==================== sequenza_partita
### Sequential cells grouped by signal name, sequenza_partita

Scale bar: 20 um. Other sequential cells in the stronger gray, the rest of the logic in the fainter gray.
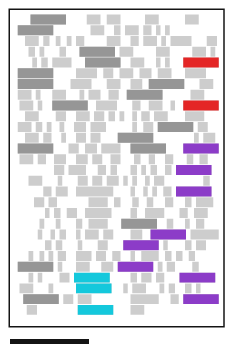

==> src/rtl/sequenza_partita.sv <==
// Match sequencer for the rock-paper-scissors core: drives set-up, collects one
// move per player over valid/ready, presents the pair, and tracks results/timeout.
module sequenza_partita #(
  parameter int SETUP_CICLI = 2,
  parameter int TIMEOUT     = 200
) (
  input  logic       clk,
  input  logic       reset,
  input  logic       AVVIA,
  input  logic [3:0] CONFIG,
  input  logic [1:0] MOSSA1,
  input  logic [1:0] MOSSA2,
  input  logic       VALIDO1,
  input  logic       VALIDO2,
  output logic       PRONTO1,
  output logic       PRONTO2,
  output logic       INIZIA,
  output logic [1:0] PRIMO,
  output logic [1:0] SECONDO,
  input  logic [1:0] MANCHE,
  input  logic [1:0] PARTITA,
  output logic [1:0] RISULTATO,
  output logic       MANCHE_VALIDA,
  output logic       RIFIUTATA,
  output logic [1:0] VINCITORE,
  output logic       FINITA,
  output logic       SCADUTO
);

  localparam int SW = (SETUP_CICLI > 1) ? $clog2(SETUP_CICLI) : 1;
  localparam logic [SW-1:0] SCNT_LAST = SW'(SETUP_CICLI - 1);
  localparam logic [7:0]    CNT_LAST  = 8'(TIMEOUT - 1);

  typedef enum logic [2:0] {IDLE, SETUP, RACCOLTA, GIOCA, ATTESA, FINE} stato_t;

  stato_t        r_state;
  logic [SW-1:0] r_scnt;
  logic [7:0]    r_cnt;
  logic [1:0]    r_slot1, r_slot2;
  logic          r_iniz, r_mv, r_rif, r_fin, r_scad;
  logic [1:0]    r_primo, r_sec, r_ris, r_vinc;

  logic       w_cap1, w_cap2, w_full1, w_full2;
  logic [1:0] w_s1, w_s2;

  // A slot holding 00 is empty: 00 is never a legal move, so it doubles as the flag.
  assign PRONTO1 = (r_state == RACCOLTA) && (r_slot1 == 2'b00);
  assign PRONTO2 = (r_state == RACCOLTA) && (r_slot2 == 2'b00);
  assign w_cap1  = VALIDO1 && PRONTO1 && (MOSSA1 != 2'b00);
  assign w_cap2  = VALIDO2 && PRONTO2 && (MOSSA2 != 2'b00);
  assign w_s1    = w_cap1 ? MOSSA1 : r_slot1;
  assign w_s2    = w_cap2 ? MOSSA2 : r_slot2;
  assign w_full1 = (w_s1 != 2'b00);
  assign w_full2 = (w_s2 != 2'b00);

  always_ff @(posedge clk or posedge reset) begin
    if (reset) begin
      r_state <= IDLE;
      r_scnt  <= '0;
      r_cnt   <= '0;
      r_slot1 <= '0;
      r_slot2 <= '0;
      r_iniz  <= 1'b0;
      r_primo <= '0;
      r_sec   <= '0;
      r_ris   <= '0;
      r_mv    <= 1'b0;
      r_rif   <= 1'b0;
      r_vinc  <= '0;
      r_fin   <= 1'b0;
      r_scad  <= 1'b0;
    end else begin
      r_mv  <= 1'b0;
      r_rif <= 1'b0;
      if (AVVIA) begin
        // Restart from any state: abort the match and relatch the turn code.
        r_state <= SETUP;
        r_scnt  <= '0;
        r_cnt   <= '0;
        r_slot1 <= '0;
        r_slot2 <= '0;
        r_iniz  <= 1'b1;
        r_primo <= CONFIG[3:2];
        r_sec   <= CONFIG[1:0];
        r_ris   <= '0;
        r_vinc  <= '0;
        r_fin   <= 1'b0;
        r_scad  <= 1'b0;
      end else begin
        case (r_state)
          SETUP: begin
            if (r_scnt == SCNT_LAST) begin
              r_state <= RACCOLTA;
              r_iniz  <= 1'b0;
              r_primo <= '0;
              r_sec   <= '0;
            end else begin
              r_scnt <= r_scnt + SW'(1);
            end
          end
          RACCOLTA: begin
            r_slot1 <= w_s1;
            r_slot2 <= w_s2;
            r_cnt   <= r_cnt + 8'd1;
            if (w_full1 && w_full2) begin
              r_state <= GIOCA;
              r_primo <= w_s1;
              r_sec   <= w_s2;
            end else if (r_cnt == CNT_LAST) begin
              // Same-edge captures are already folded into w_full*, so they beat the timeout.
              r_state <= FINE;
              r_scad  <= 1'b1;
              r_fin   <= 1'b1;
              r_vinc  <= (!w_full1 && !w_full2) ? 2'b11 : {w_full2, w_full1};
              r_slot1 <= '0;
              r_slot2 <= '0;
            end
          end
          GIOCA: begin
            r_state <= ATTESA;
            r_primo <= '0;
            r_sec   <= '0;
          end
          ATTESA: begin
            r_slot1 <= '0;
            r_slot2 <= '0;
            r_cnt   <= '0;
            if (MANCHE == 2'b00) begin
              r_rif   <= 1'b1;
              r_state <= RACCOLTA;
            end else begin
              r_ris <= MANCHE;
              r_mv  <= 1'b1;
              if (PARTITA != 2'b00) begin
                r_vinc  <= PARTITA;
                r_fin   <= 1'b1;
                r_state <= FINE;
              end else begin
                r_state <= RACCOLTA;
              end
            end
          end
          IDLE, FINE: ;
          default: r_state <= IDLE;
        endcase
      end
    end
  end

  assign INIZIA        = r_iniz;
  assign PRIMO         = r_primo;
  assign SECONDO       = r_sec;
  assign RISULTATO     = r_ris;
  assign MANCHE_VALIDA = r_mv;
  assign RIFIUTATA     = r_rif;
  assign VINCITORE     = r_vinc;
  assign FINITA        = r_fin;
  assign SCADUTO       = r_scad;

endmodule

==> config.mk <==
export PLATFORM = sky130hd
export DESIGN_NAME = sequenza_partita
export DESIGN_NICKNAME = d
export VERILOG_FILES = /design/src/rtl/sequenza_partita.sv
export SDC_FILE = /design/constraint.sdc
export NUM_CORES = 1
export LEC_CHECK = 0
export CAP_MARGIN = 30
export CELL_PAD_IN_SITES_DETAIL_PLACEMENT = 1
export CELL_PAD_IN_SITES_GLOBAL_PLACEMENT = 1
export CORE_ASPECT_RATIO = 1.5
export CORE_UTILIZATION = 40
export CTS_BUF_LIST = sky130_fd_sc_hd__clkbuf_2 sky130_fd_sc_hd__clkbuf_4 sky130_fd_sc_hd__clkbuf_8
export DETAILED_ROUTE_END_ITERATION = 10
export PLACE_DENSITY_LB_ADDON = 0.05
export SYNTH_ARGS = -nofsm -noshare
export SYNTH_HDL_FRONTEND = slang
export SYNTH_SLANG_ARGS = --single-unit
==> constraint.sdc <==
create_clock -name clk -period 2.2 [get_ports clk]
set_input_delay 0.44 -clock clk [delete_from_list [all_inputs] [get_ports clk]]
set_output_delay 0.44 -clock clk [all_outputs]
set_load 0.05 [all_outputs]
==================== trap_sequencer_flat
### config.mk
export PLATFORM = sky130hd
export DESIGN_NAME = trap_sequencer_flat
export DESIGN_NICKNAME = d
export VERILOG_FILES = /design/src/rtl/trap_sequencer_pkg.sv /design/src/rtl/trap_sequencer_if.sv /design/src/rtl/trap_sequencer_prio_enc.sv /design/src/rtl/trap_sequencer.sv /design/src/flat_wrapper.sv
export SDC_FILE = /design/constraint.sdc
export NUM_CORES = 1
export LEC_CHECK = 0
export CAP_MARGIN = 10
export CORE_MARGIN = 2
export CORE_UTILIZATION = 40
export CTS_BUF_LIST = sky130_fd_sc_hd__clkbuf_8
export DETAILED_ROUTE_END_ITERATION = 6
export PLACE_DENSITY_LB_ADDON = 0.2
export REMOVE_ABC_BUFFERS = 1
export SYNTH_ARGS = -nofsm -noshare
export SYNTH_HDL_FRONTEND = slang
export SYNTH_SLANG_ARGS = --single-unit
### constraint.sdc
create_clock -name clk_i -period 3 [get_ports clk_i]
set_clock_uncertainty 0.2 [all_clocks]
set_input_delay 0.9 -clock clk_i [delete_from_list [all_inputs] [get_ports clk_i]]
set_output_delay 0.9 -clock clk_i [all_outputs]
set_load 0.01 [all_outputs]
### src/rtl/trap_sequencer_pkg.sv
// trap_sequencer_pkg
// Shared definitions for the trap/MRET sequencer:
//   - sequencer state encoding
//   - machine interrupt cause codes (external 11, software 3, timer 7)
//   - machine CSR addresses and CSR port op codes
//   - trap_target(): trap vector computation from an mtvec value
package trap_sequencer_pkg;

   typedef enum logic [3:0] {
      ST_IDLE,
      ST_DRAIN,
      ST_RD_MST,
      ST_WR_MST,
      ST_WR_EPC,
      ST_WR_CAUSE,
      ST_RD_TVEC,
      ST_RD_EPC,
      ST_REDIR
   } seq_state_e;

   localparam logic [3:0] CAUSE_M_EXT   = 4'd11;
   localparam logic [3:0] CAUSE_M_SW    = 4'd3;
   localparam logic [3:0] CAUSE_M_TIMER = 4'd7;

   localparam logic [11:0] CSR_MSTATUS = 12'h300;
   localparam logic [11:0] CSR_MTVEC   = 12'h305;
   localparam logic [11:0] CSR_MEPC    = 12'h341;
   localparam logic [11:0] CSR_MCAUSE  = 12'h342;

   localparam logic [1:0] CSR_OP_READ  = 2'b00;
   localparam logic [1:0] CSR_OP_WRITE = 2'b01;

   localparam int MSTATUS_MIE  = 3;
   localparam int MSTATUS_MPIE = 7;

   // Only mode 01 (vectored) offsets the base, and only for interrupts.
   // Exceptions always land on the base; reserved modes 1x act as direct.
   function automatic logic [31:0] trap_target(input logic [31:0] mtvec,
                                               input logic        intr,
                                               input logic [3:0]  cause);
      logic [31:0] base;
      base = {mtvec[31:2], 2'b00};
      if (mtvec[1:0] == 2'b01 && intr)
         return base + {26'd0, cause, 2'b00};
      return base;
   endfunction

endpackage

### src/rtl/trap_sequencer_if.sv
// trap_sequencer_if
// CSR access port bundle around the trap sequencer.
//   pipe_csr_addr_i/data_i/op_i/we_i : request from the pipeline
//   csr_addr_o/data_o/op_o/we_o      : request forwarded to the CSR unit
//   csr_rdata_i                      : combinational read data for csr_addr_o
// master: the sequencer side; slave: the pipeline / CSR unit side.
interface trap_sequencer_if;

   logic [11:0] pipe_csr_addr_i;
   logic [31:0] pipe_csr_data_i;
   logic [1:0]  pipe_csr_op_i;
   logic        pipe_csr_we_i;

   logic [11:0] csr_addr_o;
   logic [31:0] csr_data_o;
   logic [1:0]  csr_op_o;
   logic        csr_we_o;

   logic [31:0] csr_rdata_i;

   modport master (
      input  pipe_csr_addr_i, pipe_csr_data_i, pipe_csr_op_i, pipe_csr_we_i,
      input  csr_rdata_i,
      output csr_addr_o, csr_data_o, csr_op_o, csr_we_o
   );

   modport slave (
      output pipe_csr_addr_i, pipe_csr_data_i, pipe_csr_op_i, pipe_csr_we_i,
      output csr_rdata_i,
      input  csr_addr_o, csr_data_o, csr_op_o, csr_we_o
   );

endinterface

### src/rtl/trap_sequencer_prio_enc.sv
// trap_sequencer_prio_enc
// Combinational event priority encoder for the trap sequencer.
//   except_valid_i/except_cause_i : synchronous exception and its cause
//   irq_i                         : {external, software, timer}, pre-gated
//   mret_i                        : MRET in execute
//   valid/intr/cause/is_mret      : winning event description
// Priority: exception > external > software > timer > MRET.
module trap_sequencer_prio_enc
   import trap_sequencer_pkg::*;
(
   input  logic       except_valid_i,
   input  logic [3:0] except_cause_i,
   input  logic [2:0] irq_i,
   input  logic       mret_i,
   output logic       valid,
   output logic       intr,
   output logic [3:0] cause,
   output logic       is_mret
);

   always_comb begin
      valid   = 1'b1;
      intr    = 1'b0;
      cause   = 4'd0;
      is_mret = 1'b0;
      if (except_valid_i) begin
         cause = except_cause_i;
      end else if (irq_i[2]) begin
         intr  = 1'b1;
         cause = CAUSE_M_EXT;
      end else if (irq_i[1]) begin
         intr  = 1'b1;
         cause = CAUSE_M_SW;
      end else if (irq_i[0]) begin
         intr  = 1'b1;
         cause = CAUSE_M_TIMER;
      end else if (mret_i) begin
         is_mret = 1'b1;
      end else begin
         valid = 1'b0;
      end
   end

endmodule

### src/rtl/trap_sequencer.sv
// trap_sequencer
// Owns the CSR unit's single access port while it sequences trap entry
// (save mstatus/mepc/mcause, fetch mtvec) or MRET (restore mstatus, fetch
// mepc), then issues a one-cycle PC redirect. In IDLE the pipeline's CSR
// requests pass straight through.
//   clk_i, rst_i                 : clock, synchronous active-high reset
//   csr_bus                      : pipeline request in, CSR unit request out
//   except_valid_i/cause_i/pc_i  : exception and faulting PC[31:1]
//   irq_i, mret_i                : gated interrupts, MRET request
//   pipe_idle_i                  : pipeline drained
//   stall_o, flush_o, busy_o     : pipeline control while sequencing
//   redirect_o, redirect_pc_o    : one-cycle redirect and its target
module trap_sequencer
   import trap_sequencer_pkg::*;
#(
   parameter logic [31:0] RESET_PC = 32'h0000_0000
) (
   input  logic                    clk_i,
   input  logic                    rst_i,
   trap_sequencer_if.master        csr_bus,
   input  logic                    except_valid_i,
   input  logic [3:0]              except_cause_i,
   input  logic [30:0]             except_pc_i,
   input  logic [2:0]              irq_i,
   input  logic                    mret_i,
   input  logic                    pipe_idle_i,
   output logic                    stall_o,
   output logic                    flush_o,
   output logic                    busy_o,
   output logic                    redirect_o,
   output logic [31:0]             redirect_pc_o
);

   seq_state_e  state;
   logic        is_mret;
   logic        intr_q;
   logic [3:0]  cause_q;
   logic [30:0] pc_q;
   logic [31:0] mstatus_q;
   logic [31:0] mstatus_wr;

   logic        ev_valid;
   logic        ev_intr;
   logic [3:0]  ev_cause;
   logic        ev_is_mret;

   trap_sequencer_prio_enc u_prio_enc (
      .except_valid_i (except_valid_i),
      .except_cause_i (except_cause_i),
      .irq_i          (irq_i),
      .mret_i         (mret_i),
      .valid          (ev_valid),
      .intr           (ev_intr),
      .cause          (ev_cause),
      .is_mret        (ev_is_mret)
   );

   // Sequencer FSM. Pipeline control outputs are registered and set on the
   // transition into the state they belong to, so they line up with state.
   // Reads latch csr_rdata_i at the end of their cycle; the mtvec/mepc reads
   // go straight into redirect_pc_o since that is their only consumer.
   always_ff @(posedge clk_i) begin
      if (rst_i) begin
         state         <= ST_IDLE;
         is_mret       <= 1'b0;
         intr_q        <= 1'b0;
         cause_q       <= 4'd0;
         pc_q          <= 31'd0;
         mstatus_q     <= 32'd0;
         stall_o       <= 1'b0;
         flush_o       <= 1'b0;
         busy_o        <= 1'b0;
         redirect_o    <= 1'b0;
         redirect_pc_o <= RESET_PC;
      end else begin
         case (state)
            ST_IDLE: begin
               if (ev_valid) begin
                  state   <= ST_DRAIN;
                  is_mret <= ev_is_mret;
                  intr_q  <= ev_intr;
                  cause_q <= ev_cause;
                  pc_q    <= except_pc_i;
                  stall_o <= 1'b1;
                  busy_o  <= 1'b1;
                  flush_o <= 1'b1;
               end
            end
            ST_DRAIN: begin
               flush_o <= 1'b0;
               if (pipe_idle_i)
                  state <= ST_RD_MST;
            end
            ST_RD_MST: begin
               mstatus_q <= csr_bus.csr_rdata_i;
               state     <= ST_WR_MST;
            end
            ST_WR_MST: begin
               state <= is_mret ? ST_RD_EPC : ST_WR_EPC;
            end
            ST_WR_EPC: begin
               state <= ST_WR_CAUSE;
            end
            ST_WR_CAUSE: begin
               state <= ST_RD_TVEC;
            end
            ST_RD_TVEC: begin
               state         <= ST_REDIR;
               redirect_o    <= 1'b1;
               redirect_pc_o <= trap_target(csr_bus.csr_rdata_i, intr_q, cause_q);
            end
            ST_RD_EPC: begin
               state         <= ST_REDIR;
               redirect_o    <= 1'b1;
               redirect_pc_o <= {csr_bus.csr_rdata_i[31:1], 1'b0};
            end
            ST_REDIR: begin
               state      <= ST_IDLE;
               redirect_o <= 1'b0;
               stall_o    <= 1'b0;
               busy_o     <= 1'b0;
            end
            default: begin
               state <= ST_IDLE;
            end
         endcase
      end
   end

   // New mstatus value: trap entry stacks MIE into MPIE and disables
   // interrupts; MRET restores MIE from MPIE and sets MPIE.
   always_comb begin
      mstatus_wr = mstatus_q;
      if (is_mret) begin
         mstatus_wr[MSTATUS_MIE]  = mstatus_q[MSTATUS_MPIE];
         mstatus_wr[MSTATUS_MPIE] = 1'b1;
      end else begin
         mstatus_wr[MSTATUS_MPIE] = mstatus_q[MSTATUS_MIE];
         mstatus_wr[MSTATUS_MIE]  = 1'b0;
      end
   end

   // CSR port mux. DRAIN and REDIR issue a side-effect-free read of address
   // 0 so a stalled pipeline request is never forwarded.
   always_comb begin
      csr_bus.csr_addr_o = 12'h000;
      csr_bus.csr_data_o = 32'd0;
      csr_bus.csr_op_o   = CSR_OP_READ;
      csr_bus.csr_we_o   = 1'b0;
      case (state)
         ST_IDLE: begin
            csr_bus.csr_addr_o = csr_bus.pipe_csr_addr_i;
            csr_bus.csr_data_o = csr_bus.pipe_csr_data_i;
            csr_bus.csr_op_o   = csr_bus.pipe_csr_op_i;
            csr_bus.csr_we_o   = csr_bus.pipe_csr_we_i;
         end
         ST_RD_MST: begin
            csr_bus.csr_addr_o = CSR_MSTATUS;
         end
         ST_WR_MST: begin
            csr_bus.csr_addr_o = CSR_MSTATUS;
            csr_bus.csr_data_o = mstatus_wr;
            csr_bus.csr_op_o   = CSR_OP_WRITE;
            csr_bus.csr_we_o   = 1'b1;
         end
         ST_WR_EPC: begin
            csr_bus.csr_addr_o = CSR_MEPC;
            csr_bus.csr_data_o = {pc_q, 1'b0};
            csr_bus.csr_op_o   = CSR_OP_WRITE;
            csr_bus.csr_we_o   = 1'b1;
         end
         ST_WR_CAUSE: begin
            csr_bus.csr_addr_o = CSR_MCAUSE;
            csr_bus.csr_data_o = {intr_q, 27'd0, cause_q};
            csr_bus.csr_op_o   = CSR_OP_WRITE;
            csr_bus.csr_we_o   = 1'b1;
         end
         ST_RD_TVEC: begin
            csr_bus.csr_addr_o = CSR_MTVEC;
         end
         ST_RD_EPC: begin
            csr_bus.csr_addr_o = CSR_MEPC;
         end
         default: begin
         end
      endcase
   end

endmodule

### src/flat_wrapper.sv
// flat-port wrapper written by rule: the top's interface ports become plain ports
module trap_sequencer_flat import trap_sequencer_pkg::*;
#(
   parameter logic [31:0] RESET_PC = 32'h0000_0000
)
  (clk_i, rst_i, except_valid_i, except_cause_i, except_pc_i, irq_i, mret_i, pipe_idle_i, stall_o, flush_o, busy_o, redirect_o, redirect_pc_o, csr_bus_pipe_csr_addr_i, csr_bus_pipe_csr_data_i, csr_bus_pipe_csr_op_i, csr_bus_pipe_csr_we_i, csr_bus_csr_rdata_i, csr_bus_csr_addr_o, csr_bus_csr_data_o, csr_bus_csr_op_o, csr_bus_csr_we_o);
  trap_sequencer_if csr_bus_i ();
  input  logic clk_i;
  input  logic rst_i;
  input  logic except_valid_i;
  input  logic [3:0] except_cause_i;
  input  logic [30:0] except_pc_i;
  input  logic [2:0] irq_i;
  input  logic mret_i;
  input  logic pipe_idle_i;
  output logic stall_o;
  output logic flush_o;
  output logic busy_o;
  output logic redirect_o;
  output logic [31:0] redirect_pc_o;
  input wire logic [$bits(csr_bus_i.pipe_csr_addr_i)-1:0] csr_bus_pipe_csr_addr_i;
  input wire logic [$bits(csr_bus_i.pipe_csr_data_i)-1:0] csr_bus_pipe_csr_data_i;
  input wire logic [$bits(csr_bus_i.pipe_csr_op_i)-1:0] csr_bus_pipe_csr_op_i;
  input wire logic [$bits(csr_bus_i.pipe_csr_we_i)-1:0] csr_bus_pipe_csr_we_i;
  input wire logic [$bits(csr_bus_i.csr_rdata_i)-1:0] csr_bus_csr_rdata_i;
  output wire logic [$bits(csr_bus_i.csr_addr_o)-1:0] csr_bus_csr_addr_o;
  output wire logic [$bits(csr_bus_i.csr_data_o)-1:0] csr_bus_csr_data_o;
  output wire logic [$bits(csr_bus_i.csr_op_o)-1:0] csr_bus_csr_op_o;
  output wire logic [$bits(csr_bus_i.csr_we_o)-1:0] csr_bus_csr_we_o;
  assign csr_bus_i.pipe_csr_addr_i = csr_bus_pipe_csr_addr_i;
  assign csr_bus_i.pipe_csr_data_i = csr_bus_pipe_csr_data_i;
  assign csr_bus_i.pipe_csr_op_i = csr_bus_pipe_csr_op_i;
  assign csr_bus_i.pipe_csr_we_i = csr_bus_pipe_csr_we_i;
  assign csr_bus_i.csr_rdata_i = csr_bus_csr_rdata_i;
  assign csr_bus_csr_addr_o = csr_bus_i.csr_addr_o;
  assign csr_bus_csr_data_o = csr_bus_i.csr_data_o;
  assign csr_bus_csr_op_o = csr_bus_i.csr_op_o;
  assign csr_bus_csr_we_o = csr_bus_i.csr_we_o;
  trap_sequencer #(.RESET_PC(RESET_PC)) u_core (.clk_i(clk_i), .rst_i(rst_i), .csr_bus(csr_bus_i), .except_valid_i(except_valid_i), .except_cause_i(except_cause_i), .except_pc_i(except_pc_i), .irq_i(irq_i), .mret_i(mret_i), .pipe_idle_i(pipe_idle_i), .stall_o(stall_o), .flush_o(flush_o), .busy_o(busy_o), .redirect_o(redirect_o), .redirect_pc_o(redirect_pc_o));
endmodule
==================== operand_fetch
<file path="config.mk">
export PLATFORM = sky130hd
export DESIGN_NAME = operand_fetch
export DESIGN_NICKNAME = d
export VERILOG_FILES = /design/src/rtl/datapath_pkg.sv /design/src/rtl/regfile.sv /design/src/rtl/operand_fetch.sv
export SDC_FILE = /design/constraint.sdc
export NUM_CORES = 1
export LEC_CHECK = 0
export CORE_ASPECT_RATIO = 0.9
export CORE_MARGIN = 3
export CORE_UTILIZATION = 39
export DETAILED_ROUTE_END_ITERATION = 8
export PLACE_DENSITY_LB_ADDON = 0.12
export SYNTH_ARGS = -nofsm -noshare
export SYNTH_HDL_FRONTEND = slang
export SYNTH_SLANG_ARGS = --single-unit
</file>
<file path="constraint.sdc">
create_clock -name clk -period 2.5 [get_ports clk]
set_input_delay 0.25 -clock clk [delete_from_list [all_inputs] [get_ports clk]]
set_output_delay 0.25 -clock clk [all_outputs]
set_load 0.1 [all_outputs]
</file>
<file path="src/rtl/datapath_pkg.sv">
// Shared datapath types and widths for the operand-fetch stage and the shifter.
package datapath_pkg;

  localparam int unsigned DATA_W = 16;
  localparam int unsigned NREGS  = 8;
  localparam int unsigned ADDR_W = 3;

  typedef enum logic [1:0] {
    IDLE    = 2'd0,
    READ_A  = 2'd1,
    READ_B  = 2'd2,
    PRESENT = 2'd3
  } fetch_state_t;

  typedef enum logic [1:0] {
    SH_NONE = 2'b00,
    SH_LSL  = 2'b01,
    SH_LSR  = 2'b10,
    SH_ASR  = 2'b11
  } shift_op_t;

  // Captured fetch request: both source addresses plus the shift code.
  typedef struct packed {
    logic [ADDR_W-1:0] a_addr;
    logic [ADDR_W-1:0] b_addr;
    shift_op_t         shift;
  } fetch_req_t;

endpackage

</file>
<file path="src/rtl/regfile.sv">
// NREGS x DATA_W register file: one synchronous write port, one combinational
// read port that forwards same-cycle write data on an address match.
module regfile
  import datapath_pkg::*;
(
  input  logic              clk,
  input  logic              reset_n,
  input  logic              wr_en,
  input  logic [ADDR_W-1:0] wr_addr,
  input  logic [DATA_W-1:0] wr_data,
  input  logic [ADDR_W-1:0] rd_addr,
  output logic [DATA_W-1:0] rd_data_c
);

  logic [DATA_W-1:0] mem [NREGS];

  // Storage: cleared asynchronously, written on the rising edge.
  always_ff @(posedge clk or negedge reset_n) begin
    if (!reset_n) begin
      for (int unsigned i = 0; i < NREGS; i++) begin
        mem[i] <= '0;
      end
    end else if (wr_en) begin
      mem[wr_addr] <= wr_data;
    end
  end

  // Read with write-through so a same-cycle write is seen by the reader.
  always_comb begin
    rd_data_c = mem[rd_addr];
    if (wr_en && (wr_addr == rd_addr)) begin
      rd_data_c = wr_data;
    end
  end

endmodule

</file>
<file path="src/rtl/operand_fetch.sv">
// Operand-fetch stage: accepts a request, reads A then B from the register
// file, and holds A/B/shift for the downstream shifter until accepted.
module operand_fetch
  import datapath_pkg::*;
(
  input  logic              clk,
  input  logic              reset_n,
  input  logic              wr_en,
  input  logic [ADDR_W-1:0] wr_addr,
  input  logic [DATA_W-1:0] wr_data,
  input  logic              req_valid,
  output logic              req_ready,
  input  logic [ADDR_W-1:0] req_a_addr,
  input  logic [ADDR_W-1:0] req_b_addr,
  input  logic [1:0]        req_shift,
  output logic              out_valid,
  input  logic              out_ready,
  output logic [DATA_W-1:0] out_a,
  output logic [DATA_W-1:0] out_b,
  output logic [1:0]        out_shift,
  output logic              busy
);

  fetch_state_t      state_q, state_d;
  fetch_req_t        req_q, req_d;
  logic [DATA_W-1:0] out_a_d, out_b_d;
  logic              out_valid_d;
  logic [ADDR_W-1:0] rd_addr;
  logic [DATA_W-1:0] rd_data_c;

  regfile u_regfile (
    .clk       (clk),
    .reset_n   (reset_n),
    .wr_en     (wr_en),
    .wr_addr   (wr_addr),
    .wr_data   (wr_data),
    .rd_addr   (rd_addr),
    .rd_data_c (rd_data_c)
  );

  // Single read port is shared: A address in READ_A, B address otherwise.
  assign rd_addr   = (state_q == READ_A) ? req_q.a_addr : req_q.b_addr;
  assign req_ready = (state_q == IDLE);
  assign busy      = (state_q != IDLE);
  assign out_shift = 2'(req_q.shift);

  // Next-state and next-output logic.
  always_comb begin
    state_d     = state_q;
    req_d       = req_q;
    out_a_d     = out_a;
    out_b_d     = out_b;
    out_valid_d = out_valid;
    case (state_q)
      IDLE: begin
        if (req_valid) begin
          req_d.a_addr = req_a_addr;
          req_d.b_addr = req_b_addr;
          req_d.shift  = shift_op_t'(req_shift);
          state_d      = READ_A;
        end
      end
      READ_A: begin
        out_a_d = rd_data_c;
        state_d = READ_B;
      end
      READ_B: begin
        out_b_d     = rd_data_c;
        out_valid_d = 1'b1;
        state_d     = PRESENT;
      end
      PRESENT: begin
        if (out_ready) begin
          out_valid_d = 1'b0;
          state_d     = IDLE;
        end
      end
      default: begin
        out_valid_d = 1'b0;
        state_d     = IDLE;
      end
    endcase
  end

  // State, captured request and operand registers.
  always_ff @(posedge clk or negedge reset_n) begin
    if (!reset_n) begin
      state_q   <= IDLE;
      req_q     <= '0;
      out_a     <= '0;
      out_b     <= '0;
      out_valid <= 1'b0;
    end else begin
      state_q   <= state_d;
      req_q     <= req_d;
      out_a     <= out_a_d;
      out_b     <= out_b_d;
      out_valid <= out_valid_d;
    end
  end

endmodule

</file>
==================== refresh_engine
**config.mk**
```make
export PLATFORM = sky130hd
export DESIGN_NAME = refresh_engine
export DESIGN_NICKNAME = d
export VERILOG_FILES = /design/src/rtl/gc_dram_pkg.sv /design/src/rtl/retention_timer.sv /design/src/rtl/refresh_engine.sv
export SDC_FILE = /design/constraint.sdc
export NUM_CORES = 1
export LEC_CHECK = 0
export ABC_AREA = 1
export CORE_MARGIN = 1
export CORE_UTILIZATION = 35
export DETAILED_ROUTE_END_ITERATION = 7
export MAX_ROUTING_LAYER = met4
export PLACE_DENSITY = 0.71
export SLEW_MARGIN = 10
export SYNTH_ARGS = -nofsm -noshare
export SYNTH_HDL_FRONTEND = slang
export SYNTH_SLANG_ARGS = --single-unit
```
**constraint.sdc**
```tcl
create_clock -name clk -period 5.6 [get_ports clk]
set_input_delay 1.12 -clock clk [delete_from_list [all_inputs] [get_ports clk]]
set_output_delay 1.12 -clock clk [all_outputs]
set_load 0.02 [all_outputs]
```
**src/rtl/gc_dram_pkg.sv**
```systemverilog
// Shared constants and FSM encoding for the gain-cell DRAM refresh slice.
package gc_dram_pkg;

  localparam int unsigned DefRows      = 128;
  localparam int unsigned DefAw        = 7;
  localparam int unsigned DefDw        = 32;
  localparam int unsigned DefRetention = 3000;

  typedef enum logic [1:0] {
    StIdle,
    StRd,
    StCap,
    StWb
  } ref_state_e;

endpackage

```
**src/rtl/retention_timer.sv**
```systemverilog
// Free-running retention counter; decides when a refresh sweep may start and
// flags a sweep that failed to finish inside the retention window.
module retention_timer
  import gc_dram_pkg::*;
#(
  parameter int unsigned RETENTION = DefRetention
) (
  input  logic clk,
  input  logic rst,
  input  logic sweep_done_i,
  output logic sweep_start_o,
  output logic overrun_o
);

  localparam int unsigned CntW = (RETENTION > 1) ? $clog2(RETENTION) : 1;
  localparam logic [CntW-1:0] CntMax = CntW'(RETENTION - 1);

  logic [CntW-1:0] cnt_q, cnt_d;
  logic            pend_q, pend_d;
  logic            overrun_q, overrun_d;
  logic            wrap;

  always_comb begin
    wrap          = (cnt_q == CntMax);
    // A late sweep still gets its start pulse as soon as the scoreboard catches up.
    sweep_start_o = sweep_done_i && (wrap || pend_q);
    cnt_d         = (wrap || sweep_start_o) ? '0 : cnt_q + CntW'(1);
    pend_d        = pend_q;
    overrun_d     = overrun_q;
    if (sweep_start_o) begin
      pend_d = 1'b0;
    end else if (wrap) begin
      pend_d    = 1'b1;
      overrun_d = 1'b1;
    end
  end

  always_ff @(posedge clk or posedge rst) begin
    if (rst) begin
      cnt_q     <= '0;
      pend_q    <= 1'b0;
      overrun_q <= 1'b0;
    end else begin
      cnt_q     <= cnt_d;
      pend_q    <= pend_d;
      overrun_q <= overrun_d;
    end
  end

  assign overrun_o = overrun_q;

endmodule

```
**src/rtl/refresh_engine.sv**
```systemverilog
// Row refresh engine: reads a scoreboard-selected row and writes it straight back,
// yielding the array to the user port whenever it claims it.
module refresh_engine
  import gc_dram_pkg::*;
#(
  parameter int unsigned ROWS      = DefRows,
  parameter int unsigned AW        = DefAw,
  parameter int unsigned DW        = DefDw,
  parameter int unsigned RETENTION = DefRetention
) (
  input  logic          clk,
  input  logic          rst,
  input  logic          sweep_done,
  input  logic [AW-1:0] addr_ref,
  input  logic          indicator_ref,
  input  logic          user_active,
  input  logic [DW-1:0] mem_rdata,
  output logic          sweep_start,
  output logic [AW-1:0] mem_addr,
  output logic          mem_re,
  output logic          mem_we,
  output logic [DW-1:0] mem_wdata,
  output logic          ref_busy,
  output logic [AW:0]   rows_done,
  output logic          overrun
);

  ref_state_e    state_q, state_d;
  logic [AW-1:0] row_q, row_d;
  logic [DW-1:0] data_q, data_d;
  logic [AW:0]   rows_q, rows_d;

  retention_timer #(
    .RETENTION(RETENTION)
  ) u_retention_timer (
    .clk          (clk),
    .rst          (rst),
    .sweep_done_i (sweep_done),
    .sweep_start_o(sweep_start),
    .overrun_o    (overrun)
  );

  always_comb begin
    state_d   = state_q;
    row_d     = row_q;
    data_d    = data_q;
    mem_re    = 1'b0;
    mem_we    = 1'b0;
    mem_addr  = '0;
    mem_wdata = '0;
    unique case (state_q)
      StIdle: begin
        if (!sweep_done && !indicator_ref && !user_active) begin
          state_d = StRd;
          row_d   = addr_ref;
        end
      end
      StRd: begin
        mem_addr = row_q;
        if (!user_active) begin
          mem_re  = 1'b1;
          state_d = StCap;
        end
      end
      // Read data is valid exactly one cycle after the strobe, so capture never stalls.
      StCap: begin
        data_d  = mem_rdata;
        state_d = StWb;
      end
      StWb: begin
        mem_addr  = row_q;
        mem_wdata = data_q;
        if (!user_active) begin
          mem_we  = 1'b1;
          state_d = StIdle;
        end
      end
      default: state_d = StIdle;
    endcase

    rows_d = rows_q;
    if (sweep_start) begin
      rows_d = '0;
    end else if (mem_we && (rows_q < (AW + 1)'(ROWS))) begin
      rows_d = rows_q + (AW + 1)'(1);
    end
  end

  always_ff @(posedge clk or posedge rst) begin
    if (rst) begin
      state_q <= StIdle;
      row_q   <= '0;
      data_q  <= '0;
      rows_q  <= '0;
    end else begin
      state_q <= state_d;
      row_q   <= row_d;
      data_q  <= data_d;
      rows_q  <= rows_d;
    end
  end

  assign ref_busy  = (state_q != StIdle);
  assign rows_done = rows_q;

endmodule

```
### Clock distribution, trap_sequencer_flat

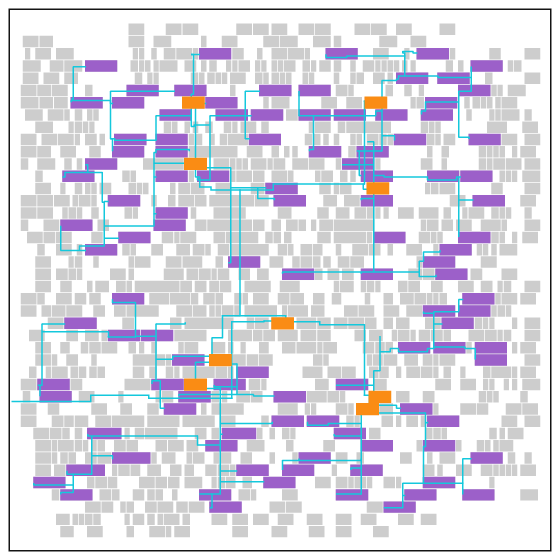
[flip-flops] purple | count: 107
[clock wires] cyan | length: 1310 um
[clock drivers] orange | count: 9
flops lie: spread over the die
routed clock nets: 10

### The clock network, trap_sequencer_flat

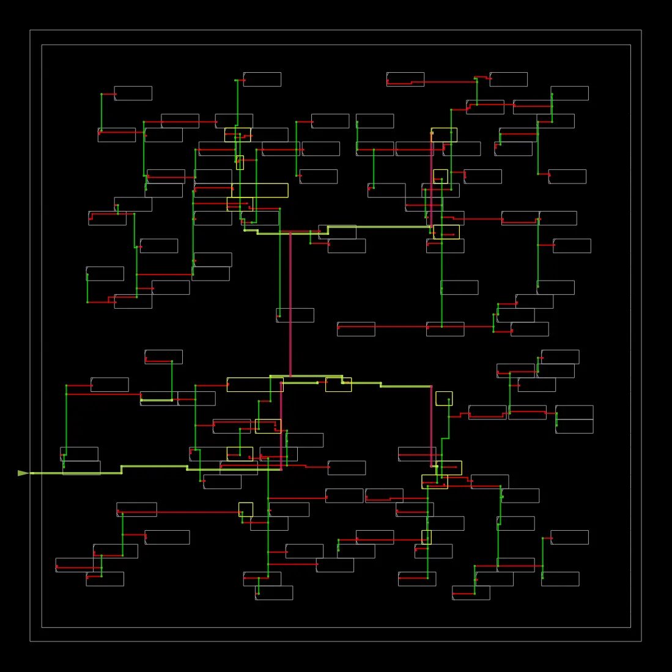
sequential cell count: 107
Num Clock Sinks: 107
clock latency on the worst-skew pair: 370 ps
TritonCTS buffer count: 9
number of clock buffers in the layout: 9

==> impl.org, trap_sequencer_flat <==
#+TITLE: Implementation results

** Clock tree
- Buffers from clock root to sink, at most :: 2
- CTS HTree Levels :: 3

** Job
- Tally of max-capacitance violations :: 0

** Status
- Run status :: finished, violations left
- Violated checks :: setup timing

** Critical path
- On the worst path, the slowest cell contributes a delay of 360 ps.
- Cells traversed along the worst timing path :: buf_4 -> nand2b_2 -> nor2_4 -> buf_12 -> clkbuf_16 -> a22oi_1 -> nand2_1 -> buf_2
- The critical path maximum fanout is 16.
- Reg2Reg Setup Slack :: 770 ps

** Layout
- Largest register FFs :: 32
- 0 antenna diodes ended up in the layout.

** Synth
- Synth top area cells :: sky130_fd_sc_hd__dfxtp_1 (40%), sky130_fd_sc_hd__nand2_1 (14%), sky130_fd_sc_hd__a21oi_1 (7.4%)
- For this run, asynchronously set or reset flops after synthesis account for 0%.
- Combinational family with the most area after synthesis :: simple AND/OR/NAND/NOR gates
- Per the synthesis report, the simple-gate share of the synthesized area is 27.6%.

** Drt
- The DRC violation total left in the routed layout is recorded as 0.
- Once detail routing completed, the nets flagged for antenna violations numbered 0.
- Wires add up to 19.4 mm.

** Timing
- The last timing report of the flow puts the setup violation total at 1.
- Smallest setup slack after layout :: -14.7 ps

** Global route
- Global Route met3 Usage :: 6.23%

** Power and ir drop
- The report lists the power per cell area as 458 nW/um^2.

** Die
- Area of the core :: 13200 um^2

** Placed design
- In this run, placement finished with an instance count of 1096.
-- trap_sequencer_flat: critical path, delay by kind of cell, from the launching register on --
kind,cells,cell delay (ps)
buffers and inverters,4,600
DFF,1,360
and+or+nand+nor,3,500
AOI/OAI and AO/OA,1,80
-- trap_sequencer_flat: power breakdown --
group / leakage (nW) / internal (W) / switching, W
clock: 0.107 / 0.000469 / 0.000513
combinational: 2.28 / 0.000686 / 0.000624
sequential: 0.875 / 0.00152 / 0.0000648
total: 3.26 / 0.00268 / 0.00120
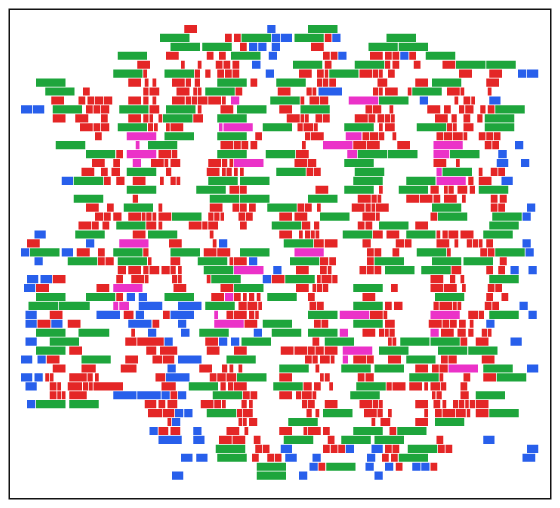
*Cell classes on the final placement, operand_fetch*
| class | color | cells |
|---|---|---|
| flops | green | 171 |
| clock drivers and dummy loads | magenta | 32 |
| combinational and other logic | red | 592 |
| other buffers and delay cells | blue | 106 |

==> impl.org, operand_fetch <==
#+TITLE: Implementation results

** Status
- The run finished with clean final reports.

** Synth
- Top flip-flop cell by instance count after synthesis :: sky130_fd_sc_hd__dfrtp_1
- Biggest area consumer among synthesized cells :: sky130_fd_sc_hd__dfrtp_1
- By instance count, the leading cell after synthesis is sky130_fd_sc_hd__dfrtp_1.
- Number of cells produced by synthesis :: 845

** Layout
- Number of non-clock buffers in the layout :: 106

** Timing
- RSZ-0062 raised after global routing :: false
- Worst slew margin relative to its limit :: 59.0%
- Across all setup checks in the final design, the least slack found is 195 ps.

** Drt
- Before antenna repair, the detailed router went through 5 iterations.
- Highest metal used :: met4
- In the final routing, the length of wire on met1 measures 11.5 mm.

** Critical path
- Launch instance of the worst register-to-register path :: state_q[1]
- Crit. Startpoint :: state_q[1]
- By startpoint and endpoint, the worst setup path is classified as flip-flop to flip-flop.

** Clock tree
- Clock latency on the worst-skew pair :: 430 ps
- The number of hold buffers added after CTS was 1.

** Global route
- The total overflow left after global routing is 0.

** Power and ir drop
- Per the breakdown, switching nets consume 49.8% of all power.

** Placed design
- Placed Cells :: 1158
## operand_fetch: sequential cells by signal, indices dropped and copies added (netlist names)
signal	cells
state_q	2
out_shift	2
out_a	16
req_q	6
out_b	16
out_valid	1
u_regfile.mem	128
## operand_fetch: logic make-up after synthesis
family	count (synthesis)	share of synthesized area [%]
compound gates	211	15.2
xor+xnor	3	0.298
fa+ha+maj	5	0.710
buf+inv	87	3.89
flops	171	48.6
mux	142	18.2
simple gates	226	13.1
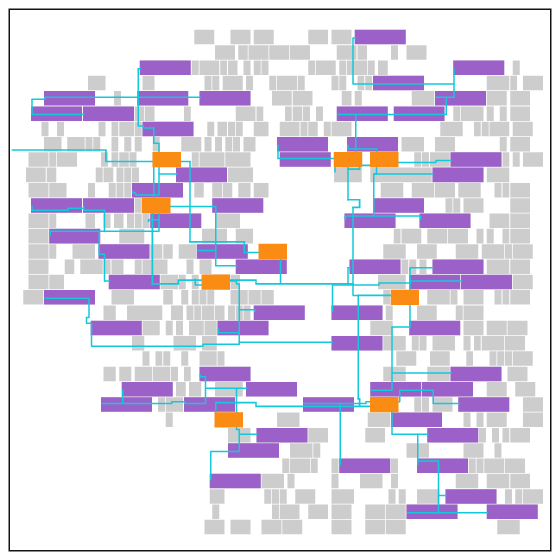
*Clock distribution, refresh_engine*
[clock wires] cyan | length: 836 um
[flip-flops] purple | count: 63
[clock drivers] orange | count: 9
flops lie: spread over the die

==> impl.org, refresh_engine <==
#+TITLE: Implementation results

** Layout
- 0 antenna diodes ended up in the layout.
- Core utilization of the finished layout :: 51.8%
- Dominant logic cell types in the final layout :: sky130_fd_sc_hd__clkdlybuf4s50_1 (95), sky130_fd_sc_hd__nand2_1 (65), sky130_fd_sc_hd__dfrtp_1 (63), sky130_fd_sc_hd__inv_1 (57), sky130_fd_sc_hd__mux2_2 (32)
- Cells with a size suffix above 1 make up 16.7% of the layout.
- The net count of the finished layout is 477.
- Between the synthesized netlist and the finished layout, the area growth was recorded as 40.6%.

** Drt
- The detailed router placed 2378 vias in this run.
- DRC violation total after the first TritonRoute iteration :: 49
- For this run, the detailed router's first-pass iteration total came to 4.
- Routed length on met1 :: 2.91 mm

** Global route
- Entering global routing, the biggest net connects 64 pins.
- The first global-routing pass estimated 10.3 mm of wire.
- All-Layer GR Usage :: 15.1%
- Initial antenna violation count :: 0
- Vias in the first global route :: 2316
- Recorded from the global router log, the overflow total was 0.

** Synth
- Number of cells produced by synthesis :: 327
- In the Yosys report the total cell count is 327.
- Synth Warn # :: 0
- Among all flip-flop cells after synthesis, the most frequent one is sky130_fd_sc_hd__dfrtp_1.
- Portion of the post-synthesis area used by sequential elements :: 51.1%
- Biggest area consumer among synthesized cells :: sky130_fd_sc_hd__dfrtp_1
- Synthesized Nets :: 378
- In this run, synthesis inferred 0 flip-flops with an integrated enable.

** Clock tree
- The root buffer cell chosen for the clock tree is sky130_fd_sc_hd__clkbuf_8.
- Post-cts hold buffer count :: 0
- In this run, post-CTS repair resized a total of 0 instances.

** Critical path
- Cell repeated most along the worst path :: sky130_fd_sc_hd__clkdlybuf4s50_1
- Launch instance of the worst register-to-register path :: state_q[0]
- The worst setup path is captured at a primary output.
- The data required time reported for the critical path is 4480 ps.

** Status
- Run status :: complete, no violations

** Power and ir drop
- The combinational power reported by the tool is 0.000920 W.
- Reported leakage power :: 2.10 nW
- Flop+latch power :: 0.000747 W
- Net switching power :: 0.000732 W

** Job
- Total tool warning count :: 30

** Hold path
- Hold wc startpoint :: u_retention_timer.cnt_q[0]
- The number of cells on the worst hold path is listed as 1.

** Timing
- The tightest hold path in the finished design has a slack of 466 ps.
- Per the slew report, the remaining headroom to the max-slew limit stands at 47.6%.
- Total count of hold-check failures in the final report :: 0
- The final timing summary puts the cycle share of the worst path at 65.7%.
refresh_engine: cell families after synthesis:
family | share of synthesized area (%)
AOI/OAI and AO/OA | 3.00
DFF | 51.1
and+or+nand+nor | 18.5
adders and majority gates | 2.84
muxes | 11.7
buffers and inverters | 9.24
xor gates and xnor gates | 3.69
refresh_engine: layout make-up:
cell class	count	share of cell area, %
Clock buffer	14	3.98
Clock inverter	2	0.864
Inverter	60	5.19
Multi-Input combinational cell	194	28.2
Sequential cell	63	36.3
Tap cell	105	3.03
Timing Repair Buffer	98	22.4
### Drive-strength map, sequenza_partita

Scale bar: 20 um.
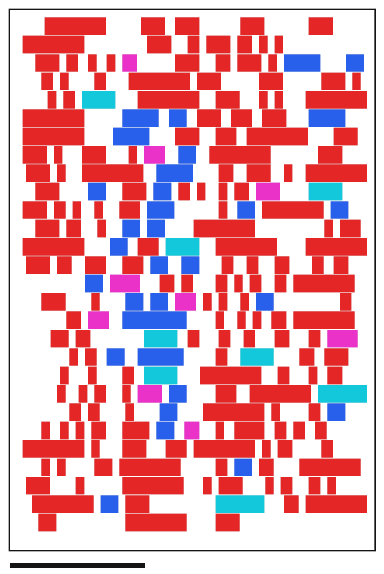
| size | color | cells | share |
|---|---|---|---|
| _2 cells | magenta | 9 | 3.9% |
| _0 and _1 cells | red | 180 | 79% |
| _3 and _4 cells | blue | 31 | 14% |
| _6 and larger | cyan | 8 | 3.5% |

## Picture notes: 'Sequential cells grouped by signal name' of sequenza_partita
| netlist name | color | placed flops |
|---|---|---|
| `r_state` | cyan | 3 |
| `r_cnt` | purple | 8 |
| `SECONDO` | red | 2 |

==> impl.org, sequenza_partita <==
#+TITLE: Implementation results

** Status
- Run status :: complete, no violations

** Synth
- Post-synthesis chip area from yosys :: 1620 um^2
- sky130_fd_sc_hd__dfrtp_1 takes more of the synthesized area than any other cell.
- For this run, the leading register cell type out of synthesis is sky130_fd_sc_hd__dfrtp_1.
- XOR-XNOR Cells, Area Fraction :: 0.541%
- The synthesized netlist contains 46 unique library cells.

** Timing
- Per the final timing report, the hold violations number 0.
- The final timing report gives a worst setup slack of 114 ps.
- Achievable clock frequency :: 479 MHz
- Checking max transition, the worst relative margin is 56.7%.
- Hold timing on the final database bottoms out at a slack of 486 ps.
- Fin crit share :: 94.8%
- Setup repair after global routing left no endpoint under its margin.

** Hold path
- Class of the worst hold path :: flip-flop to flip-flop

** Placed design
- Detailed placement reports a standard cell area of 2130 um^2.
- The congestion estimate from routability-driven global placement came to 0.866.
- The number of placed instances, taps included, is 266.
- After legalization and detailed placement, the total HPWL measured 3.82 mm.

** Layout
- There are 29 flip-flops and latches.
- The largest registers in the layout are r_cnt x8, r_state x3.
- The layout has 7 clock buffers.
- Per the layout area report, the combinational fraction of cell area is 37.8%.
- Per the final report, the share of cell area in non-clock buffers is 22.2%.
- The layout report lists the clock-cell share of area as 4.03%.

** Power and ir drop
- Power per standard cell area :: 920 nW/um^2
- Worst ir drop on vdd :: 0.554 mV

** Die
- Chip area :: 4310 um^2

** Drt
- Wire length on met3 :: 141 um
- Number of nets with antenna violations after routing :: 0
- After detailed routing, no signal wire sits above met4.

** Global route
- In this run the most used layer during global routing was met2.
- The initial antenna violation count is 0.

** Job
- The report counts max-capacitance violations totalling 0.

** Critical path
- On the critical path, the stage with the largest delay is an instance of sky130_fd_sc_hd__clkdlybuf4s50_1.
- The worst register-to-register path ends at VINCITORE[1].
[sequenza_partita: where the power goes]
part / internal, W / leakage [nW] / switching, W
logic: 0.000374 / 0.561 / 0.000561
registers: 0.000611 / 0.388 / 0.0000515
clock network: 0.000260 / 0.0477 / 0.000199
[sequenza_partita: cell usage after synthesis, drive strengths merged, types with 2 or more instances]
cell	instances
dfrtp	29
nor2	28
nand2	19
o21ai	19
a21oi	11
inv	6
nor3	6
a31oi	5
buf	5
mux2	5
nand4	4
a311oi	3
and2	3
clkbuf	3
and3	2
and4b	2
mux2i	2
nor4	2
o21a	2
o32ai	2
or3b	2

## Gallery

Sequential cells grouped by signal name.
Plate I
Scale bar: 50 um. Other sequential cells in the stronger gray, the rest of the logic in the fainter gray.
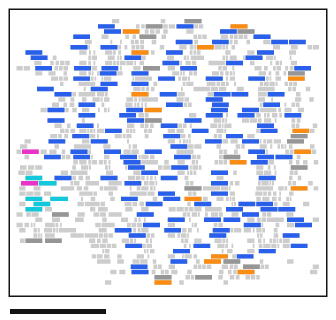
Plate II
Scale bar: 20 um. Other sequential cells in the stronger gray, the rest of the logic in the fainter gray.
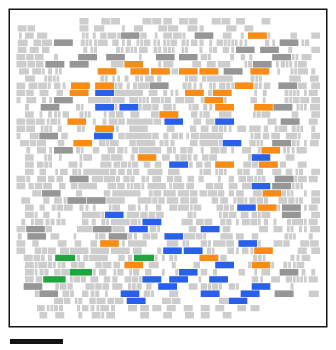
Plate III
Scale bar: 20 um. Other sequential cells in the stronger gray, the rest of the logic in the fainter gray.
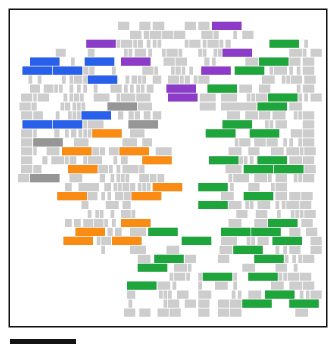
Plate II is trap_sequencer_flat.
Plate I is operand_fetch.
Plate III is refresh_engine.

Key to Plate III:
| netlist name | color | placed flops |
|---|---|---|
| `data_q` | green | 32 |
| `row_q` | purple | 7 |
| `u_retention_timer.cnt_q` | orange | 12 |
| `rows_done` | blue | 8 |


==================== carregador_matrizes_flat
### The clock network, carregador_matrizes_flat

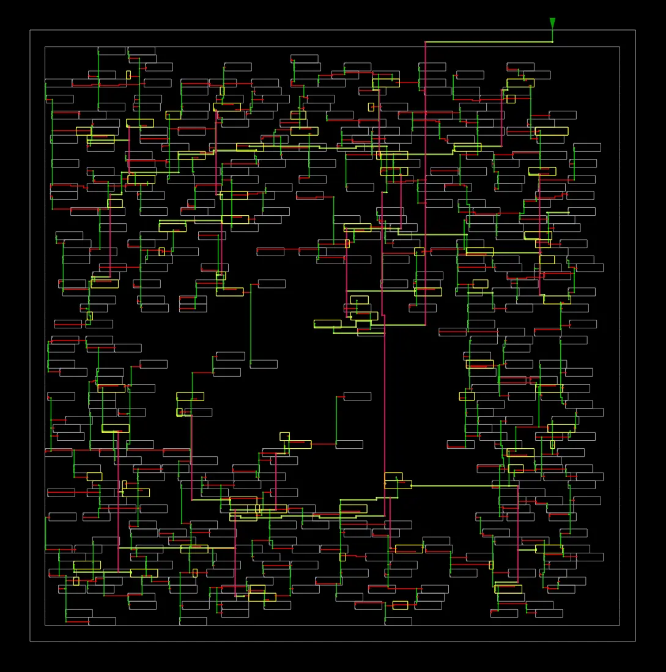

--- config.mk ---
export PLATFORM = sky130hd
export DESIGN_NAME = carregador_matrizes_flat
export DESIGN_NICKNAME = d
export VERILOG_FILES = /design/src/rtl/matrizes_pkg.sv /design/src/rtl/carregador_matrizes_if.sv /design/src/rtl/carregador_matrizes.sv /design/src/flat_wrapper.sv
export SDC_FILE = /design/constraint.sdc
export NUM_CORES = 1
export LEC_CHECK = 0
export ABC_AREA = 1
export CORE_AREA = 5 5 200 202
export CTS_CLUSTER_DIAMETER = 60
export DETAILED_ROUTE_END_ITERATION = 6
export DIE_AREA = 0 0 205 207
export HOLD_SLACK_MARGIN = 0.12
export PLACE_DENSITY = 0.71
export SYNTH_ARGS = -nofsm -noshare
export SYNTH_HDL_FRONTEND = slang
export SYNTH_SLANG_ARGS = --single-unit
--- constraint.sdc ---
create_clock -name clk -period 1.8 [get_ports clk]
set_input_delay 0.27 -clock clk [delete_from_list [all_inputs] [get_ports clk]]
set_output_delay 0.27 -clock clk [all_outputs]
set_load 0.02 [all_outputs]
--- src/rtl/matrizes_pkg.sv ---
// Shared constants and state encoding for the matrix loader and the downstream multiplier.
package matrizes_pkg;

    localparam int N      = 5;
    localparam int ELEM_W = 8;
    localparam int MAT_W  = N * N * ELEM_W;
    localparam int CNT_W  = 5;

    typedef enum logic [1:0] {
        LOAD_A = 2'd0,
        LOAD_B = 2'd1,
        HOLD   = 2'd2
    } state_t;

    // True on the element index that completes an n x n matrix.
    function automatic logic is_last_elem(input logic [CNT_W-1:0] cnt, input int n);
        return (cnt == CNT_W'(n * n - 1));
    endfunction

endpackage

--- src/rtl/carregador_matrizes_if.sv ---
// Element stream in, assembled matrix pair out; master = producer/consumer side, slave = loader.
interface carregador_matrizes_if #(
    parameter int ELEM_W = matrizes_pkg::ELEM_W,
    parameter int MAT_W  = matrizes_pkg::MAT_W,
    parameter int CNT_W  = matrizes_pkg::CNT_W
);
    logic signed [ELEM_W-1:0] in_data;
    logic                     in_valid;
    logic                     in_ready;
    logic                     abort;
    logic [MAT_W-1:0]         A;
    logic [MAT_W-1:0]         B;
    logic                     mat_valid;
    logic                     mat_ready;
    logic [CNT_W-1:0]         elem_cnt;

    modport master (
        output in_data, in_valid, abort, mat_ready,
        input  in_ready, A, B, mat_valid, elem_cnt
    );

    modport slave (
        input  in_data, in_valid, abort, mat_ready,
        output in_ready, A, B, mat_valid, elem_cnt
    );
endinterface

--- src/rtl/carregador_matrizes.sv ---
// Streams row-major elements of A then B into flat registers and holds the pair until
// the multiplier acknowledges it.
module carregador_matrizes #(
    parameter int N      = matrizes_pkg::N,
    parameter int ELEM_W = matrizes_pkg::ELEM_W
) (
    input  logic                  clk,
    input  logic                  rst_n,
    carregador_matrizes_if.slave  bus
);
    import matrizes_pkg::*;

    localparam int MAT_BITS = N * N * ELEM_W;

    state_t                state_r;
    logic [CNT_W-1:0]      elem_cnt_r;
    logic [MAT_BITS-1:0]   a_r;
    logic [MAT_BITS-1:0]   b_r;
    logic                  mat_valid_r;
    logic                  in_ready_r;
    logic                  take_s;

    assign take_s        = bus.in_valid & in_ready_r;
    assign bus.in_ready  = in_ready_r;
    assign bus.A         = a_r;
    assign bus.B         = b_r;
    assign bus.mat_valid = mat_valid_r;
    assign bus.elem_cnt  = elem_cnt_r;

    // Load sequencer, element write decoder and handshake outputs in one register process.
    always_ff @(posedge clk or negedge rst_n) begin
        if (!rst_n) begin
            state_r     <= LOAD_A;
            elem_cnt_r  <= {CNT_W{1'b0}};
            a_r         <= {MAT_BITS{1'b0}};
            b_r         <= {MAT_BITS{1'b0}};
            mat_valid_r <= 1'b0;
            in_ready_r  <= 1'b1;
        end else if (bus.abort) begin
            // Abort wins over any transfer or acknowledge in the same cycle.
            state_r     <= LOAD_A;
            elem_cnt_r  <= {CNT_W{1'b0}};
            a_r         <= {MAT_BITS{1'b0}};
            b_r         <= {MAT_BITS{1'b0}};
            mat_valid_r <= 1'b0;
            in_ready_r  <= 1'b1;
        end else begin
            case (state_r)
                LOAD_A, LOAD_B: begin
                    if (take_s) begin
                        for (int e = 0; e < N * N; e++) begin
                            if (elem_cnt_r == CNT_W'(e)) begin
                                if (state_r == LOAD_A) begin
                                    a_r[e*ELEM_W +: ELEM_W] <= bus.in_data;
                                end else begin
                                    b_r[e*ELEM_W +: ELEM_W] <= bus.in_data;
                                end
                            end
                        end
                        if (is_last_elem(elem_cnt_r, N)) begin
                            elem_cnt_r <= {CNT_W{1'b0}};
                            if (state_r == LOAD_A) begin
                                state_r <= LOAD_B;
                            end else begin
                                state_r     <= HOLD;
                                mat_valid_r <= 1'b1;
                                in_ready_r  <= 1'b0;
                            end
                        end else begin
                            elem_cnt_r <= elem_cnt_r + {{(CNT_W-1){1'b0}}, 1'b1};
                        end
                    end
                end
                HOLD: begin
                    if (bus.mat_ready) begin
                        state_r     <= LOAD_A;
                        mat_valid_r <= 1'b0;
                        in_ready_r  <= 1'b1;
                    end
                end
                default: begin
                    state_r     <= LOAD_A;
                    elem_cnt_r  <= {CNT_W{1'b0}};
                    mat_valid_r <= 1'b0;
                    in_ready_r  <= 1'b1;
                end
            endcase
        end
    end

endmodule

--- src/flat_wrapper.sv ---
// flat-port wrapper written by rule: the top's interface ports become plain ports
module carregador_matrizes_flat import matrizes_pkg::*;
#(
    parameter int N      = matrizes_pkg::N,
    parameter int ELEM_W = matrizes_pkg::ELEM_W
)
  (clk, rst_n, bus_in_data, bus_in_valid, bus_abort, bus_mat_ready, bus_in_ready, bus_A, bus_B, bus_mat_valid, bus_elem_cnt);
  carregador_matrizes_if #(.ELEM_W(ELEM_W)) bus_i ();
  input  logic clk;
  input  logic rst_n;
  input wire logic [$bits(bus_i.in_data)-1:0] bus_in_data;
  input wire logic [$bits(bus_i.in_valid)-1:0] bus_in_valid;
  input wire logic [$bits(bus_i.abort)-1:0] bus_abort;
  input wire logic [$bits(bus_i.mat_ready)-1:0] bus_mat_ready;
  output wire logic [$bits(bus_i.in_ready)-1:0] bus_in_ready;
  output wire logic [$bits(bus_i.A)-1:0] bus_A;
  output wire logic [$bits(bus_i.B)-1:0] bus_B;
  output wire logic [$bits(bus_i.mat_valid)-1:0] bus_mat_valid;
  output wire logic [$bits(bus_i.elem_cnt)-1:0] bus_elem_cnt;
  assign bus_i.in_data = bus_in_data;
  assign bus_i.in_valid = bus_in_valid;
  assign bus_i.abort = bus_abort;
  assign bus_i.mat_ready = bus_mat_ready;
  assign bus_in_ready = bus_i.in_ready;
  assign bus_A = bus_i.A;
  assign bus_B = bus_i.B;
  assign bus_mat_valid = bus_i.mat_valid;
  assign bus_elem_cnt = bus_i.elem_cnt;
  carregador_matrizes #(.N(N), .ELEM_W(ELEM_W)) u_core (.clk(clk), .rst_n(rst_n), .bus(bus_i));
endmodule
==================== x_dl_cal_ctrl
File: src/rtl/x_dl_pkg.sv
// Shared types and constants for the delay-line calibration controller.
package x_dl_pkg;

    // Edge positions span 1..256, so nine bits are needed.
    localparam int unsigned PosW = 9;
    localparam logic [PosW-1:0] PosInit = 9'd511;

    typedef enum logic [2:0] {
        StIdle,
        StCapt,
        StScan,
        StAcc,
        StOut
    } dl_state_e;

endpackage

File: src/rtl/x_dl_edge_scan.sv
// Holds one delay-line snapshot and walks it one tap per cycle to find the first
// tap that differs from tap 0.
module x_dl_edge_scan
    import x_dl_pkg::*;
#(
    parameter int unsigned p_length = 256
) (
    input  logic                clk_i,
    input  logic                rst_ni,
    input  logic                capt_i,
    input  logic                scan_i,
    input  logic [p_length-1:0] data_i,
    output logic [PosW-1:0]     pos_o,
    output logic                done_o
);

    localparam int unsigned IdxW = (p_length > 2) ? $clog2(p_length) : 1;

    logic [p_length-1:0] scan_q, scan_d;
    logic [IdxW-1:0]     idx_q, idx_d;
    logic [PosW-1:0]     pos_q, pos_d;
    logic                mismatch;
    logic                last;

    always_comb begin
        scan_d   = scan_q;
        idx_d    = idx_q;
        pos_d    = pos_q;
        mismatch = (scan_q[idx_q] != scan_q[0]);
        last     = (idx_q == IdxW'(p_length - 1));
        done_o   = scan_i && (mismatch || last);

        if (capt_i) begin
            scan_d = data_i;
            idx_d  = IdxW'(1);
        end else if (scan_i) begin
            if (done_o) begin
                // A full pass with no mismatch reports p_length as the position.
                pos_d = mismatch ? PosW'(idx_q) : PosW'(p_length);
            end else begin
                idx_d = idx_q + IdxW'(1);
            end
        end
    end

    always_ff @(posedge clk_i or negedge rst_ni) begin
        if (!rst_ni) begin
            scan_q <= '0;
            idx_q  <= '0;
            pos_q  <= '0;
        end else begin
            scan_q <= scan_d;
            idx_q  <= idx_d;
            pos_q  <= pos_d;
        end
    end

    // Registered so the position stays stable through the accumulate cycle.
    assign pos_o = pos_q;

endmodule

File: src/rtl/x_dl_cal_ctrl.sv
// Calibration controller: captures p_samples delay-line snapshots, gathers
// min/max/mean edge position and no-edge count, and hands the result off.
module x_dl_cal_ctrl
    import x_dl_pkg::*;
#(
    parameter int unsigned p_length  = 256,
    parameter int unsigned p_samples = 16
) (
    input  logic                i_clk,
    input  logic                i_nrst,
    input  logic                i_start,
    input  logic [p_length-1:0] i_data,
    output logic                o_busy,
    output logic [PosW-1:0]     o_min,
    output logic [PosW-1:0]     o_max,
    output logic [PosW-1:0]     o_mean,
    output logic [PosW-1:0]     o_noedge,
    output logic                o_valid,
    input  logic                i_ready
);

    localparam int unsigned SampW = $clog2(p_samples);
    localparam int unsigned SumW  = PosW + SampW;

    dl_state_e state_q, state_d;

    logic [PosW-1:0] min_q, min_d;
    logic [PosW-1:0] max_q, max_d;
    logic [SumW-1:0] sum_q, sum_d;
    logic [PosW-1:0] noedge_q, noedge_d;
    logic [PosW-1:0] cnt_q, cnt_d;

    logic [PosW-1:0] res_min_q, res_min_d;
    logic [PosW-1:0] res_max_q, res_max_d;
    logic [PosW-1:0] res_mean_q, res_mean_d;
    logic [PosW-1:0] res_noedge_q, res_noedge_d;

    logic [SumW-1:0] sum_shift;
    logic [PosW-1:0] pos;
    logic            scan_done;
    logic            capt;
    logic            scan_en;

    x_dl_edge_scan #(
        .p_length (p_length)
    ) u_edge_scan (
        .clk_i  (i_clk),
        .rst_ni (i_nrst),
        .capt_i (capt),
        .scan_i (scan_en),
        .data_i (i_data),
        .pos_o  (pos),
        .done_o (scan_done)
    );

    always_comb begin
        state_d      = state_q;
        min_d        = min_q;
        max_d        = max_q;
        sum_d        = sum_q;
        noedge_d     = noedge_q;
        cnt_d        = cnt_q;
        res_min_d    = res_min_q;
        res_max_d    = res_max_q;
        res_mean_d   = res_mean_q;
        res_noedge_d = res_noedge_q;
        sum_shift    = '0;
        capt         = 1'b0;
        scan_en      = 1'b0;

        unique case (state_q)
            StIdle: begin
                if (i_start) begin
                    state_d  = StCapt;
                    min_d    = PosInit;
                    max_d    = '0;
                    sum_d    = '0;
                    noedge_d = '0;
                    cnt_d    = '0;
                end
            end
            StCapt: begin
                capt    = 1'b1;
                state_d = StScan;
            end
            StScan: begin
                scan_en = 1'b1;
                if (scan_done) begin
                    state_d = StAcc;
                end
            end
            StAcc: begin
                if (pos < min_q) begin
                    min_d = pos;
                end
                if (pos > max_q) begin
                    max_d = pos;
                end
                sum_d = sum_q + SumW'(pos);
                if (pos == PosW'(p_length)) begin
                    noedge_d = noedge_q + PosW'(1);
                end
                cnt_d = cnt_q + PosW'(1);
                if (cnt_d < PosW'(p_samples)) begin
                    state_d = StCapt;
                end else begin
                    // Results are latched only here, so an aborted run never leaks out.
                    state_d      = StOut;
                    sum_shift    = sum_d >> SampW;
                    res_min_d    = min_d;
                    res_max_d    = max_d;
                    res_mean_d   = sum_shift[PosW-1:0];
                    res_noedge_d = noedge_d;
                end
            end
            StOut: begin
                if (i_ready) begin
                    state_d = StIdle;
                end
            end
            default: begin
                state_d = StIdle;
            end
        endcase
    end

    always_ff @(posedge i_clk or negedge i_nrst) begin
        if (!i_nrst) begin
            state_q      <= StIdle;
            min_q        <= '0;
            max_q        <= '0;
            sum_q        <= '0;
            noedge_q     <= '0;
            cnt_q        <= '0;
            res_min_q    <= '0;
            res_max_q    <= '0;
            res_mean_q   <= '0;
            res_noedge_q <= '0;
        end else begin
            state_q      <= state_d;
            min_q        <= min_d;
            max_q        <= max_d;
            sum_q        <= sum_d;
            noedge_q     <= noedge_d;
            cnt_q        <= cnt_d;
            res_min_q    <= res_min_d;
            res_max_q    <= res_max_d;
            res_mean_q   <= res_mean_d;
            res_noedge_q <= res_noedge_d;
        end
    end

    assign o_busy   = (state_q != StIdle);
    assign o_valid  = (state_q == StOut);
    assign o_min    = res_min_q;
    assign o_max    = res_max_q;
    assign o_mean   = res_mean_q;
    assign o_noedge = res_noedge_q;

endmodule

File: config.mk
export PLATFORM = sky130hd
export DESIGN_NAME = x_dl_cal_ctrl
export DESIGN_NICKNAME = d
export VERILOG_FILES = /design/src/rtl/x_dl_pkg.sv /design/src/rtl/x_dl_edge_scan.sv /design/src/rtl/x_dl_cal_ctrl.sv
export SDC_FILE = /design/constraint.sdc
export NUM_CORES = 1
export LEC_CHECK = 0
export CORE_MARGIN = 1
export CORE_UTILIZATION = 58
export CTS_CLUSTER_DIAMETER = 30
export CTS_CLUSTER_SIZE = 14
export DETAILED_ROUTE_END_ITERATION = 12
export HOLD_SLACK_MARGIN = 0.1
export PLACE_DENSITY_LB_ADDON = 0.12
export SYNTH_ARGS = -nofsm -noshare
export SYNTH_HDL_FRONTEND = slang
export SYNTH_SLANG_ARGS = --single-unit
File: constraint.sdc
create_clock -name i_clk -period 7.4 [get_ports i_clk]
set_input_delay 1.48 -clock i_clk [delete_from_list [all_inputs] [get_ports i_clk]]
set_output_delay 1.48 -clock i_clk [all_outputs]
set_load 0.05 [all_outputs]
==================== vend_transaction_fsm
==> src/rtl/vend_transaction_fsm.sv <==
// vend_transaction_fsm
//   Customer-transaction stage that sits in front of the dispensing controller.
//   It collects coin credit and takes an item selection, then reads the item price.
//   When credit covers the price it issues a one-cycle dispense command and tracks
//   the controller's active/error response. At the end it pays out change or a full refund.
// Ports
//   clk, rst_n          clock, asynchronous active-low reset
//   coin_valid_i/value  coin strobe and value in cents
//   sel_valid_i/item    item selection strobe and index
//   cancel_i            refund request strobe
//   price_addr_o/data_i price table read port (data valid one cycle after address)
//   dispense_cmd_o      one-cycle dispense request; item_select_o is the item
//   dispense_active_i   controller busy; error_state_i controller fault
//   credit_o            current credit
//   coin_reject_o, insufficient_o, fault_o   one-cycle status pulses
//   change_valid_o/change_amount_o           one-cycle payout
//   busy_o              high whenever the FSM is not idle
module vend_transaction_fsm #(
    parameter int unsigned NUM_ITEMS    = 16,
    parameter int unsigned CREDIT_W     = 12,
    parameter int unsigned MAX_CREDIT   = 1000,
    parameter int unsigned ACK_TIMEOUT  = 16,
    parameter int unsigned IDLE_TIMEOUT = 500000000
) (
    input  logic                clk,
    input  logic                rst_n,
    input  logic                coin_valid_i,
    input  logic [7:0]          coin_value_i,
    input  logic                sel_valid_i,
    input  logic [3:0]          sel_item_i,
    input  logic                cancel_i,
    output logic [3:0]          price_addr_o,
    input  logic [7:0]          price_data_i,
    output logic                dispense_cmd_o,
    output logic [3:0]          item_select_o,
    input  logic                dispense_active_i,
    input  logic                error_state_i,
    output logic [CREDIT_W-1:0] credit_o,
    output logic                coin_reject_o,
    output logic                insufficient_o,
    output logic                fault_o,
    output logic                change_valid_o,
    output logic [CREDIT_W-1:0] change_amount_o,
    output logic                busy_o
);

    localparam int unsigned AckW  = $clog2(ACK_TIMEOUT + 1);
    localparam int unsigned IdleW = $clog2(IDLE_TIMEOUT + 1);

    typedef enum logic [2:0] {
        StIdle, StPrice, StCheck, StIssue, StWaitAck, StWaitDone, StPayout
    } state_e;

    state_e              state_q;
    logic [CREDIT_W-1:0] credit_q;
    logic [CREDIT_W-1:0] price_q;
    logic [3:0]          item_q;
    logic [AckW-1:0]     ack_cnt_q;
    logic [IdleW-1:0]    idle_cnt_q;
    logic                active_q;

    logic [CREDIT_W:0]   coin_sum;
    logic                coin_ok;
    logic [CREDIT_W-1:0] credit_upd;
    logic [CREDIT_W-1:0] price_ext;
    logic                sel_ok;
    logic                strobe;

    // Extra MSB on the sum so the MAX_CREDIT compare can never see a wrapped value.
    always_comb begin
        coin_sum   = {1'b0, credit_q} + (CREDIT_W + 1)'(coin_value_i);
        coin_ok    = coin_sum <= (CREDIT_W + 1)'(MAX_CREDIT);
        credit_upd = (coin_valid_i && coin_ok) ? coin_sum[CREDIT_W-1:0] : credit_q;
        price_ext  = CREDIT_W'(price_data_i);
        sel_ok     = sel_valid_i && (32'(sel_item_i) < NUM_ITEMS);
        strobe     = coin_valid_i || sel_valid_i || cancel_i;
    end

    assign credit_o      = credit_q;
    assign price_addr_o  = item_q;
    assign item_select_o = item_q;
    assign busy_o        = (state_q != StIdle);

    always_ff @(posedge clk or negedge rst_n) begin
        if (!rst_n) begin
            state_q         <= StIdle;
            credit_q        <= '0;
            price_q         <= '0;
            item_q          <= '0;
            ack_cnt_q       <= '0;
            idle_cnt_q      <= '0;
            active_q        <= 1'b0;
            dispense_cmd_o  <= 1'b0;
            coin_reject_o   <= 1'b0;
            insufficient_o  <= 1'b0;
            fault_o         <= 1'b0;
            change_valid_o  <= 1'b0;
            change_amount_o <= '0;
        end else begin
            dispense_cmd_o  <= 1'b0;
            coin_reject_o   <= 1'b0;
            insufficient_o  <= 1'b0;
            fault_o         <= 1'b0;
            change_valid_o  <= 1'b0;
            change_amount_o <= '0;
            active_q        <= dispense_active_i;

            // Coins are only banked in IDLE; anywhere else they go straight back.
            if (coin_valid_i && (state_q != StIdle || !coin_ok)) begin
                coin_reject_o <= 1'b1;
            end

            unique case (state_q)
                StIdle: begin
                    credit_q <= credit_upd;
                    // A coin accepted in the same cycle as cancel is refunded too.
                    if (cancel_i && credit_upd != '0) begin
                        change_valid_o  <= 1'b1;
                        change_amount_o <= credit_upd;
                        idle_cnt_q      <= '0;
                        state_q         <= StPayout;
                    end else if (sel_ok) begin
                        item_q     <= sel_item_i;
                        idle_cnt_q <= '0;
                        state_q    <= StPrice;
                    end else if (strobe || credit_q == '0) begin
                        idle_cnt_q <= '0;
                    end else if (idle_cnt_q == IdleW'(IDLE_TIMEOUT - 1)) begin
                        change_valid_o  <= 1'b1;
                        change_amount_o <= credit_q;
                        idle_cnt_q      <= '0;
                        state_q         <= StPayout;
                    end else begin
                        idle_cnt_q <= idle_cnt_q + 1'b1;
                    end
                end
                StPrice: state_q <= StCheck;
                StCheck: begin
                    price_q <= price_ext;
                    // A zero price marks a disabled item.
                    if (price_data_i == 8'd0 || credit_q < price_ext) begin
                        insufficient_o <= 1'b1;
                        state_q        <= StIdle;
                    end else begin
                        dispense_cmd_o <= 1'b1;
                        ack_cnt_q      <= '0;
                        state_q        <= StIssue;
                    end
                end
                StIssue: state_q <= StWaitAck;
                StWaitAck: begin
                    if (error_state_i || ack_cnt_q == AckW'(ACK_TIMEOUT - 1)) begin
                        // Errors take priority over a same-cycle active.
                        if (error_state_i || !dispense_active_i) begin
                            fault_o         <= 1'b1;
                            change_valid_o  <= (credit_q != '0);
                            change_amount_o <= credit_q;
                            state_q         <= StPayout;
                        end else begin
                            state_q <= StWaitDone;
                        end
                    end else if (dispense_active_i) begin
                        state_q <= StWaitDone;
                    end else begin
                        ack_cnt_q <= ack_cnt_q + 1'b1;
                    end
                end
                StWaitDone: begin
                    // CHECK already guaranteed credit >= price, so this cannot underflow.
                    if (active_q && !dispense_active_i) begin
                        credit_q        <= credit_q - price_q;
                        change_valid_o  <= (credit_q != price_q);
                        change_amount_o <= credit_q - price_q;
                        state_q         <= StPayout;
                    end
                end
                StPayout: begin
                    credit_q <= '0;
                    state_q  <= StIdle;
                end
                default: state_q <= StIdle;
            endcase
        end
    end

endmodule

==> config.mk <==
export PLATFORM = sky130hd
export DESIGN_NAME = vend_transaction_fsm
export DESIGN_NICKNAME = d
export VERILOG_FILES = /design/src/rtl/vend_transaction_fsm.sv
export SDC_FILE = /design/constraint.sdc
export NUM_CORES = 1
export LEC_CHECK = 0
export CAP_MARGIN = 10
export CORE_ASPECT_RATIO = 0.9
export CORE_MARGIN = 3
export CORE_UTILIZATION = 51
export DETAILED_ROUTE_END_ITERATION = 10
export PLACE_DENSITY_LB_ADDON = 0.2
export SYNTH_ARGS = -nofsm -noshare
export SYNTH_HDL_FRONTEND = slang
export SYNTH_SLANG_ARGS = --single-unit
==> constraint.sdc <==
create_clock -name clk -period 2.83 [get_ports clk]
set_input_delay 0.4245 -clock clk [delete_from_list [all_inputs] [get_ports clk]]
set_output_delay 0.4245 -clock clk [all_outputs]
set_load 0.03 [all_outputs]
### Drive-strength map, vend_transaction_fsm

Scale bar: 20 um.
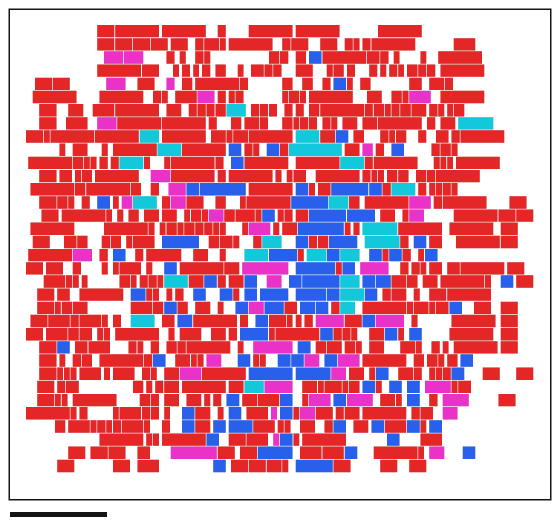
| size | color | cells | share |
|---|---|---|---|
| _2 cells | magenta | 40 | 5.6% |
| _6 and larger | cyan | 23 | 3.2% |
| _3 and _4 cells | blue | 96 | 13% |
| _0 and _1 cells | red | 559 | 78% |

### Cell classes on the final placement, vend_transaction_fsm

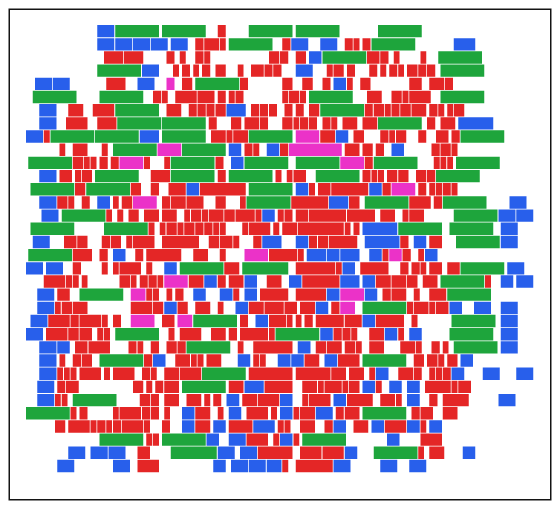
| class | color | cells |
|---|---|---|
| combinational and other logic | red | 478 |
| clock drivers and dummy loads | magenta | 16 |
| other buffers and delay cells | blue | 145 |
| flops | green | 79 |

==> impl.org, vend_transaction_fsm <==
#+TITLE: Implementation results

** Timing
- Smallest setup slack after layout :: -442 ps
- Count of endpoints failing setup in the final report :: 31
- Total count of hold-check failures in the final report :: 0

** Layout
- Count of placed standard cells in the final layout, fillers left out :: 844
- Sequential cell area :: 1980 um^2
- For this run, the script counts the antenna cells in the layout as 0.
- Number of clock buffers in the layout :: 10
- Number of multi-input combinational cells :: 444

** Placed design
- The final weighted congestion recorded by global placement is 0.979.
- Worst slack after detailed placement :: -956 ps

** Global route
- Sum of overflow across all layers after global routing :: 0
- Vias in the first global route :: 5021

** Critical path
- Cell type of the slowest stage on the worst timing path :: sky130_fd_sc_hd__o311ai_4
- The worst setup path is launched from a flip-flop.
- The critical path goes through inv_1 -> fa_2 -> nand2b_4 -> a211oi_4 -> nor2b_1 -> xor2_1 -> nand4_1 -> o311ai_4 -> o21a_2 -> o21ai_4 -> a221o_1.

** Status
- Run status :: finished, violations left
- The checks that failed: setup timing.

** Synth
- Multiplexer cells account for 1.49% of the synthesized area.
- Per the post-synthesis report, the nets total 633.
- Number of distinct library cell variants in the gate-level netlist after synthesis :: 69
- After synthesis the cells add up to 5110 um^2.

** Job
- Total tool warning count :: 29
- Tally of max-capacitance violations :: 0

** Drt
- Per the post-route antenna check, the number of violating nets is 0.
## vend_transaction_fsm: final timing paths
kind,endpoint,start,cells past startpoint,slack [ps]
min,credit_o[7],rst_n,1,20
min reg2reg,idle_cnt_q[0],idle_cnt_q[0],1,530
max,change_amount_o[4],credit_o[1],11,-440
max in group asynchronous,idle_cnt_q[2],rst_n,2,2190
min in group clk,idle_cnt_q[0],idle_cnt_q[0],1,530
max reg2reg,change_amount_o[4],credit_o[1],11,-440
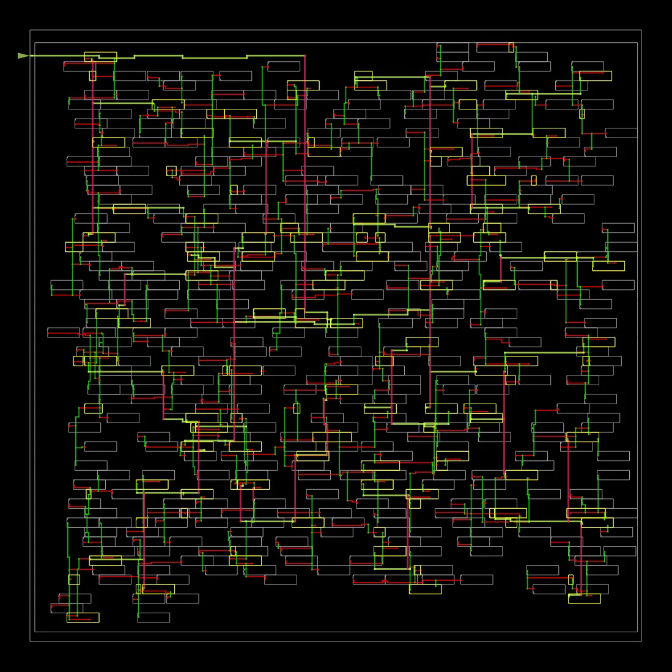
*The clock network, x_dl_cal_ctrl*
sequential cell count: 361
clock latency on the worst-skew pair: 550 ps

### Cell classes on the final placement, x_dl_cal_ctrl

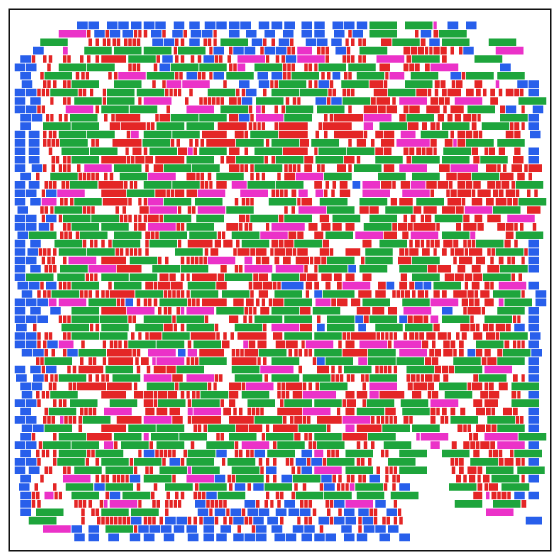
| class | color | cells |
|---|---|---|
| other buffers and delay cells | blue | 313 |
| flops | green | 361 |
| combinational and other logic | red | 1380 |
| clock drivers and dummy loads | magenta | 125 |

==> impl.org, x_dl_cal_ctrl <==
#+TITLE: Implementation results

** Power and ir drop
- The completed layout was analyzed and its total power is 0.00987 W.

** Global route
- All-Layer GR Usage :: 32.9%
- The total overflow left after global routing is 0.

** Hold path
- End of the worst hold path :: u_edge_scan.scan_q[38]

** Status
- Run status :: complete, no violations

** Critical path
- Gate family responsible for the most delay along the worst path :: AND-OR/OR-AND gates
- STA puts the critical path data required time at 7820 ps.

** Synth
- After synthesis, the cell types taking the most area are sky130_fd_sc_hd__dfrtp_1 (52%), sky130_fd_sc_hd__nand2_1 (19%), sky130_fd_sc_hd__mux4_2 (4.7%).
- Before any placement, the netlist area is recorded as 17400 um^2.
- The area recorded from the Yosys report for this design is 17400 um^2.
- Synthesis produced a netlist whose cell count is 1859.
- Per the synthesis report, the adder-cell share of the synthesized area is 2.21%.
- Per the post-synthesis report, the nets total 2149.

** Placed design
- Once placement finished, the instance area stood at 20400 um^2.
- The detailed placer reported the number of placed instances as 2438.

** Layout
- Area Overhead vs Synth :: 31.3%

** Clock tree
- For this design, the CTS-stage hold fixing added 0 buffers.
- On the reported timing paths, the clock transition at the registers reads 50 ps.
- Number of buffers added for setup after CTS :: 0

** Timing
- Fin crit share :: 59.4%

** Drt
- Across all layers, the routed design uses 15000 vias.
x_dl_cal_ctrl: power by group through the flow:
stage,Clock (W),Combinational [W],Sequential [W]
6_report,0.00314,0.00333,0.00340
5_1_grt,0.00325,0.00369,0.00348
4_1_cts,0.00316,0.00333,0.00338
3_5_place_dp,0,0.00326,0.00338
3_3_place_gp,0,0.00312,0.00336
2_1_floorplan,0,0.00254,0.00318
x_dl_cal_ctrl: final cells by class:
class,instances,area (um^2)
well taps,384,480
repair buffers,313,3110
multi-input cells,1349,7680
flip-flops and latches,361,9040
fillers,1847,6290
clock inverters,31,344
inverters,31,116
clock buffers,94,2030
### Cell classes on the final placement, carregador_matrizes_flat

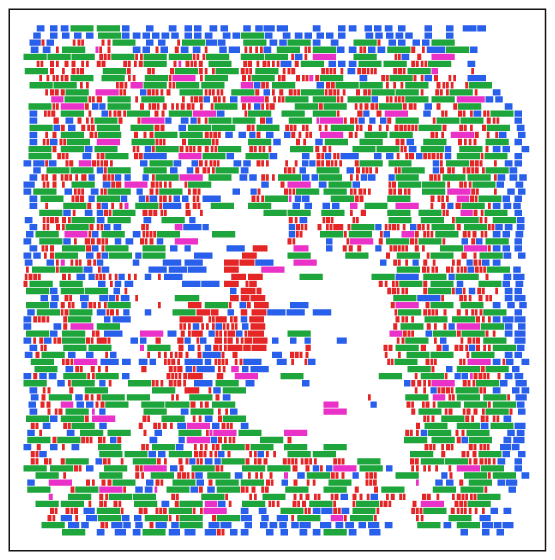
| class | color | cells |
|---|---|---|
| other buffers and delay cells | blue | 597 |
| combinational and other logic | red | 1299 |
| flops | green | 409 |
| clock drivers and dummy loads | magenta | 80 |

## Picture notes: 'The clock network' of carregador_matrizes_flat
number of clock buffers in the layout: 67
clock latency on the worst-skew pair: 560 ps

==> impl.org, carregador_matrizes_flat <==
#+TITLE: Implementation results

** Synth
- Of the total synthesized cell area, the portion taken by XOR and XNOR cells is 0%.
- Fraction of synthesized area in multiplexers :: 0%
- Most common library cells after synthesis :: sky130_fd_sc_hd__nand2_1 (817), sky130_fd_sc_hd__dfrtp_1 (408), sky130_fd_sc_hd__nand3_1 (331)

** Clock tree
- The clock tree synthesis step divided the H-tree into 2 levels.

** Critical path
- Critical path endpoint :: u_core.bus.B[46]
- STA lists the maximum fanout along the critical path as 12.

** Layout
- Sequential cell area :: 10200 um^2

** Drt
- Number of nets with antenna violations after routing :: 0
- The routed design shows a wire length per standard cell of 19.9 um.

** Global route
- Initial antenna violation count :: 1
- All-Layer GR Usage :: 26.2%
- Sum of overflow across all layers after global routing :: 0

** Status
- The flow ran to the end, and the final reports show no timing, DRC or antenna violations.

** Job
- Tally of max-capacitance violations :: 0

** Power and ir drop
- Internal power comes to 0.0189 W.

** Timing
- RSZ-0062 raised after global routing :: true
==> carregador_matrizes_flat: flip-flops by register name, summed over array words and instances (netlist names) <==
register and cells:
u_core.bus.elem_cnt 5, u_core.state_r 2, u_core.bus.B 200, u_core.bus.in_ready 1, u_core.bus.A 200, u_core.bus.mat_valid 1
==> carregador_matrizes_flat: stage by stage <==
step,area (um^2),power [W],hold WS [ps]
after floorplan,16400,0.0157,-25.6
after global routing,23800,0.0301,192
after CTS,23200,0.0287,169
after global placement,22100,0.0204,163
after detailed placement,22100,0.0206,170
final,23800,0.0288,177

==================== reg_access_seq
===== config.mk =====
export PLATFORM = sky130hd
export DESIGN_NAME = reg_access_seq
export DESIGN_NICKNAME = d
export VERILOG_FILES = /design/src/rtl/reg_seq_pkg.sv /design/src/rtl/rr_arbiter2.sv /design/src/rtl/reg_access_seq.sv
export SDC_FILE = /design/constraint.sdc
export NUM_CORES = 1
export LEC_CHECK = 0
export CORE_MARGIN = 2
export CORE_UTILIZATION = 46
export DETAILED_ROUTE_END_ITERATION = 8
export GPL_TIMING_DRIVEN = 0
export PLACE_DENSITY = 0.86
export SLEW_MARGIN = 20
export SYNTH_ARGS = -nofsm -noshare
export SYNTH_HDL_FRONTEND = slang
export SYNTH_SLANG_ARGS = --single-unit

===== constraint.sdc =====
create_clock -name clk -period 3.3 [get_ports clk]
set_input_delay 0.495 -clock clk [delete_from_list [all_inputs] [get_ports clk]]
set_output_delay 0.495 -clock clk [all_outputs]
set_load 0.03 [all_outputs]

===== src/rtl/reg_seq_pkg.sv =====
// Shared types and constants for the register-access sequencer.
// Holds the FSM state enum, register map addresses and the map check.
package reg_seq_pkg;

    typedef enum logic [2:0] {
        S_IDLE,
        S_ADDR,
        S_LATCH,
        S_ACCESS,
        S_RESP
    } seq_state_t;

    localparam logic [3:0] ADR_CTRL0 = 4'h0;
    localparam logic [3:0] ADR_CTRL1 = 4'h1;
    localparam logic [3:0] ADR_CTRL2 = 4'h2;
    localparam logic [3:0] ADR_DATA1 = 4'h8;
    localparam logic [3:0] ADR_DATA2 = 4'h9;
    localparam logic [3:0] ADR_DATA3 = 4'hA;
    localparam logic [3:0] ADR_DATA4 = 4'hB;
    localparam logic [3:0] ADR_DATA5 = 4'hC;
    localparam logic [3:0] ADR_DATA6 = 4'hD;
    localparam logic [3:0] ADR_DATA7 = 4'hE;
    localparam logic [3:0] ADR_DATA8 = 4'hF;

    // CTRL0..CTRL2 and DATA1..DATA8 decode; 3..7 are holes.
    function automatic logic adr_mapped(input logic [3:0] addr);
        return (addr <= ADR_CTRL2) || (addr >= ADR_DATA1);
    endfunction

endpackage


===== src/rtl/rr_arbiter2.sv =====
// Two-requester round-robin arbiter with a last-grant flag.
// The flag only moves when the sequencer actually takes a grant.
module rr_arbiter2 (
    input  logic       clk,
    input  logic       rst_n,
    input  logic [1:0] req,
    input  logic       en,
    output logic [1:0] gnt
);

    logic last_q;
    logic last_d;

    // Tie goes to the port that did not win last time.
    always_comb begin
        gnt    = 2'b00;
        gnt[0] = req[0] & (~req[1] | last_q);
        gnt[1] = req[1] & (~req[0] | ~last_q);
    end

    // Remember the winner of each taken grant.
    always_comb begin
        last_d = last_q;
        if (en && (gnt != 2'b00)) begin
            last_d = gnt[1];
        end
    end

    // Reset as if port 1 won last, so port 0 takes the first tie.
    always_ff @(posedge clk or negedge rst_n) begin
        if (!rst_n) begin
            last_q <= 1'b1;
        end else begin
            last_q <= last_d;
        end
    end

endmodule


===== src/rtl/reg_access_seq.sv =====
// Register-access sequencer: arbitrates two ports and runs
// ADDR/LATCH/ACCESS/RESP. Optional read bursts under REG_BURST_EN.
module reg_access_seq
    import reg_seq_pkg::*;
#(
    parameter int DATA_W   = 8,
    parameter int WAIT_CYC = 1
) (
    input  logic                clk,
    input  logic                rst_n,
    input  logic [1:0]          req_valid,
    output logic [1:0]          req_ready,
    input  logic [7:0]          req_addr,
    input  logic [1:0]          req_we,
    input  logic [2*DATA_W-1:0] req_wdata,
`ifdef REG_BURST_EN
    input  logic [5:0]          req_len,
`endif
    output logic [3:0]          reg_adr,
    output logic                adr_latch,
    output logic                reg_en,
    output logic                reg_we,
    output logic [DATA_W-1:0]   reg_wdata,
    input  logic [DATA_W-1:0]   reg_rdata,
    output logic                rsp_valid,
    output logic                rsp_port,
    output logic [DATA_W-1:0]   rsp_rdata,
    output logic                rsp_err
);

    localparam logic [2:0] WAIT_L = 3'(WAIT_CYC);

    seq_state_t state_q, state_d;

    logic              port_q, port_d;
    logic              we_q, we_d;
    logic              err_q, err_d;
    logic [3:0]        adr_q, adr_d;
    logic [2:0]        cnt_q, cnt_d;
    logic [DATA_W-1:0] wdata_q, wdata_d;
    logic [DATA_W-1:0] rdata_q, rdata_d;
`ifdef REG_BURST_EN
    logic [2:0]        beat_q, beat_d;
    logic [2:0]        len_sel;
`endif

    logic [1:0]        gnt;
    logic              gnt_en;
    logic              sel;
    logic [3:0]        addr_sel;
    logic              we_sel;
    logic [DATA_W-1:0] wdata_sel;
    logic              bad_sel;
    logic              last_acc;
    logic              more_beats;

    assign gnt_en = (state_q == S_IDLE) && (req_valid != 2'b00);

    rr_arbiter2 u_arb (
        .clk   (clk),
        .rst_n (rst_n),
        .req   (req_valid),
        .en    (gnt_en),
        .gnt   (gnt)
    );

    // Mux the granted port's request fields and classify it.
    always_comb begin
        sel       = gnt[1];
        addr_sel  = sel ? req_addr[7:4] : req_addr[3:0];
        we_sel    = sel ? req_we[1] : req_we[0];
        wdata_sel = sel ? req_wdata[2*DATA_W-1:DATA_W]
                        : req_wdata[DATA_W-1:0];
        bad_sel   = !adr_mapped(addr_sel);
`ifdef REG_BURST_EN
        len_sel   = sel ? req_len[5:3] : req_len[2:0];
        if ((len_sel != 3'd0) &&
            (we_sel || (addr_sel < ADR_DATA1))) begin
            bad_sel = 1'b1;
        end
`endif
    end

    assign last_acc = (cnt_q == WAIT_L);

`ifdef REG_BURST_EN
    assign more_beats = (beat_q != 3'd0);
`else
    assign more_beats = 1'b0;
`endif

    // State register.
    always_ff @(posedge clk or negedge rst_n) begin
        if (!rst_n) begin
            state_q <= S_IDLE;
        end else begin
            state_q <= state_d;
        end
    end

    // Next-state logic for the access sequence.
    always_comb begin
        state_d = state_q;
        unique case (state_q)
            S_IDLE: begin
                if (req_valid != 2'b00) state_d = S_ADDR;
            end
            S_ADDR:   state_d = S_LATCH;
            S_LATCH:  state_d = err_q ? S_RESP : S_ACCESS;
            S_ACCESS: begin
                if (last_acc) state_d = S_RESP;
            end
            S_RESP:   state_d = more_beats ? S_ADDR : S_IDLE;
            default:  state_d = S_IDLE;
        endcase
    end

    // Capture the granted request, count wait states, sample reads.
    always_comb begin
        port_d  = port_q;
        we_d    = we_q;
        err_d   = err_q;
        adr_d   = adr_q;
        wdata_d = wdata_q;
        rdata_d = rdata_q;
        cnt_d   = 3'd0;
`ifdef REG_BURST_EN
        beat_d  = beat_q;
`endif
        if (gnt_en) begin
            port_d  = sel;
            we_d    = we_sel;
            err_d   = bad_sel;
            adr_d   = addr_sel;
            wdata_d = wdata_sel;
            rdata_d = '0;
`ifdef REG_BURST_EN
            beat_d  = bad_sel ? 3'd0 : len_sel;
`endif
        end
        if (state_q == S_ACCESS) begin
            if (!last_acc) begin
                cnt_d = cnt_q + 3'd1;
            end else if (!we_q) begin
                rdata_d = reg_rdata;
            end
        end
`ifdef REG_BURST_EN
        // Next burst beat walks DATA1..DATA8, wrapping 15 to 8.
        if ((state_q == S_RESP) && more_beats) begin
            adr_d   = {1'b1, adr_q[2:0] + 3'd1};
            beat_d  = beat_q - 3'd1;
            rdata_d = '0;
        end
`endif
    end

    // Datapath registers.
    always_ff @(posedge clk or negedge rst_n) begin
        if (!rst_n) begin
            port_q  <= 1'b0;
            we_q    <= 1'b0;
            err_q   <= 1'b0;
            adr_q   <= 4'd0;
            cnt_q   <= 3'd0;
            wdata_q <= '0;
            rdata_q <= '0;
`ifdef REG_BURST_EN
            beat_q  <= 3'd0;
`endif
        end else begin
            port_q  <= port_d;
            we_q    <= we_d;
            err_q   <= err_d;
            adr_q   <= adr_d;
            cnt_q   <= cnt_d;
            wdata_q <= wdata_d;
            rdata_q <= rdata_d;
`ifdef REG_BURST_EN
            beat_q  <= beat_d;
`endif
        end
    end

    // Bus and response outputs decoded from the current state.
    always_comb begin
        req_ready = gnt_en ? gnt : 2'b00;
        reg_adr   = adr_q;
        reg_wdata = wdata_q;
        adr_latch = (state_q == S_ADDR);
        reg_en    = (state_q == S_ACCESS);
        reg_we    = (state_q == S_ACCESS) && we_q && last_acc;
        rsp_valid = (state_q == S_RESP);
        rsp_port  = rsp_valid && port_q;
        rsp_err   = rsp_valid && err_q;
        rsp_rdata = rsp_valid ? rdata_q : '0;
    end

endmodule


==================== uart_tx_sched
File: config.mk
export PLATFORM = sky130hd
export DESIGN_NAME = uart_tx_sched
export DESIGN_NICKNAME = d
export VERILOG_FILES = /design/src/rtl/uart_tx_sched.sv
export SDC_FILE = /design/constraint.sdc
export NUM_CORES = 1
export LEC_CHECK = 0
export CAP_MARGIN = 10
export CORE_ASPECT_RATIO = 1.4
export CORE_MARGIN = 2
export CORE_UTILIZATION = 30
export DETAILED_ROUTE_END_ITERATION = 7
export DONT_BUFFER_PORTS = 1
export PLACE_DENSITY = 0.48
export SLEW_MARGIN = 20
export SYNTH_ARGS = -nofsm -noshare
export SYNTH_HDL_FRONTEND = slang
export SYNTH_SLANG_ARGS = --single-unit
File: constraint.sdc
create_clock -name clk -period 2.1 [get_ports clk]
set_input_delay 0.63 -clock clk [delete_from_list [all_inputs] [get_ports clk]]
set_output_delay 0.63 -clock clk [all_outputs]
set_load 0.005 [all_outputs]
File: src/rtl/uart_tx_sched.sv
// Two-source UART TX frame scheduler: resp-priority arbitration with a
// tlm starvation guard, XOR checksum append and optional inter-frame gap.
module uart_tx_sched #(
  parameter int MAX_STREAK = 4,
  parameter int GAP_CYCLES = 0
) (
  input  logic        clk,
  input  logic        rst,
  input  logic        resp_req,
  input  logic [39:0] resp_frame,
  output logic        resp_ack,
  input  logic        tlm_req,
  input  logic [39:0] tlm_frame,
  output logic        tlm_ack,
  output logic        tx_valid,
  output logic [7:0]  tx_data,
  input  logic        tx_ready,
  output logic        busy,
  output logic        cur_src,
  output logic [15:0] resp_frames,
  output logic [15:0] tlm_frames
);

  typedef enum logic [1:0] {
    IDLE,
    SEND,
    GAP
  } state_t;

  localparam logic [3:0] MAX_S = 4'(MAX_STREAK);
  localparam logic [7:0] GAP_N = 8'(GAP_CYCLES);

  state_t      state, state_d;
  logic [39:0] frame_q, frame_d;
  logic [7:0]  chk_q, chk_d;
  logic [2:0]  idx_q, idx_d;
  logic [7:0]  gap_q, gap_d;
  logic [3:0]  streak_q, streak_d;
  logic        resp_ack_d, tlm_ack_d;
  logic        tx_valid_d, busy_d, cur_src_d;
  logic [7:0]  tx_data_d;
  logic [15:0] resp_frames_d, tlm_frames_d;
  logic        pick_tlm;
  logic [39:0] sel;

  function automatic logic [7:0] xor5(
    input logic [39:0] f
  );
    return f[7:0] ^ f[15:8] ^ f[23:16]
         ^ f[31:24] ^ f[39:32];
  endfunction

  function automatic logic [7:0] byte_at(
    input logic [39:0] f,
    input logic [7:0]  c,
    input logic [2:0]  i
  );
    logic [7:0] b;
    unique case (i)
      3'd0:    b = f[7:0];
      3'd1:    b = f[15:8];
      3'd2:    b = f[23:16];
      3'd3:    b = f[31:24];
      3'd4:    b = f[39:32];
      default: b = c;
    endcase
    return b;
  endfunction

  always_comb begin
    state_d       = state;
    frame_d       = frame_q;
    chk_d         = chk_q;
    idx_d         = idx_q;
    gap_d         = gap_q;
    streak_d      = streak_q;
    resp_ack_d    = 1'b0;
    tlm_ack_d     = 1'b0;
    tx_valid_d    = tx_valid;
    tx_data_d     = tx_data;
    busy_d        = busy;
    cur_src_d     = cur_src;
    resp_frames_d = resp_frames;
    tlm_frames_d  = tlm_frames;
    pick_tlm      = tlm_req &&
                    (!resp_req || streak_q == MAX_S);
    sel           = pick_tlm ? tlm_frame : resp_frame;
    unique case (state)
      IDLE: begin
        if (resp_req || tlm_req) begin
          frame_d    = sel;
          chk_d      = xor5(sel);
          cur_src_d  = pick_tlm;
          resp_ack_d = !pick_tlm;
          tlm_ack_d  = pick_tlm;
          tx_valid_d = 1'b1;
          tx_data_d  = sel[7:0];
          busy_d     = 1'b1;
          idx_d      = 3'd0;
          state_d    = SEND;
          if (pick_tlm)
            streak_d = 4'd0;
          else if (streak_q != MAX_S)
            streak_d = streak_q + 4'd1;
        end
      end
      SEND: begin
        if (tx_ready) begin
          if (idx_q != 3'd5) begin
            idx_d     = idx_q + 3'd1;
            tx_data_d = byte_at(frame_q, chk_q,
                                idx_q + 3'd1);
          end else begin
            idx_d      = 3'd0;
            tx_valid_d = 1'b0;
            tx_data_d  = 8'h00;
            if (cur_src)
              tlm_frames_d = tlm_frames + 16'd1;
            else
              resp_frames_d = resp_frames + 16'd1;
            if (GAP_CYCLES == 0) begin
              state_d = IDLE;
              busy_d  = 1'b0;
            end else begin
              state_d = GAP;
              gap_d   = GAP_N;
            end
          end
        end
      end
      GAP: begin
        // Count reaches 1 on the last gap cycle.
        if (gap_q <= 8'd1) begin
          gap_d   = 8'd0;
          state_d = IDLE;
          busy_d  = 1'b0;
        end else begin
          gap_d = gap_q - 8'd1;
        end
      end
      default: state_d = IDLE;
    endcase
  end

  always_ff @(posedge clk) begin
    if (rst) begin
      state       <= IDLE;
      frame_q     <= '0;
      chk_q       <= '0;
      idx_q       <= '0;
      gap_q       <= '0;
      streak_q    <= '0;
      resp_ack    <= 1'b0;
      tlm_ack     <= 1'b0;
      tx_valid    <= 1'b0;
      tx_data     <= 8'h00;
      busy        <= 1'b0;
      cur_src     <= 1'b0;
      resp_frames <= '0;
      tlm_frames  <= '0;
    end else begin
      state       <= state_d;
      frame_q     <= frame_d;
      chk_q       <= chk_d;
      idx_q       <= idx_d;
      gap_q       <= gap_d;
      streak_q    <= streak_d;
      resp_ack    <= resp_ack_d;
      tlm_ack     <= tlm_ack_d;
      tx_valid    <= tx_valid_d;
      tx_data     <= tx_data_d;
      busy        <= busy_d;
      cur_src     <= cur_src_d;
      resp_frames <= resp_frames_d;
      tlm_frames  <= tlm_frames_d;
    end
  end

endmodule

==================== counter_seq_ctrl
File: src/rtl/counter_seq_ctrl.sv
// -----------------------------------------------------------------------------
// counter_seq_ctrl
//
// Command-driven sequencer placed directly upstream of the 4-bit loadable
// counter (counter_4bit). It drives the counter's load / load_data / enable
// inputs. It also watches counter_is_max so it can count completed count
// periods. When the programmed number of periods has elapsed it pulses done
// for one cycle.
//
// Ports:
//   clk            in   rising-edge clock
//   rst            in   synchronous active-high reset
//   cmd_valid      in   command present
//   cmd_ready      out  command can be accepted (low only while loading counter)
//   cmd_op         in   00=START 01=PAUSE 10=RESUME 11=LOAD
//   cmd_data       in   preload value used by LOAD
//   cmd_periods    in   number of periods used by START
//   counter_is_max in   terminal-count flag from the counter
//   load           out  counter load strobe
//   load_data      out  counter load value
//   enable         out  counter count enable
//   busy           out  sequencer not idle
//   done           out  one-cycle pulse when the programmed periods finish
//   periods_left   out  remaining periods
//
// All outputs are registered. Each output is computed from the next state and
// the next values in one combinational block, so that a command's effect is
// visible right after the edge that accepts it.
// -----------------------------------------------------------------------------
module counter_seq_ctrl #(
    parameter int P_DATA_W   = 4,
    parameter int P_PERIOD_W = 8
) (
    input  logic                  clk,
    input  logic                  rst,
    input  logic                  cmd_valid,
    output logic                  cmd_ready,
    input  logic [1:0]            cmd_op,
    input  logic [P_DATA_W-1:0]   cmd_data,
    input  logic [P_PERIOD_W-1:0] cmd_periods,
    input  logic                  counter_is_max,
    output logic                  load,
    output logic [P_DATA_W-1:0]   load_data,
    output logic                  enable,
    output logic                  busy,
    output logic                  done,
    output logic [P_PERIOD_W-1:0] periods_left
);

    localparam logic [1:0] ST_IDLE    = 2'd0;
    localparam logic [1:0] ST_LOADCTR = 2'd1;
    localparam logic [1:0] ST_RUN     = 2'd2;
    localparam logic [1:0] ST_PAUSED  = 2'd3;

    localparam logic [1:0] OP_START  = 2'b00;
    localparam logic [1:0] OP_PAUSE  = 2'b01;
    localparam logic [1:0] OP_RESUME = 2'b10;
    localparam logic [1:0] OP_LOAD   = 2'b11;

    logic [1:0]            state, state_nxt;
    logic [P_PERIOD_W-1:0] periods_nxt;
    logic                  load_nxt;
    logic [P_DATA_W-1:0]   load_data_nxt;
    logic                  done_nxt;
    logic                  accept;
    logic                  wrap;

    assign accept = cmd_valid && cmd_ready;
    // A wrap is counted only when the counter is actually counting. This uses
    // the registered enable and load values, i.e. what the counter saw on
    // this edge.
    assign wrap = counter_is_max && enable && !load;

    always_comb begin
        state_nxt     = state;
        periods_nxt   = periods_left;
        load_nxt      = 1'b0;
        load_data_nxt = '0;
        done_nxt      = 1'b0;

        case (state)
            ST_IDLE: begin
                if (accept) begin
                    if (cmd_op == OP_START) begin
                        if (cmd_periods != '0) begin
                            state_nxt   = ST_LOADCTR;
                            periods_nxt = cmd_periods;
                            load_nxt    = 1'b1;
                        end else begin
                            done_nxt = 1'b1;
                        end
                    end else if (cmd_op == OP_LOAD) begin
                        load_nxt      = 1'b1;
                        load_data_nxt = cmd_data;
                    end
                end
            end

            ST_LOADCTR: begin
                state_nxt = ST_RUN;
            end

            ST_RUN, ST_PAUSED: begin
                // START takes priority over any wrap on the same edge.
                if (accept && cmd_op == OP_START) begin
                    if (cmd_periods != '0) begin
                        state_nxt   = ST_LOADCTR;
                        periods_nxt = cmd_periods;
                        load_nxt    = 1'b1;
                    end else begin
                        state_nxt   = ST_IDLE;
                        periods_nxt = '0;
                        done_nxt    = 1'b1;
                    end
                end else if (state == ST_RUN && wrap && periods_left <= 1) begin
                    // The final wrap swallows any other command on this edge.
                    state_nxt   = ST_IDLE;
                    periods_nxt = '0;
                    done_nxt    = 1'b1;
                end else begin
                    if (state == ST_RUN && wrap) begin
                        periods_nxt = periods_left - 1'b1;
                    end
                    if (accept) begin
                        if (cmd_op == OP_LOAD) begin
                            load_nxt      = 1'b1;
                            load_data_nxt = cmd_data;
                        end else if (cmd_op == OP_PAUSE && state == ST_RUN) begin
                            state_nxt = ST_PAUSED;
                        end else if (cmd_op == OP_RESUME && state == ST_PAUSED) begin
                            state_nxt = ST_RUN;
                        end
                    end
                end
            end

            default: begin
                state_nxt = ST_IDLE;
            end
        endcase
    end

    always_ff @(posedge clk) begin
        if (rst) begin
            state        <= ST_IDLE;
            load         <= 1'b0;
            load_data    <= '0;
            enable       <= 1'b0;
            busy         <= 1'b0;
            done         <= 1'b0;
            periods_left <= '0;
            cmd_ready    <= 1'b1;
        end else begin
            state        <= state_nxt;
            load         <= load_nxt;
            load_data    <= load_data_nxt;
            enable       <= (state_nxt == ST_RUN);
            busy         <= (state_nxt != ST_IDLE);
            done         <= done_nxt;
            periods_left <= periods_nxt;
            cmd_ready    <= (state_nxt != ST_LOADCTR);
        end
    end

endmodule
File: config.mk
export PLATFORM = sky130hd
export DESIGN_NAME = counter_seq_ctrl
export DESIGN_NICKNAME = d
export VERILOG_FILES = /design/src/rtl/counter_seq_ctrl.sv
export SDC_FILE = /design/constraint.sdc
export NUM_CORES = 1
export LEC_CHECK = 0
export CORE_MARGIN = 1
export CORE_UTILIZATION = 30
export CTS_BUF_LIST = sky130_fd_sc_hd__clkbuf_16
export DETAILED_ROUTE_END_ITERATION = 10
export GPL_ROUTABILITY_DRIVEN = 0
export PLACE_DENSITY = 0.59
export SETUP_SLACK_MARGIN = 0.02
export SLEW_MARGIN = 20
export SYNTH_ARGS = -nofsm -noshare
export SYNTH_HDL_FRONTEND = slang
export SYNTH_SLANG_ARGS = --single-unit
export TNS_END_PERCENT = 30
File: constraint.sdc
create_clock -name clk -period 5.9 [get_ports clk]
set_clock_uncertainty 0.15 [all_clocks]
set_input_delay 0.885 -clock clk [delete_from_list [all_inputs] [get_ports clk]]
set_output_delay 0.885 -clock clk [all_outputs]
set_load 0.005 [all_outputs]
==================== serial_transmitter
`config.mk`:
```
export PLATFORM = sky130hd
export DESIGN_NAME = serial_transmitter
export DESIGN_NICKNAME = d
export VERILOG_FILES = /design/src/rtl/serial_transmitter.sv
export SDC_FILE = /design/constraint.sdc
export NUM_CORES = 1
export LEC_CHECK = 0
export CELL_PAD_IN_SITES_DETAIL_PLACEMENT = 0
export CELL_PAD_IN_SITES_GLOBAL_PLACEMENT = 2
export CORE_UTILIZATION = 36
export CTS_BUF_LIST = sky130_fd_sc_hd__clkbuf_4 sky130_fd_sc_hd__clkbuf_8
export DETAILED_ROUTE_END_ITERATION = 8
export PLACE_DENSITY_LB_ADDON = 0.1
export RECOVER_POWER = 25
export SYNTH_ARGS = -nofsm -noshare
export SYNTH_HDL_FRONTEND = slang
export SYNTH_SLANG_ARGS = --single-unit
```
`constraint.sdc`:
```
create_clock -name clock -period 2.76 [get_ports clock]
set_input_delay 0.69 -clock clock [delete_from_list [all_inputs] [get_ports clock]]
set_output_delay 0.69 -clock clock [all_outputs]
set_load 0.005 [all_outputs]
```
`src/rtl/serial_transmitter.sv`:
```
`default_nettype none
// ============================================================================
//  Module      : serial_transmitter
//  Description : UART-style asynchronous serial transmitter. Takes an N-bit
//                word over the dav_/rfd handshake and sends it on txd as one
//                start bit (0), N data bits LSB first, then the stop bit(s)
//                (1). Every bit is held for exactly K clock periods.
//                Optional macro TX_TWO_STOP_EN: send two stop bits instead
//                of one, giving (N + 3) * K clocks per frame.
//  Revision    : 1.0  initial release
// ============================================================================
module serial_transmitter #(
    parameter int N = 8,
    parameter int K = 16
) (
    input  logic         clock,
    input  logic         reset_,
    input  logic [N-1:0] data,
    input  logic         dav_,
    output logic         rfd,
    output logic         txd
);

    // Bit timer counts K down to 1; bit counter must hold N as well as the
    // stop-bit count, so it is never narrower than 2 bits.
    localparam int WW = $clog2(K + 1);
    localparam int CW = (N < 2) ? 2 : $clog2(N + 1);

`ifdef TX_TWO_STOP_EN
    localparam int STOP_BITS = 2;
`else
    localparam int STOP_BITS = 1;
`endif

    localparam logic [WW-1:0] C_WAIT_LOAD = WW'(K);
    localparam logic [WW-1:0] C_WAIT_ONE  = WW'(1);
    localparam logic [CW-1:0] C_COUNT_LOAD = CW'(N);
    localparam logic [CW-1:0] C_STOP_LOAD  = CW'(STOP_BITS);
    localparam logic [CW-1:0] C_COUNT_ONE  = CW'(1);

    typedef enum logic [2:0] {
        S_IDLE  = 3'd0,
        S_ACK   = 3'd1,
        S_START = 3'd2,
        S_DATA  = 3'd3,
        S_STOP  = 3'd4
    } state_t;

    state_t          r_state, w_state;
    logic [N-1:0]    r_buffer, w_buffer;
    logic [WW-1:0]   r_wait, w_wait;
    logic [CW-1:0]   r_count, w_count;
    logic            r_txd, w_txd;
    logic            r_rfd, w_rfd;
    logic            w_wait_done;

    assign w_wait_done = (r_wait == C_WAIT_ONE);

    // Next-state and datapath: each bit period ends on the edge that sees
    // the timer at 1, and that same edge reloads the timer with K.
    always_comb begin
        w_state  = r_state;
        w_buffer = r_buffer;
        w_wait   = r_wait;
        w_count  = r_count;
        w_txd    = r_txd;
        w_rfd    = r_rfd;
        unique case (r_state)
            S_IDLE: begin
                if (!dav_) begin
                    w_buffer = data;
                    w_rfd    = 1'b0;
                    w_state  = S_ACK;
                end
            end
            S_ACK: begin
                if (dav_) begin
                    w_txd   = 1'b0;
                    w_wait  = C_WAIT_LOAD;
                    w_state = S_START;
                end
            end
            S_START: begin
                if (w_wait_done) begin
                    w_txd    = r_buffer[0];
                    w_buffer = r_buffer >> 1;
                    w_count  = C_COUNT_LOAD;
                    w_wait   = C_WAIT_LOAD;
                    w_state  = S_DATA;
                end else begin
                    w_wait = r_wait - C_WAIT_ONE;
                end
            end
            S_DATA: begin
                if (w_wait_done) begin
                    w_wait = C_WAIT_LOAD;
                    if (r_count == C_COUNT_ONE) begin
                        w_txd   = 1'b1;
                        w_count = C_STOP_LOAD;
                        w_state = S_STOP;
                    end else begin
                        w_txd    = r_buffer[0];
                        w_buffer = r_buffer >> 1;
                        w_count  = r_count - C_COUNT_ONE;
                    end
                end else begin
                    w_wait = r_wait - C_WAIT_ONE;
                end
            end
            S_STOP: begin
                // The bit counter is reused to count stop bits.
                if (w_wait_done) begin
                    if (r_count == C_COUNT_ONE) begin
                        w_rfd   = 1'b1;
                        w_state = S_IDLE;
                    end else begin
                        w_count = r_count - C_COUNT_ONE;
                        w_wait  = C_WAIT_LOAD;
                    end
                end else begin
                    w_wait = r_wait - C_WAIT_ONE;
                end
            end
            default: begin
                w_txd   = 1'b1;
                w_rfd   = 1'b1;
                w_state = S_IDLE;
            end
        endcase
    end

    // State register; reset forces the line idle immediately, mid-frame too.
    always_ff @(posedge clock or negedge reset_) begin
        if (!reset_) begin
            r_state  <= S_IDLE;
            r_buffer <= '0;
            r_wait   <= '0;
            r_count  <= '0;
            r_txd    <= 1'b1;
            r_rfd    <= 1'b1;
        end else begin
            r_state  <= w_state;
            r_buffer <= w_buffer;
            r_wait   <= w_wait;
            r_count  <= w_count;
            r_txd    <= w_txd;
            r_rfd    <= w_rfd;
        end
    end

    assign txd = r_txd;
    assign rfd = r_rfd;

endmodule
`default_nettype wire

```
### Sequential cells grouped by signal name, serial_transmitter

Scale bar: 20 um. Other sequential cells in the stronger gray, the rest of the logic in the fainter gray.
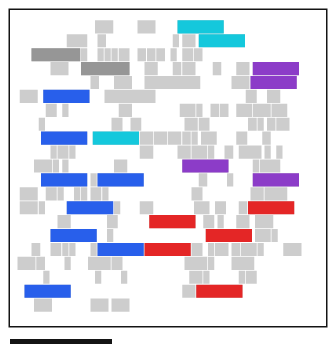
| netlist name | color | placed flops |
|---|---|---|
| `r_buffer` | blue | 8 |
| `r_state` | cyan | 3 |
| `r_count` | purple | 4 |
| `r_wait` | red | 5 |

### Drive-strength map, serial_transmitter

Scale bar: 20 um.
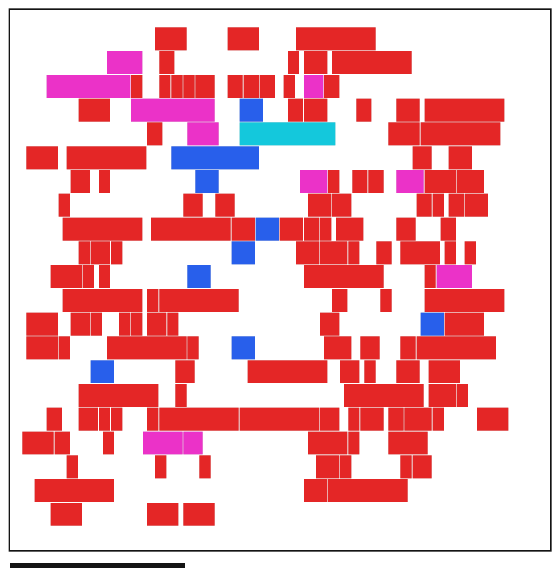
| size | color | cells | share |
|---|---|---|---|
| _2 cells | magenta | 10 | 6.4% |
| _3 and _4 cells | blue | 9 | 5.7% |
| _6 and larger | cyan | 1 | 0.64% |
| _0 and _1 cells | red | 137 | 87% |

==> impl.org, serial_transmitter <==
#+TITLE: Implementation results

** Die
- Die Y-Extent :: 61.8 um
- Starting density of the core :: 37.9%
- The report lists the number of standard-cell rows as 21.
- Area of the core :: 3390 um^2

** Clock tree
- For reference, the clock transition at the flip-flops on the worst setup and hold paths is 140 ps.
- Post-cts hold buffer count :: 0

** Synth
- After synthesis, the netlist uses 42 different library cells.
- Looking at the gate-level netlist, the highest instance count belongs to sky130_fd_sc_hd__dfrtp_1.
- Post-synthesis cell count from yosys :: 143
- Synth Warn # :: 0

** Critical path
- Reg-to-reg critical path endpoint :: r_buffer[1]
- The kind of cell with the highest combined delay along the critical path is simple AND/OR/NAND/NOR gates.
- The worst setup path is captured at a flip-flop.

** Power and ir drop
- Internal Pwr Total :: 0.000962 W
- Largest power group :: combinational cells
- Power per standard cell area :: 1010 nW/um^2

** Global route
- The first global-routing pass estimated 4.59 mm of wire.
- Met2 usage in global routing :: 26.3%

** Layout
- # nets final :: 173
- The largest cell class by area is multi-input combinational cells.
- Register bank with the most flops :: r_buffer

** Timing
- For reference, the final report shows the max-slew violation count at 0.
- The highest clock rate this design can be run at is 453 MHz.

** Drt
- Detailed routing placed a total of 71 um of wire on met3.

** Hold path
- End of the worst hold path :: rfd

** Status
- The flow ran to the end, and the final reports show no timing, DRC or antenna violations.
## serial_transmitter: per-stage QoR
| step | utilization [%] | setup slack (ps) | power (W) | hold WS (ps) | cell area [um^2] |
|---|---|---|---|---|---|
| 2_1_floorplan | - | 686 | 0.00112 | 394 | 1290 |
| 3_3_place_gp | 43.2 | 592 | 0.00128 | 490 | 1470 |
| 3_5_place_dp | 43.2 | 547 | 0.00130 | 498 | 1470 |
| 4_1_cts | 44.8 | 550 | 0.00156 | 516 | 1520 |
| 5_1_grt | 44.8 | 345 | 0.00170 | 528 | 1520 |
| 6_report | 44.8 | 550 | 0.00154 | 509 | 1520 |
### Cell classes on the final placement, uart_tx_sched

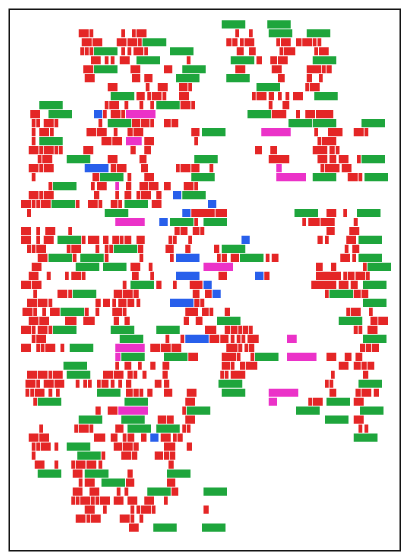
| class | color | cells |
|---|---|---|
| clock drivers and dummy loads | magenta | 15 |
| other buffers and delay cells | blue | 15 |
| flops | green | 99 |
| combinational and other logic | red | 522 |

==> impl.org, uart_tx_sched <==
#+TITLE: Implementation results

** Timing
- Maximum clock skew at final layout :: 8.40 ps
- Smallest setup slack after layout :: 250 ps
- For reference, the final report shows the hold violation count at 0.
- Final critical-path required period :: 1850 ps

** Power and ir drop
- Power spread over the standard cell area amounts to 714 nW/um^2.
- Power Total :: 0.00427 W
- Switching Share :: 26.7%
- Clock power share :: 36.5%
- Power drawn by the clock network :: 0.00156 W

** Synth
- Fraction of synthesis flops using an asynchronous set or reset pin :: 0%
- Most common library cells after synthesis :: sky130_fd_sc_hd__nor2_1 (111), sky130_fd_sc_hd__dfxtp_1 (99), sky130_fd_sc_hd__nand2_1 (88)
- By area, the combinational part of the netlist is dominated by simple AND/OR/NAND/NOR gates.
- In the synthesized netlist, the number of instances is 665.
- The mapped netlist covers 5450 um^2.
- The number of nets in the synthesized netlist is 754.
- The chip area line in the Yosys stat output reads 5450 um^2.
- Avg Cell Area, Syn :: 8.19 um^2

** Layout
- Combinational gate area :: 3220 um^2
- Largest registers in the final layout :: frame_q x40, resp_frames x16, tlm_frames x16
- Largest register FFs :: 40

** Die
- The region available for standard cell placement spans 17900 um^2.

** Placed design
- Worst slack after detailed placement :: 246 ps
- Post-DP HPWL :: 11.1 mm
- IO Port Bufs :: 0

** Clock tree
- Number of buffers added for setup after CTS :: 0
- Clock latency on the worst-skew pair, taken at its later pin, is 350 ps.

** Critical path
- Per the STA report, the cell with the highest stage delay on the worst path is sky130_fd_sc_hd__dfxtp_1.
- Critical path endpoint :: tx_data[2]
- Endpoint required time on the critical path :: 2330 ps

** Job
- Tally of max-capacitance violations :: 0
- OpenROAD emitted warnings numbering 29.

** Status
- The run finished with clean final reports.

** Drt
- The routed layout has 4587 vias.

** Hold path
- End of the worst hold path :: resp_frames[2]
[uart_tx_sched: area by class of cell]
| class | instances | share of cell area (%) |
|---|---|---|
| clock buffers | 11 | 4.06 |
| clock inverters | 4 | 0.440 |
| inverters | 9 | 0.565 |
| multi-input cells | 513 | 53.8 |
| flip-flops and latches | 99 | 33.2 |
| well taps | 240 | 5.02 |
| repair buffers | 15 | 2.93 |
[uart_tx_sched: metal layers]
| metal | wire length [um] | GRT usage (%) |
|---|---|---|
| met2 | 7340 | 26.3 |
| met3 | 771 | 3.46 |
| met1 | 6430 | 18.7 |
| met5 | 0 | 0 |
| met4 | 523 | 8.43 |
### Cell classes on the final placement, counter_seq_ctrl

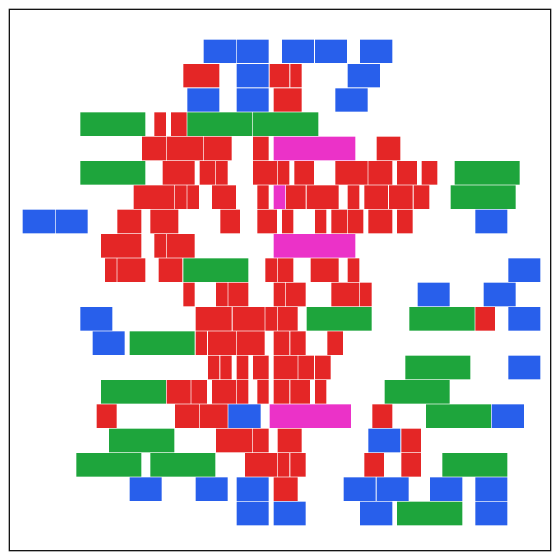
| class | color | cells |
|---|---|---|
| other buffers and delay cells | blue | 34 |
| clock drivers and dummy loads | magenta | 4 |
| flops | green | 19 |
| combinational and other logic | red | 99 |

==> impl.org, counter_seq_ctrl <==
#+TITLE: Implementation results

** Layout
- Once layout is done, the placed cells without fillers occupy 1480 um^2.
- Fillers :: 316

** Hold path
- Class of the worst hold path :: flip-flop to flip-flop

** Global route
- Overall routing resource usage recorded by global route was 16.9%.
- Global routing's busiest layer :: met2

** Critical path
- The script reports the combined buffer and inverter count of the critical path as 1.
- Critical path endpoint :: periods_left[2]
- Length in cells of the worst reg-to-reg path :: 7

** Timing
- Pins over their slew limit in the final report were tallied at 0.
- Total count of hold-check failures in the final report :: 0

** Status
- Run status :: complete, no violations

** Synth
- Per the synth log, the flip-flop and latch total comes to 19.
- Per the synth stats, the proportion of register bits with asynchronous set or reset is 0%.

** Clock tree
- TritonCTS buffer count :: 3
- TritonCTS clock tree :: yes

** Power and ir drop
- Power attributed to the clock group is 0.000140 W.
- The script computed the net switching share of total power as 24.3%.
## counter_seq_ctrl: cell usage after synthesis, drive strengths merged, types with 2 or more instances
cell type and count:
o21a 2, nand2 10, clkbuf 2, or4 2
o311a 2, o311ai 2, and2 3, a211oi 2
dfxtp 19, nor2 11, o211ai 3, o21ai 7
a32oi 3, ha 2, inv 6, nor2b 2
nor3 5, o31ai 2, nor4 3, buf 2
and3 5, a22oi 4, a21oi 6, nor4bb 2
a221oi 2, o41ai 2
### Sequential cells grouped by signal name, reg_access_seq

Scale bar: 20 um. Other sequential cells in the stronger gray, the rest of the logic in the fainter gray.
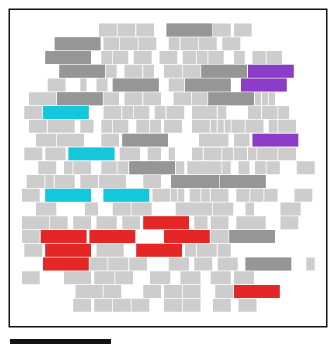
| netlist name | color | placed flops |
|---|---|---|
| `reg_adr` | cyan | 4 |
| `cnt_q` | purple | 3 |
| `reg_wdata` | red | 8 |

==> impl.org, reg_access_seq <==
#+TITLE: Implementation results

** Drt
- Count of unresolved DRC violations after routing :: 0
- In this run the remaining antenna-violating nets after routing total 0.

** Synth
- After synthesis the cells add up to 1570 um^2.
- Synth Area in Compound Gates :: 11.4%
- Top flip-flop cell by instance count after synthesis :: sky130_fd_sc_hd__dfrtp_1
- In the Yosys report, the sequential cells make up 47.9% of the chip area.
- The synthesis report lists the most area-consuming cells as sky130_fd_sc_hd__dfrtp_1 (46%), sky130_fd_sc_hd__mux2_2 (11%), sky130_fd_sc_hd__mux2_4 (7.6%).

** Layout
- Across the whole layout, multi-input logic makes up 32.1% of the cell area.
- After layout the signal buffers, clock cells excluded, come to 30.3% of cell area.
- Per the layout area report, the combinational gate area comes to 749 um^2.

** Power and ir drop
- Combinational logic is responsible for 56.1% of the overall power.
- Largest power group :: combinational cells
- Internal Pwr Total :: 0.00116 W

** Status
- The run finished with clean final reports.

** Die
- In this run the full chip footprint comes out at 3900 um^2.
- Die outline width :: 62.4 um
- Starting density of the core :: 47.4%
- Cell Rows :: 21

** Clock tree
- TritonCTS reports the number of clock sinks as 30.
- Counting along the longest clock path gives a buffer depth of 2.
- Clock tree synthesis inserted a total of 5 buffers.
- TritonCTS clock tree :: yes

** Critical path
- Worst setup path category :: input port to primary output
- Endpoint required time on the critical path :: 2800 ps
- Reg2Reg Setup Slack :: 1550 ps

** Global route
- Global routing used 35.3% of the available met2 tracks.
- The global routing report lists met3 layer usage as 5.05%.

** Timing
- Endpoints failing hold in the final report were tallied at 0.
- Maximum clock skew at final layout :: 5.08 ps
- Per the timing report, the achievable frequency comes out to 337 MHz.

** Job
- Tally of max-capacitance violations :: 0
## reg_access_seq: registers in the layout (all words and copies together) (netlist names)
name and flops:
rdata_q 8, state_q 3, reg_wdata 8, port_q 1, u_arb.last_q 1, reg_adr 4
cnt_q 3, we_q 1, err_q 1
## reg_access_seq: path summary, 6_finish.rpt
kind / endpoint / startpoint / depth (start not counted)
worst max-delay path: req_ready[1] / req_valid[1] / 5
worst min-delay path: reg_wdata[2] / rst_n / 1
worst max register to register: reg_adr[2] / state_q[1] / 6
worst min register to register: port_q / port_q / 1
max in group asynchronous: rdata_q[4] / rst_n / 1
min in group clk: port_q / port_q / 1

## Gallery

Clock distribution.
shot_01.png
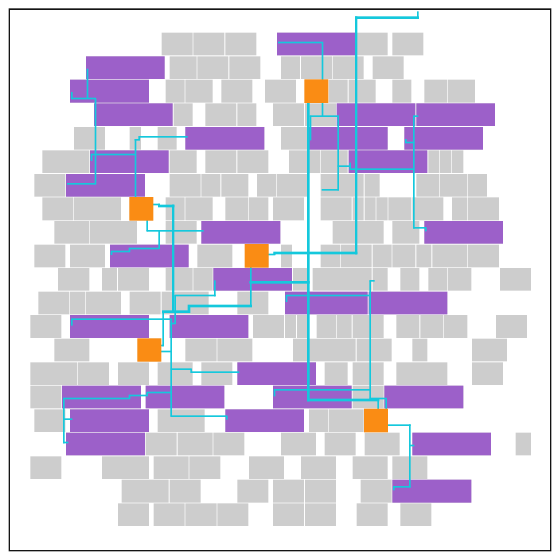
shot_02.png
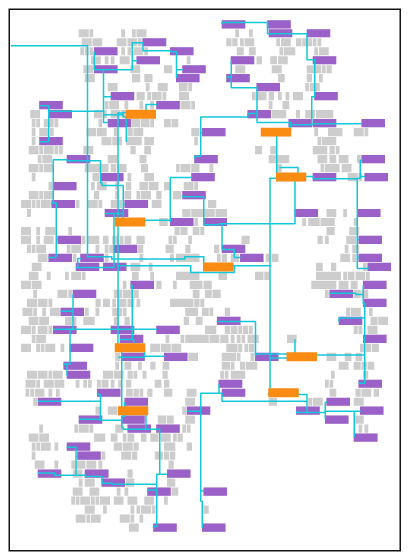
shot_03.png
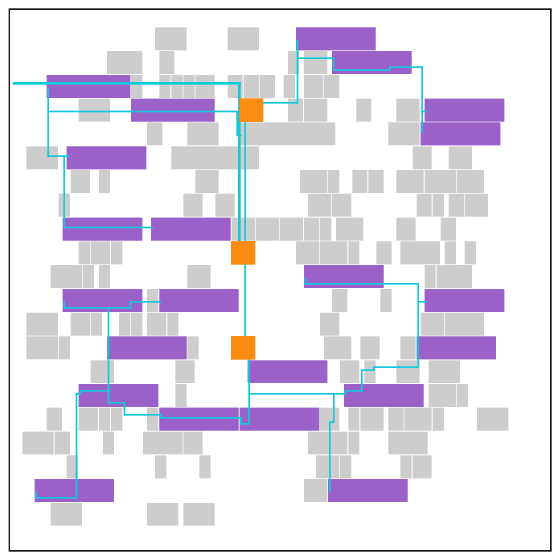
shot_04.png
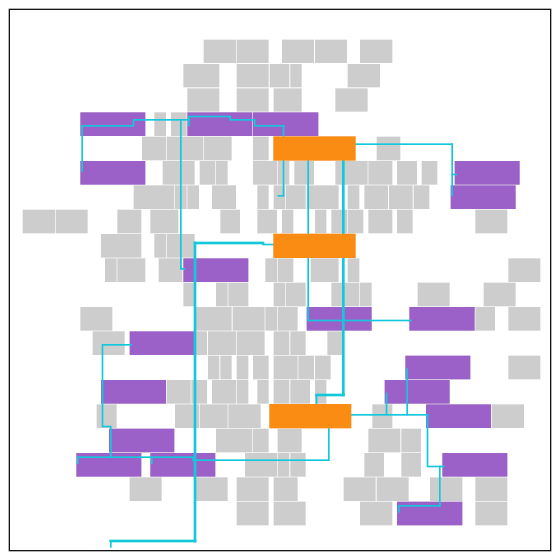
The one with the most sequential cells is shot_02.png.
| from | picture |
|---|---|
| reg_access_seq | shot_01.png |
| counter_seq_ctrl | shot_04.png |
| serial_transmitter | shot_03.png |
| uart_tx_sched | shot_02.png |



==> layout pictures side by side <==
Clock distribution.
image #1
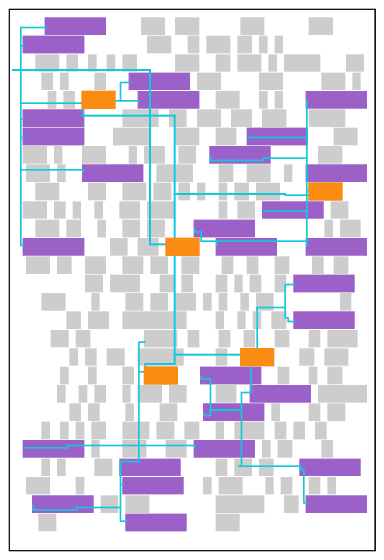
image #2
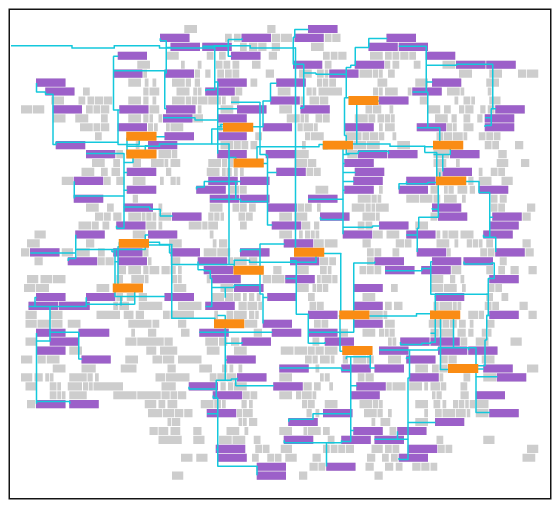
image #3
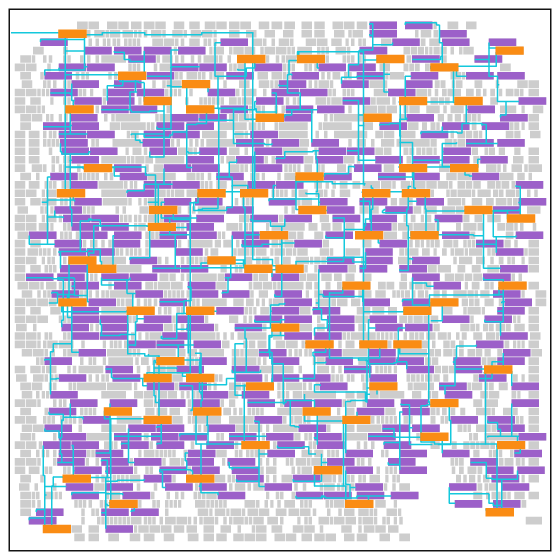
image #4
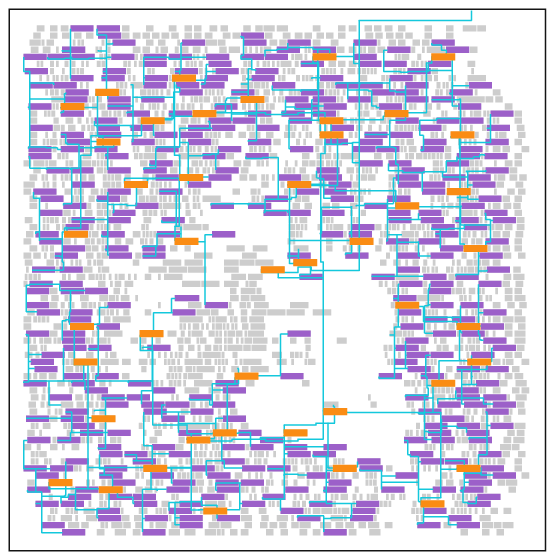
image #5
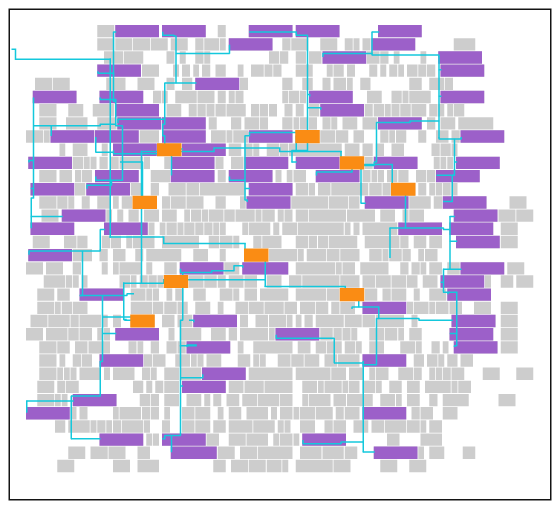
The one with the fewest sequential cells is image #1.
image #1: sequenza_partita
image #4: carregador_matrizes_flat
image #2: operand_fetch
image #3: x_dl_cal_ctrl
image #5: vend_transaction_fsm


==> notes/layouts.md <==
Pictures saved along the way, in no particular order.

Cell classes on the final placement.
picture 1
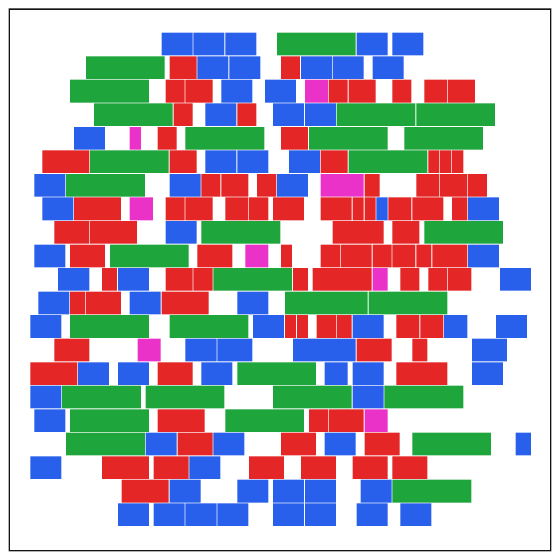
picture 2
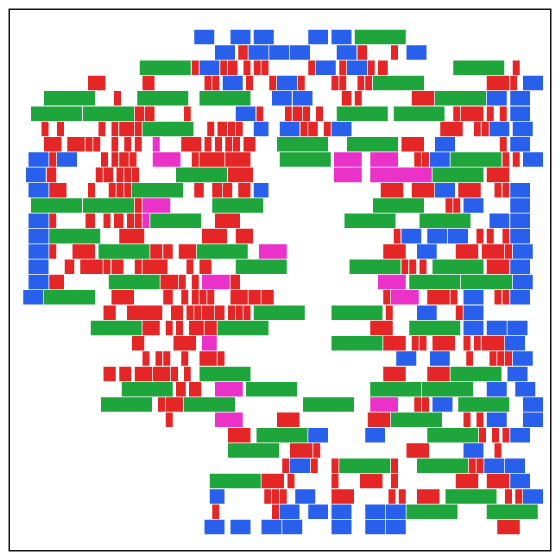
picture 3
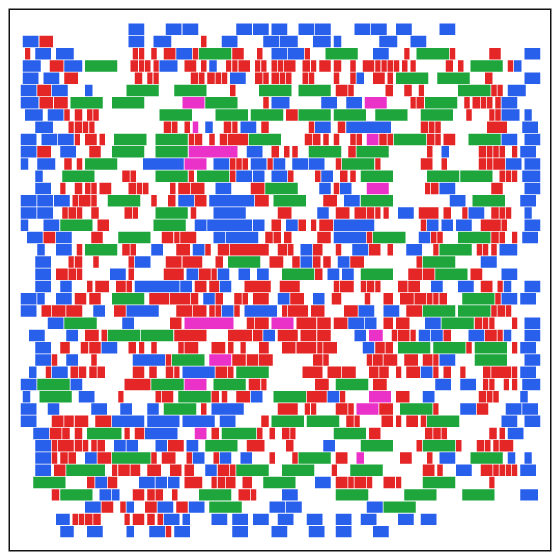
picture 4
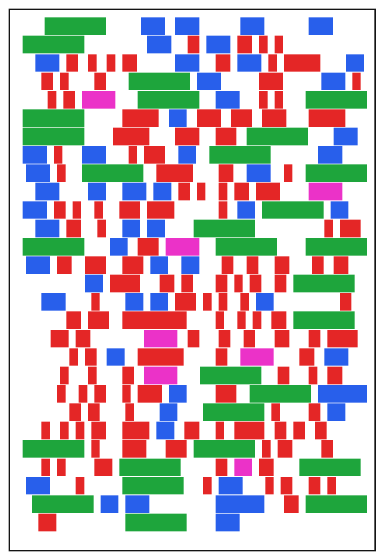
picture 5
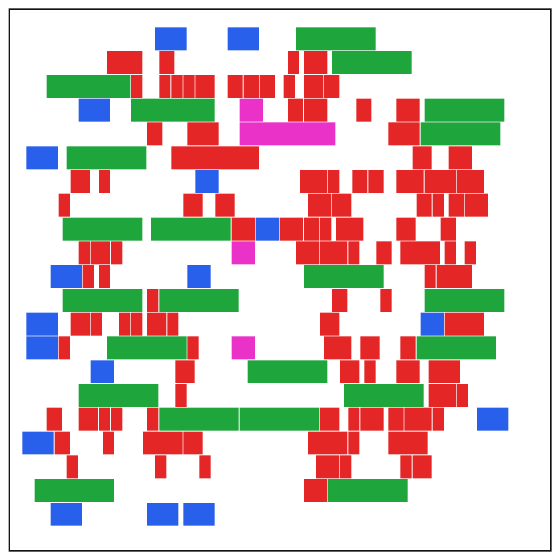
Of these, fewest sequential cells: picture 5
Of these, most cells: picture 3
- picture 1 = reg_access_seq
- picture 4 = sequenza_partita
- picture 5 = serial_transmitter
- picture 3 = trap_sequencer_flat
- picture 2 = refresh_engine

Key to picture 3:
| class | color | cells |
|---|---|---|
| flops | green | 107 |
| combinational and other logic | red | 543 |
| clock drivers and dummy loads | magenta | 16 |
| other buffers and delay cells | blue | 284 |

Power and IR drop assume default switching activity.
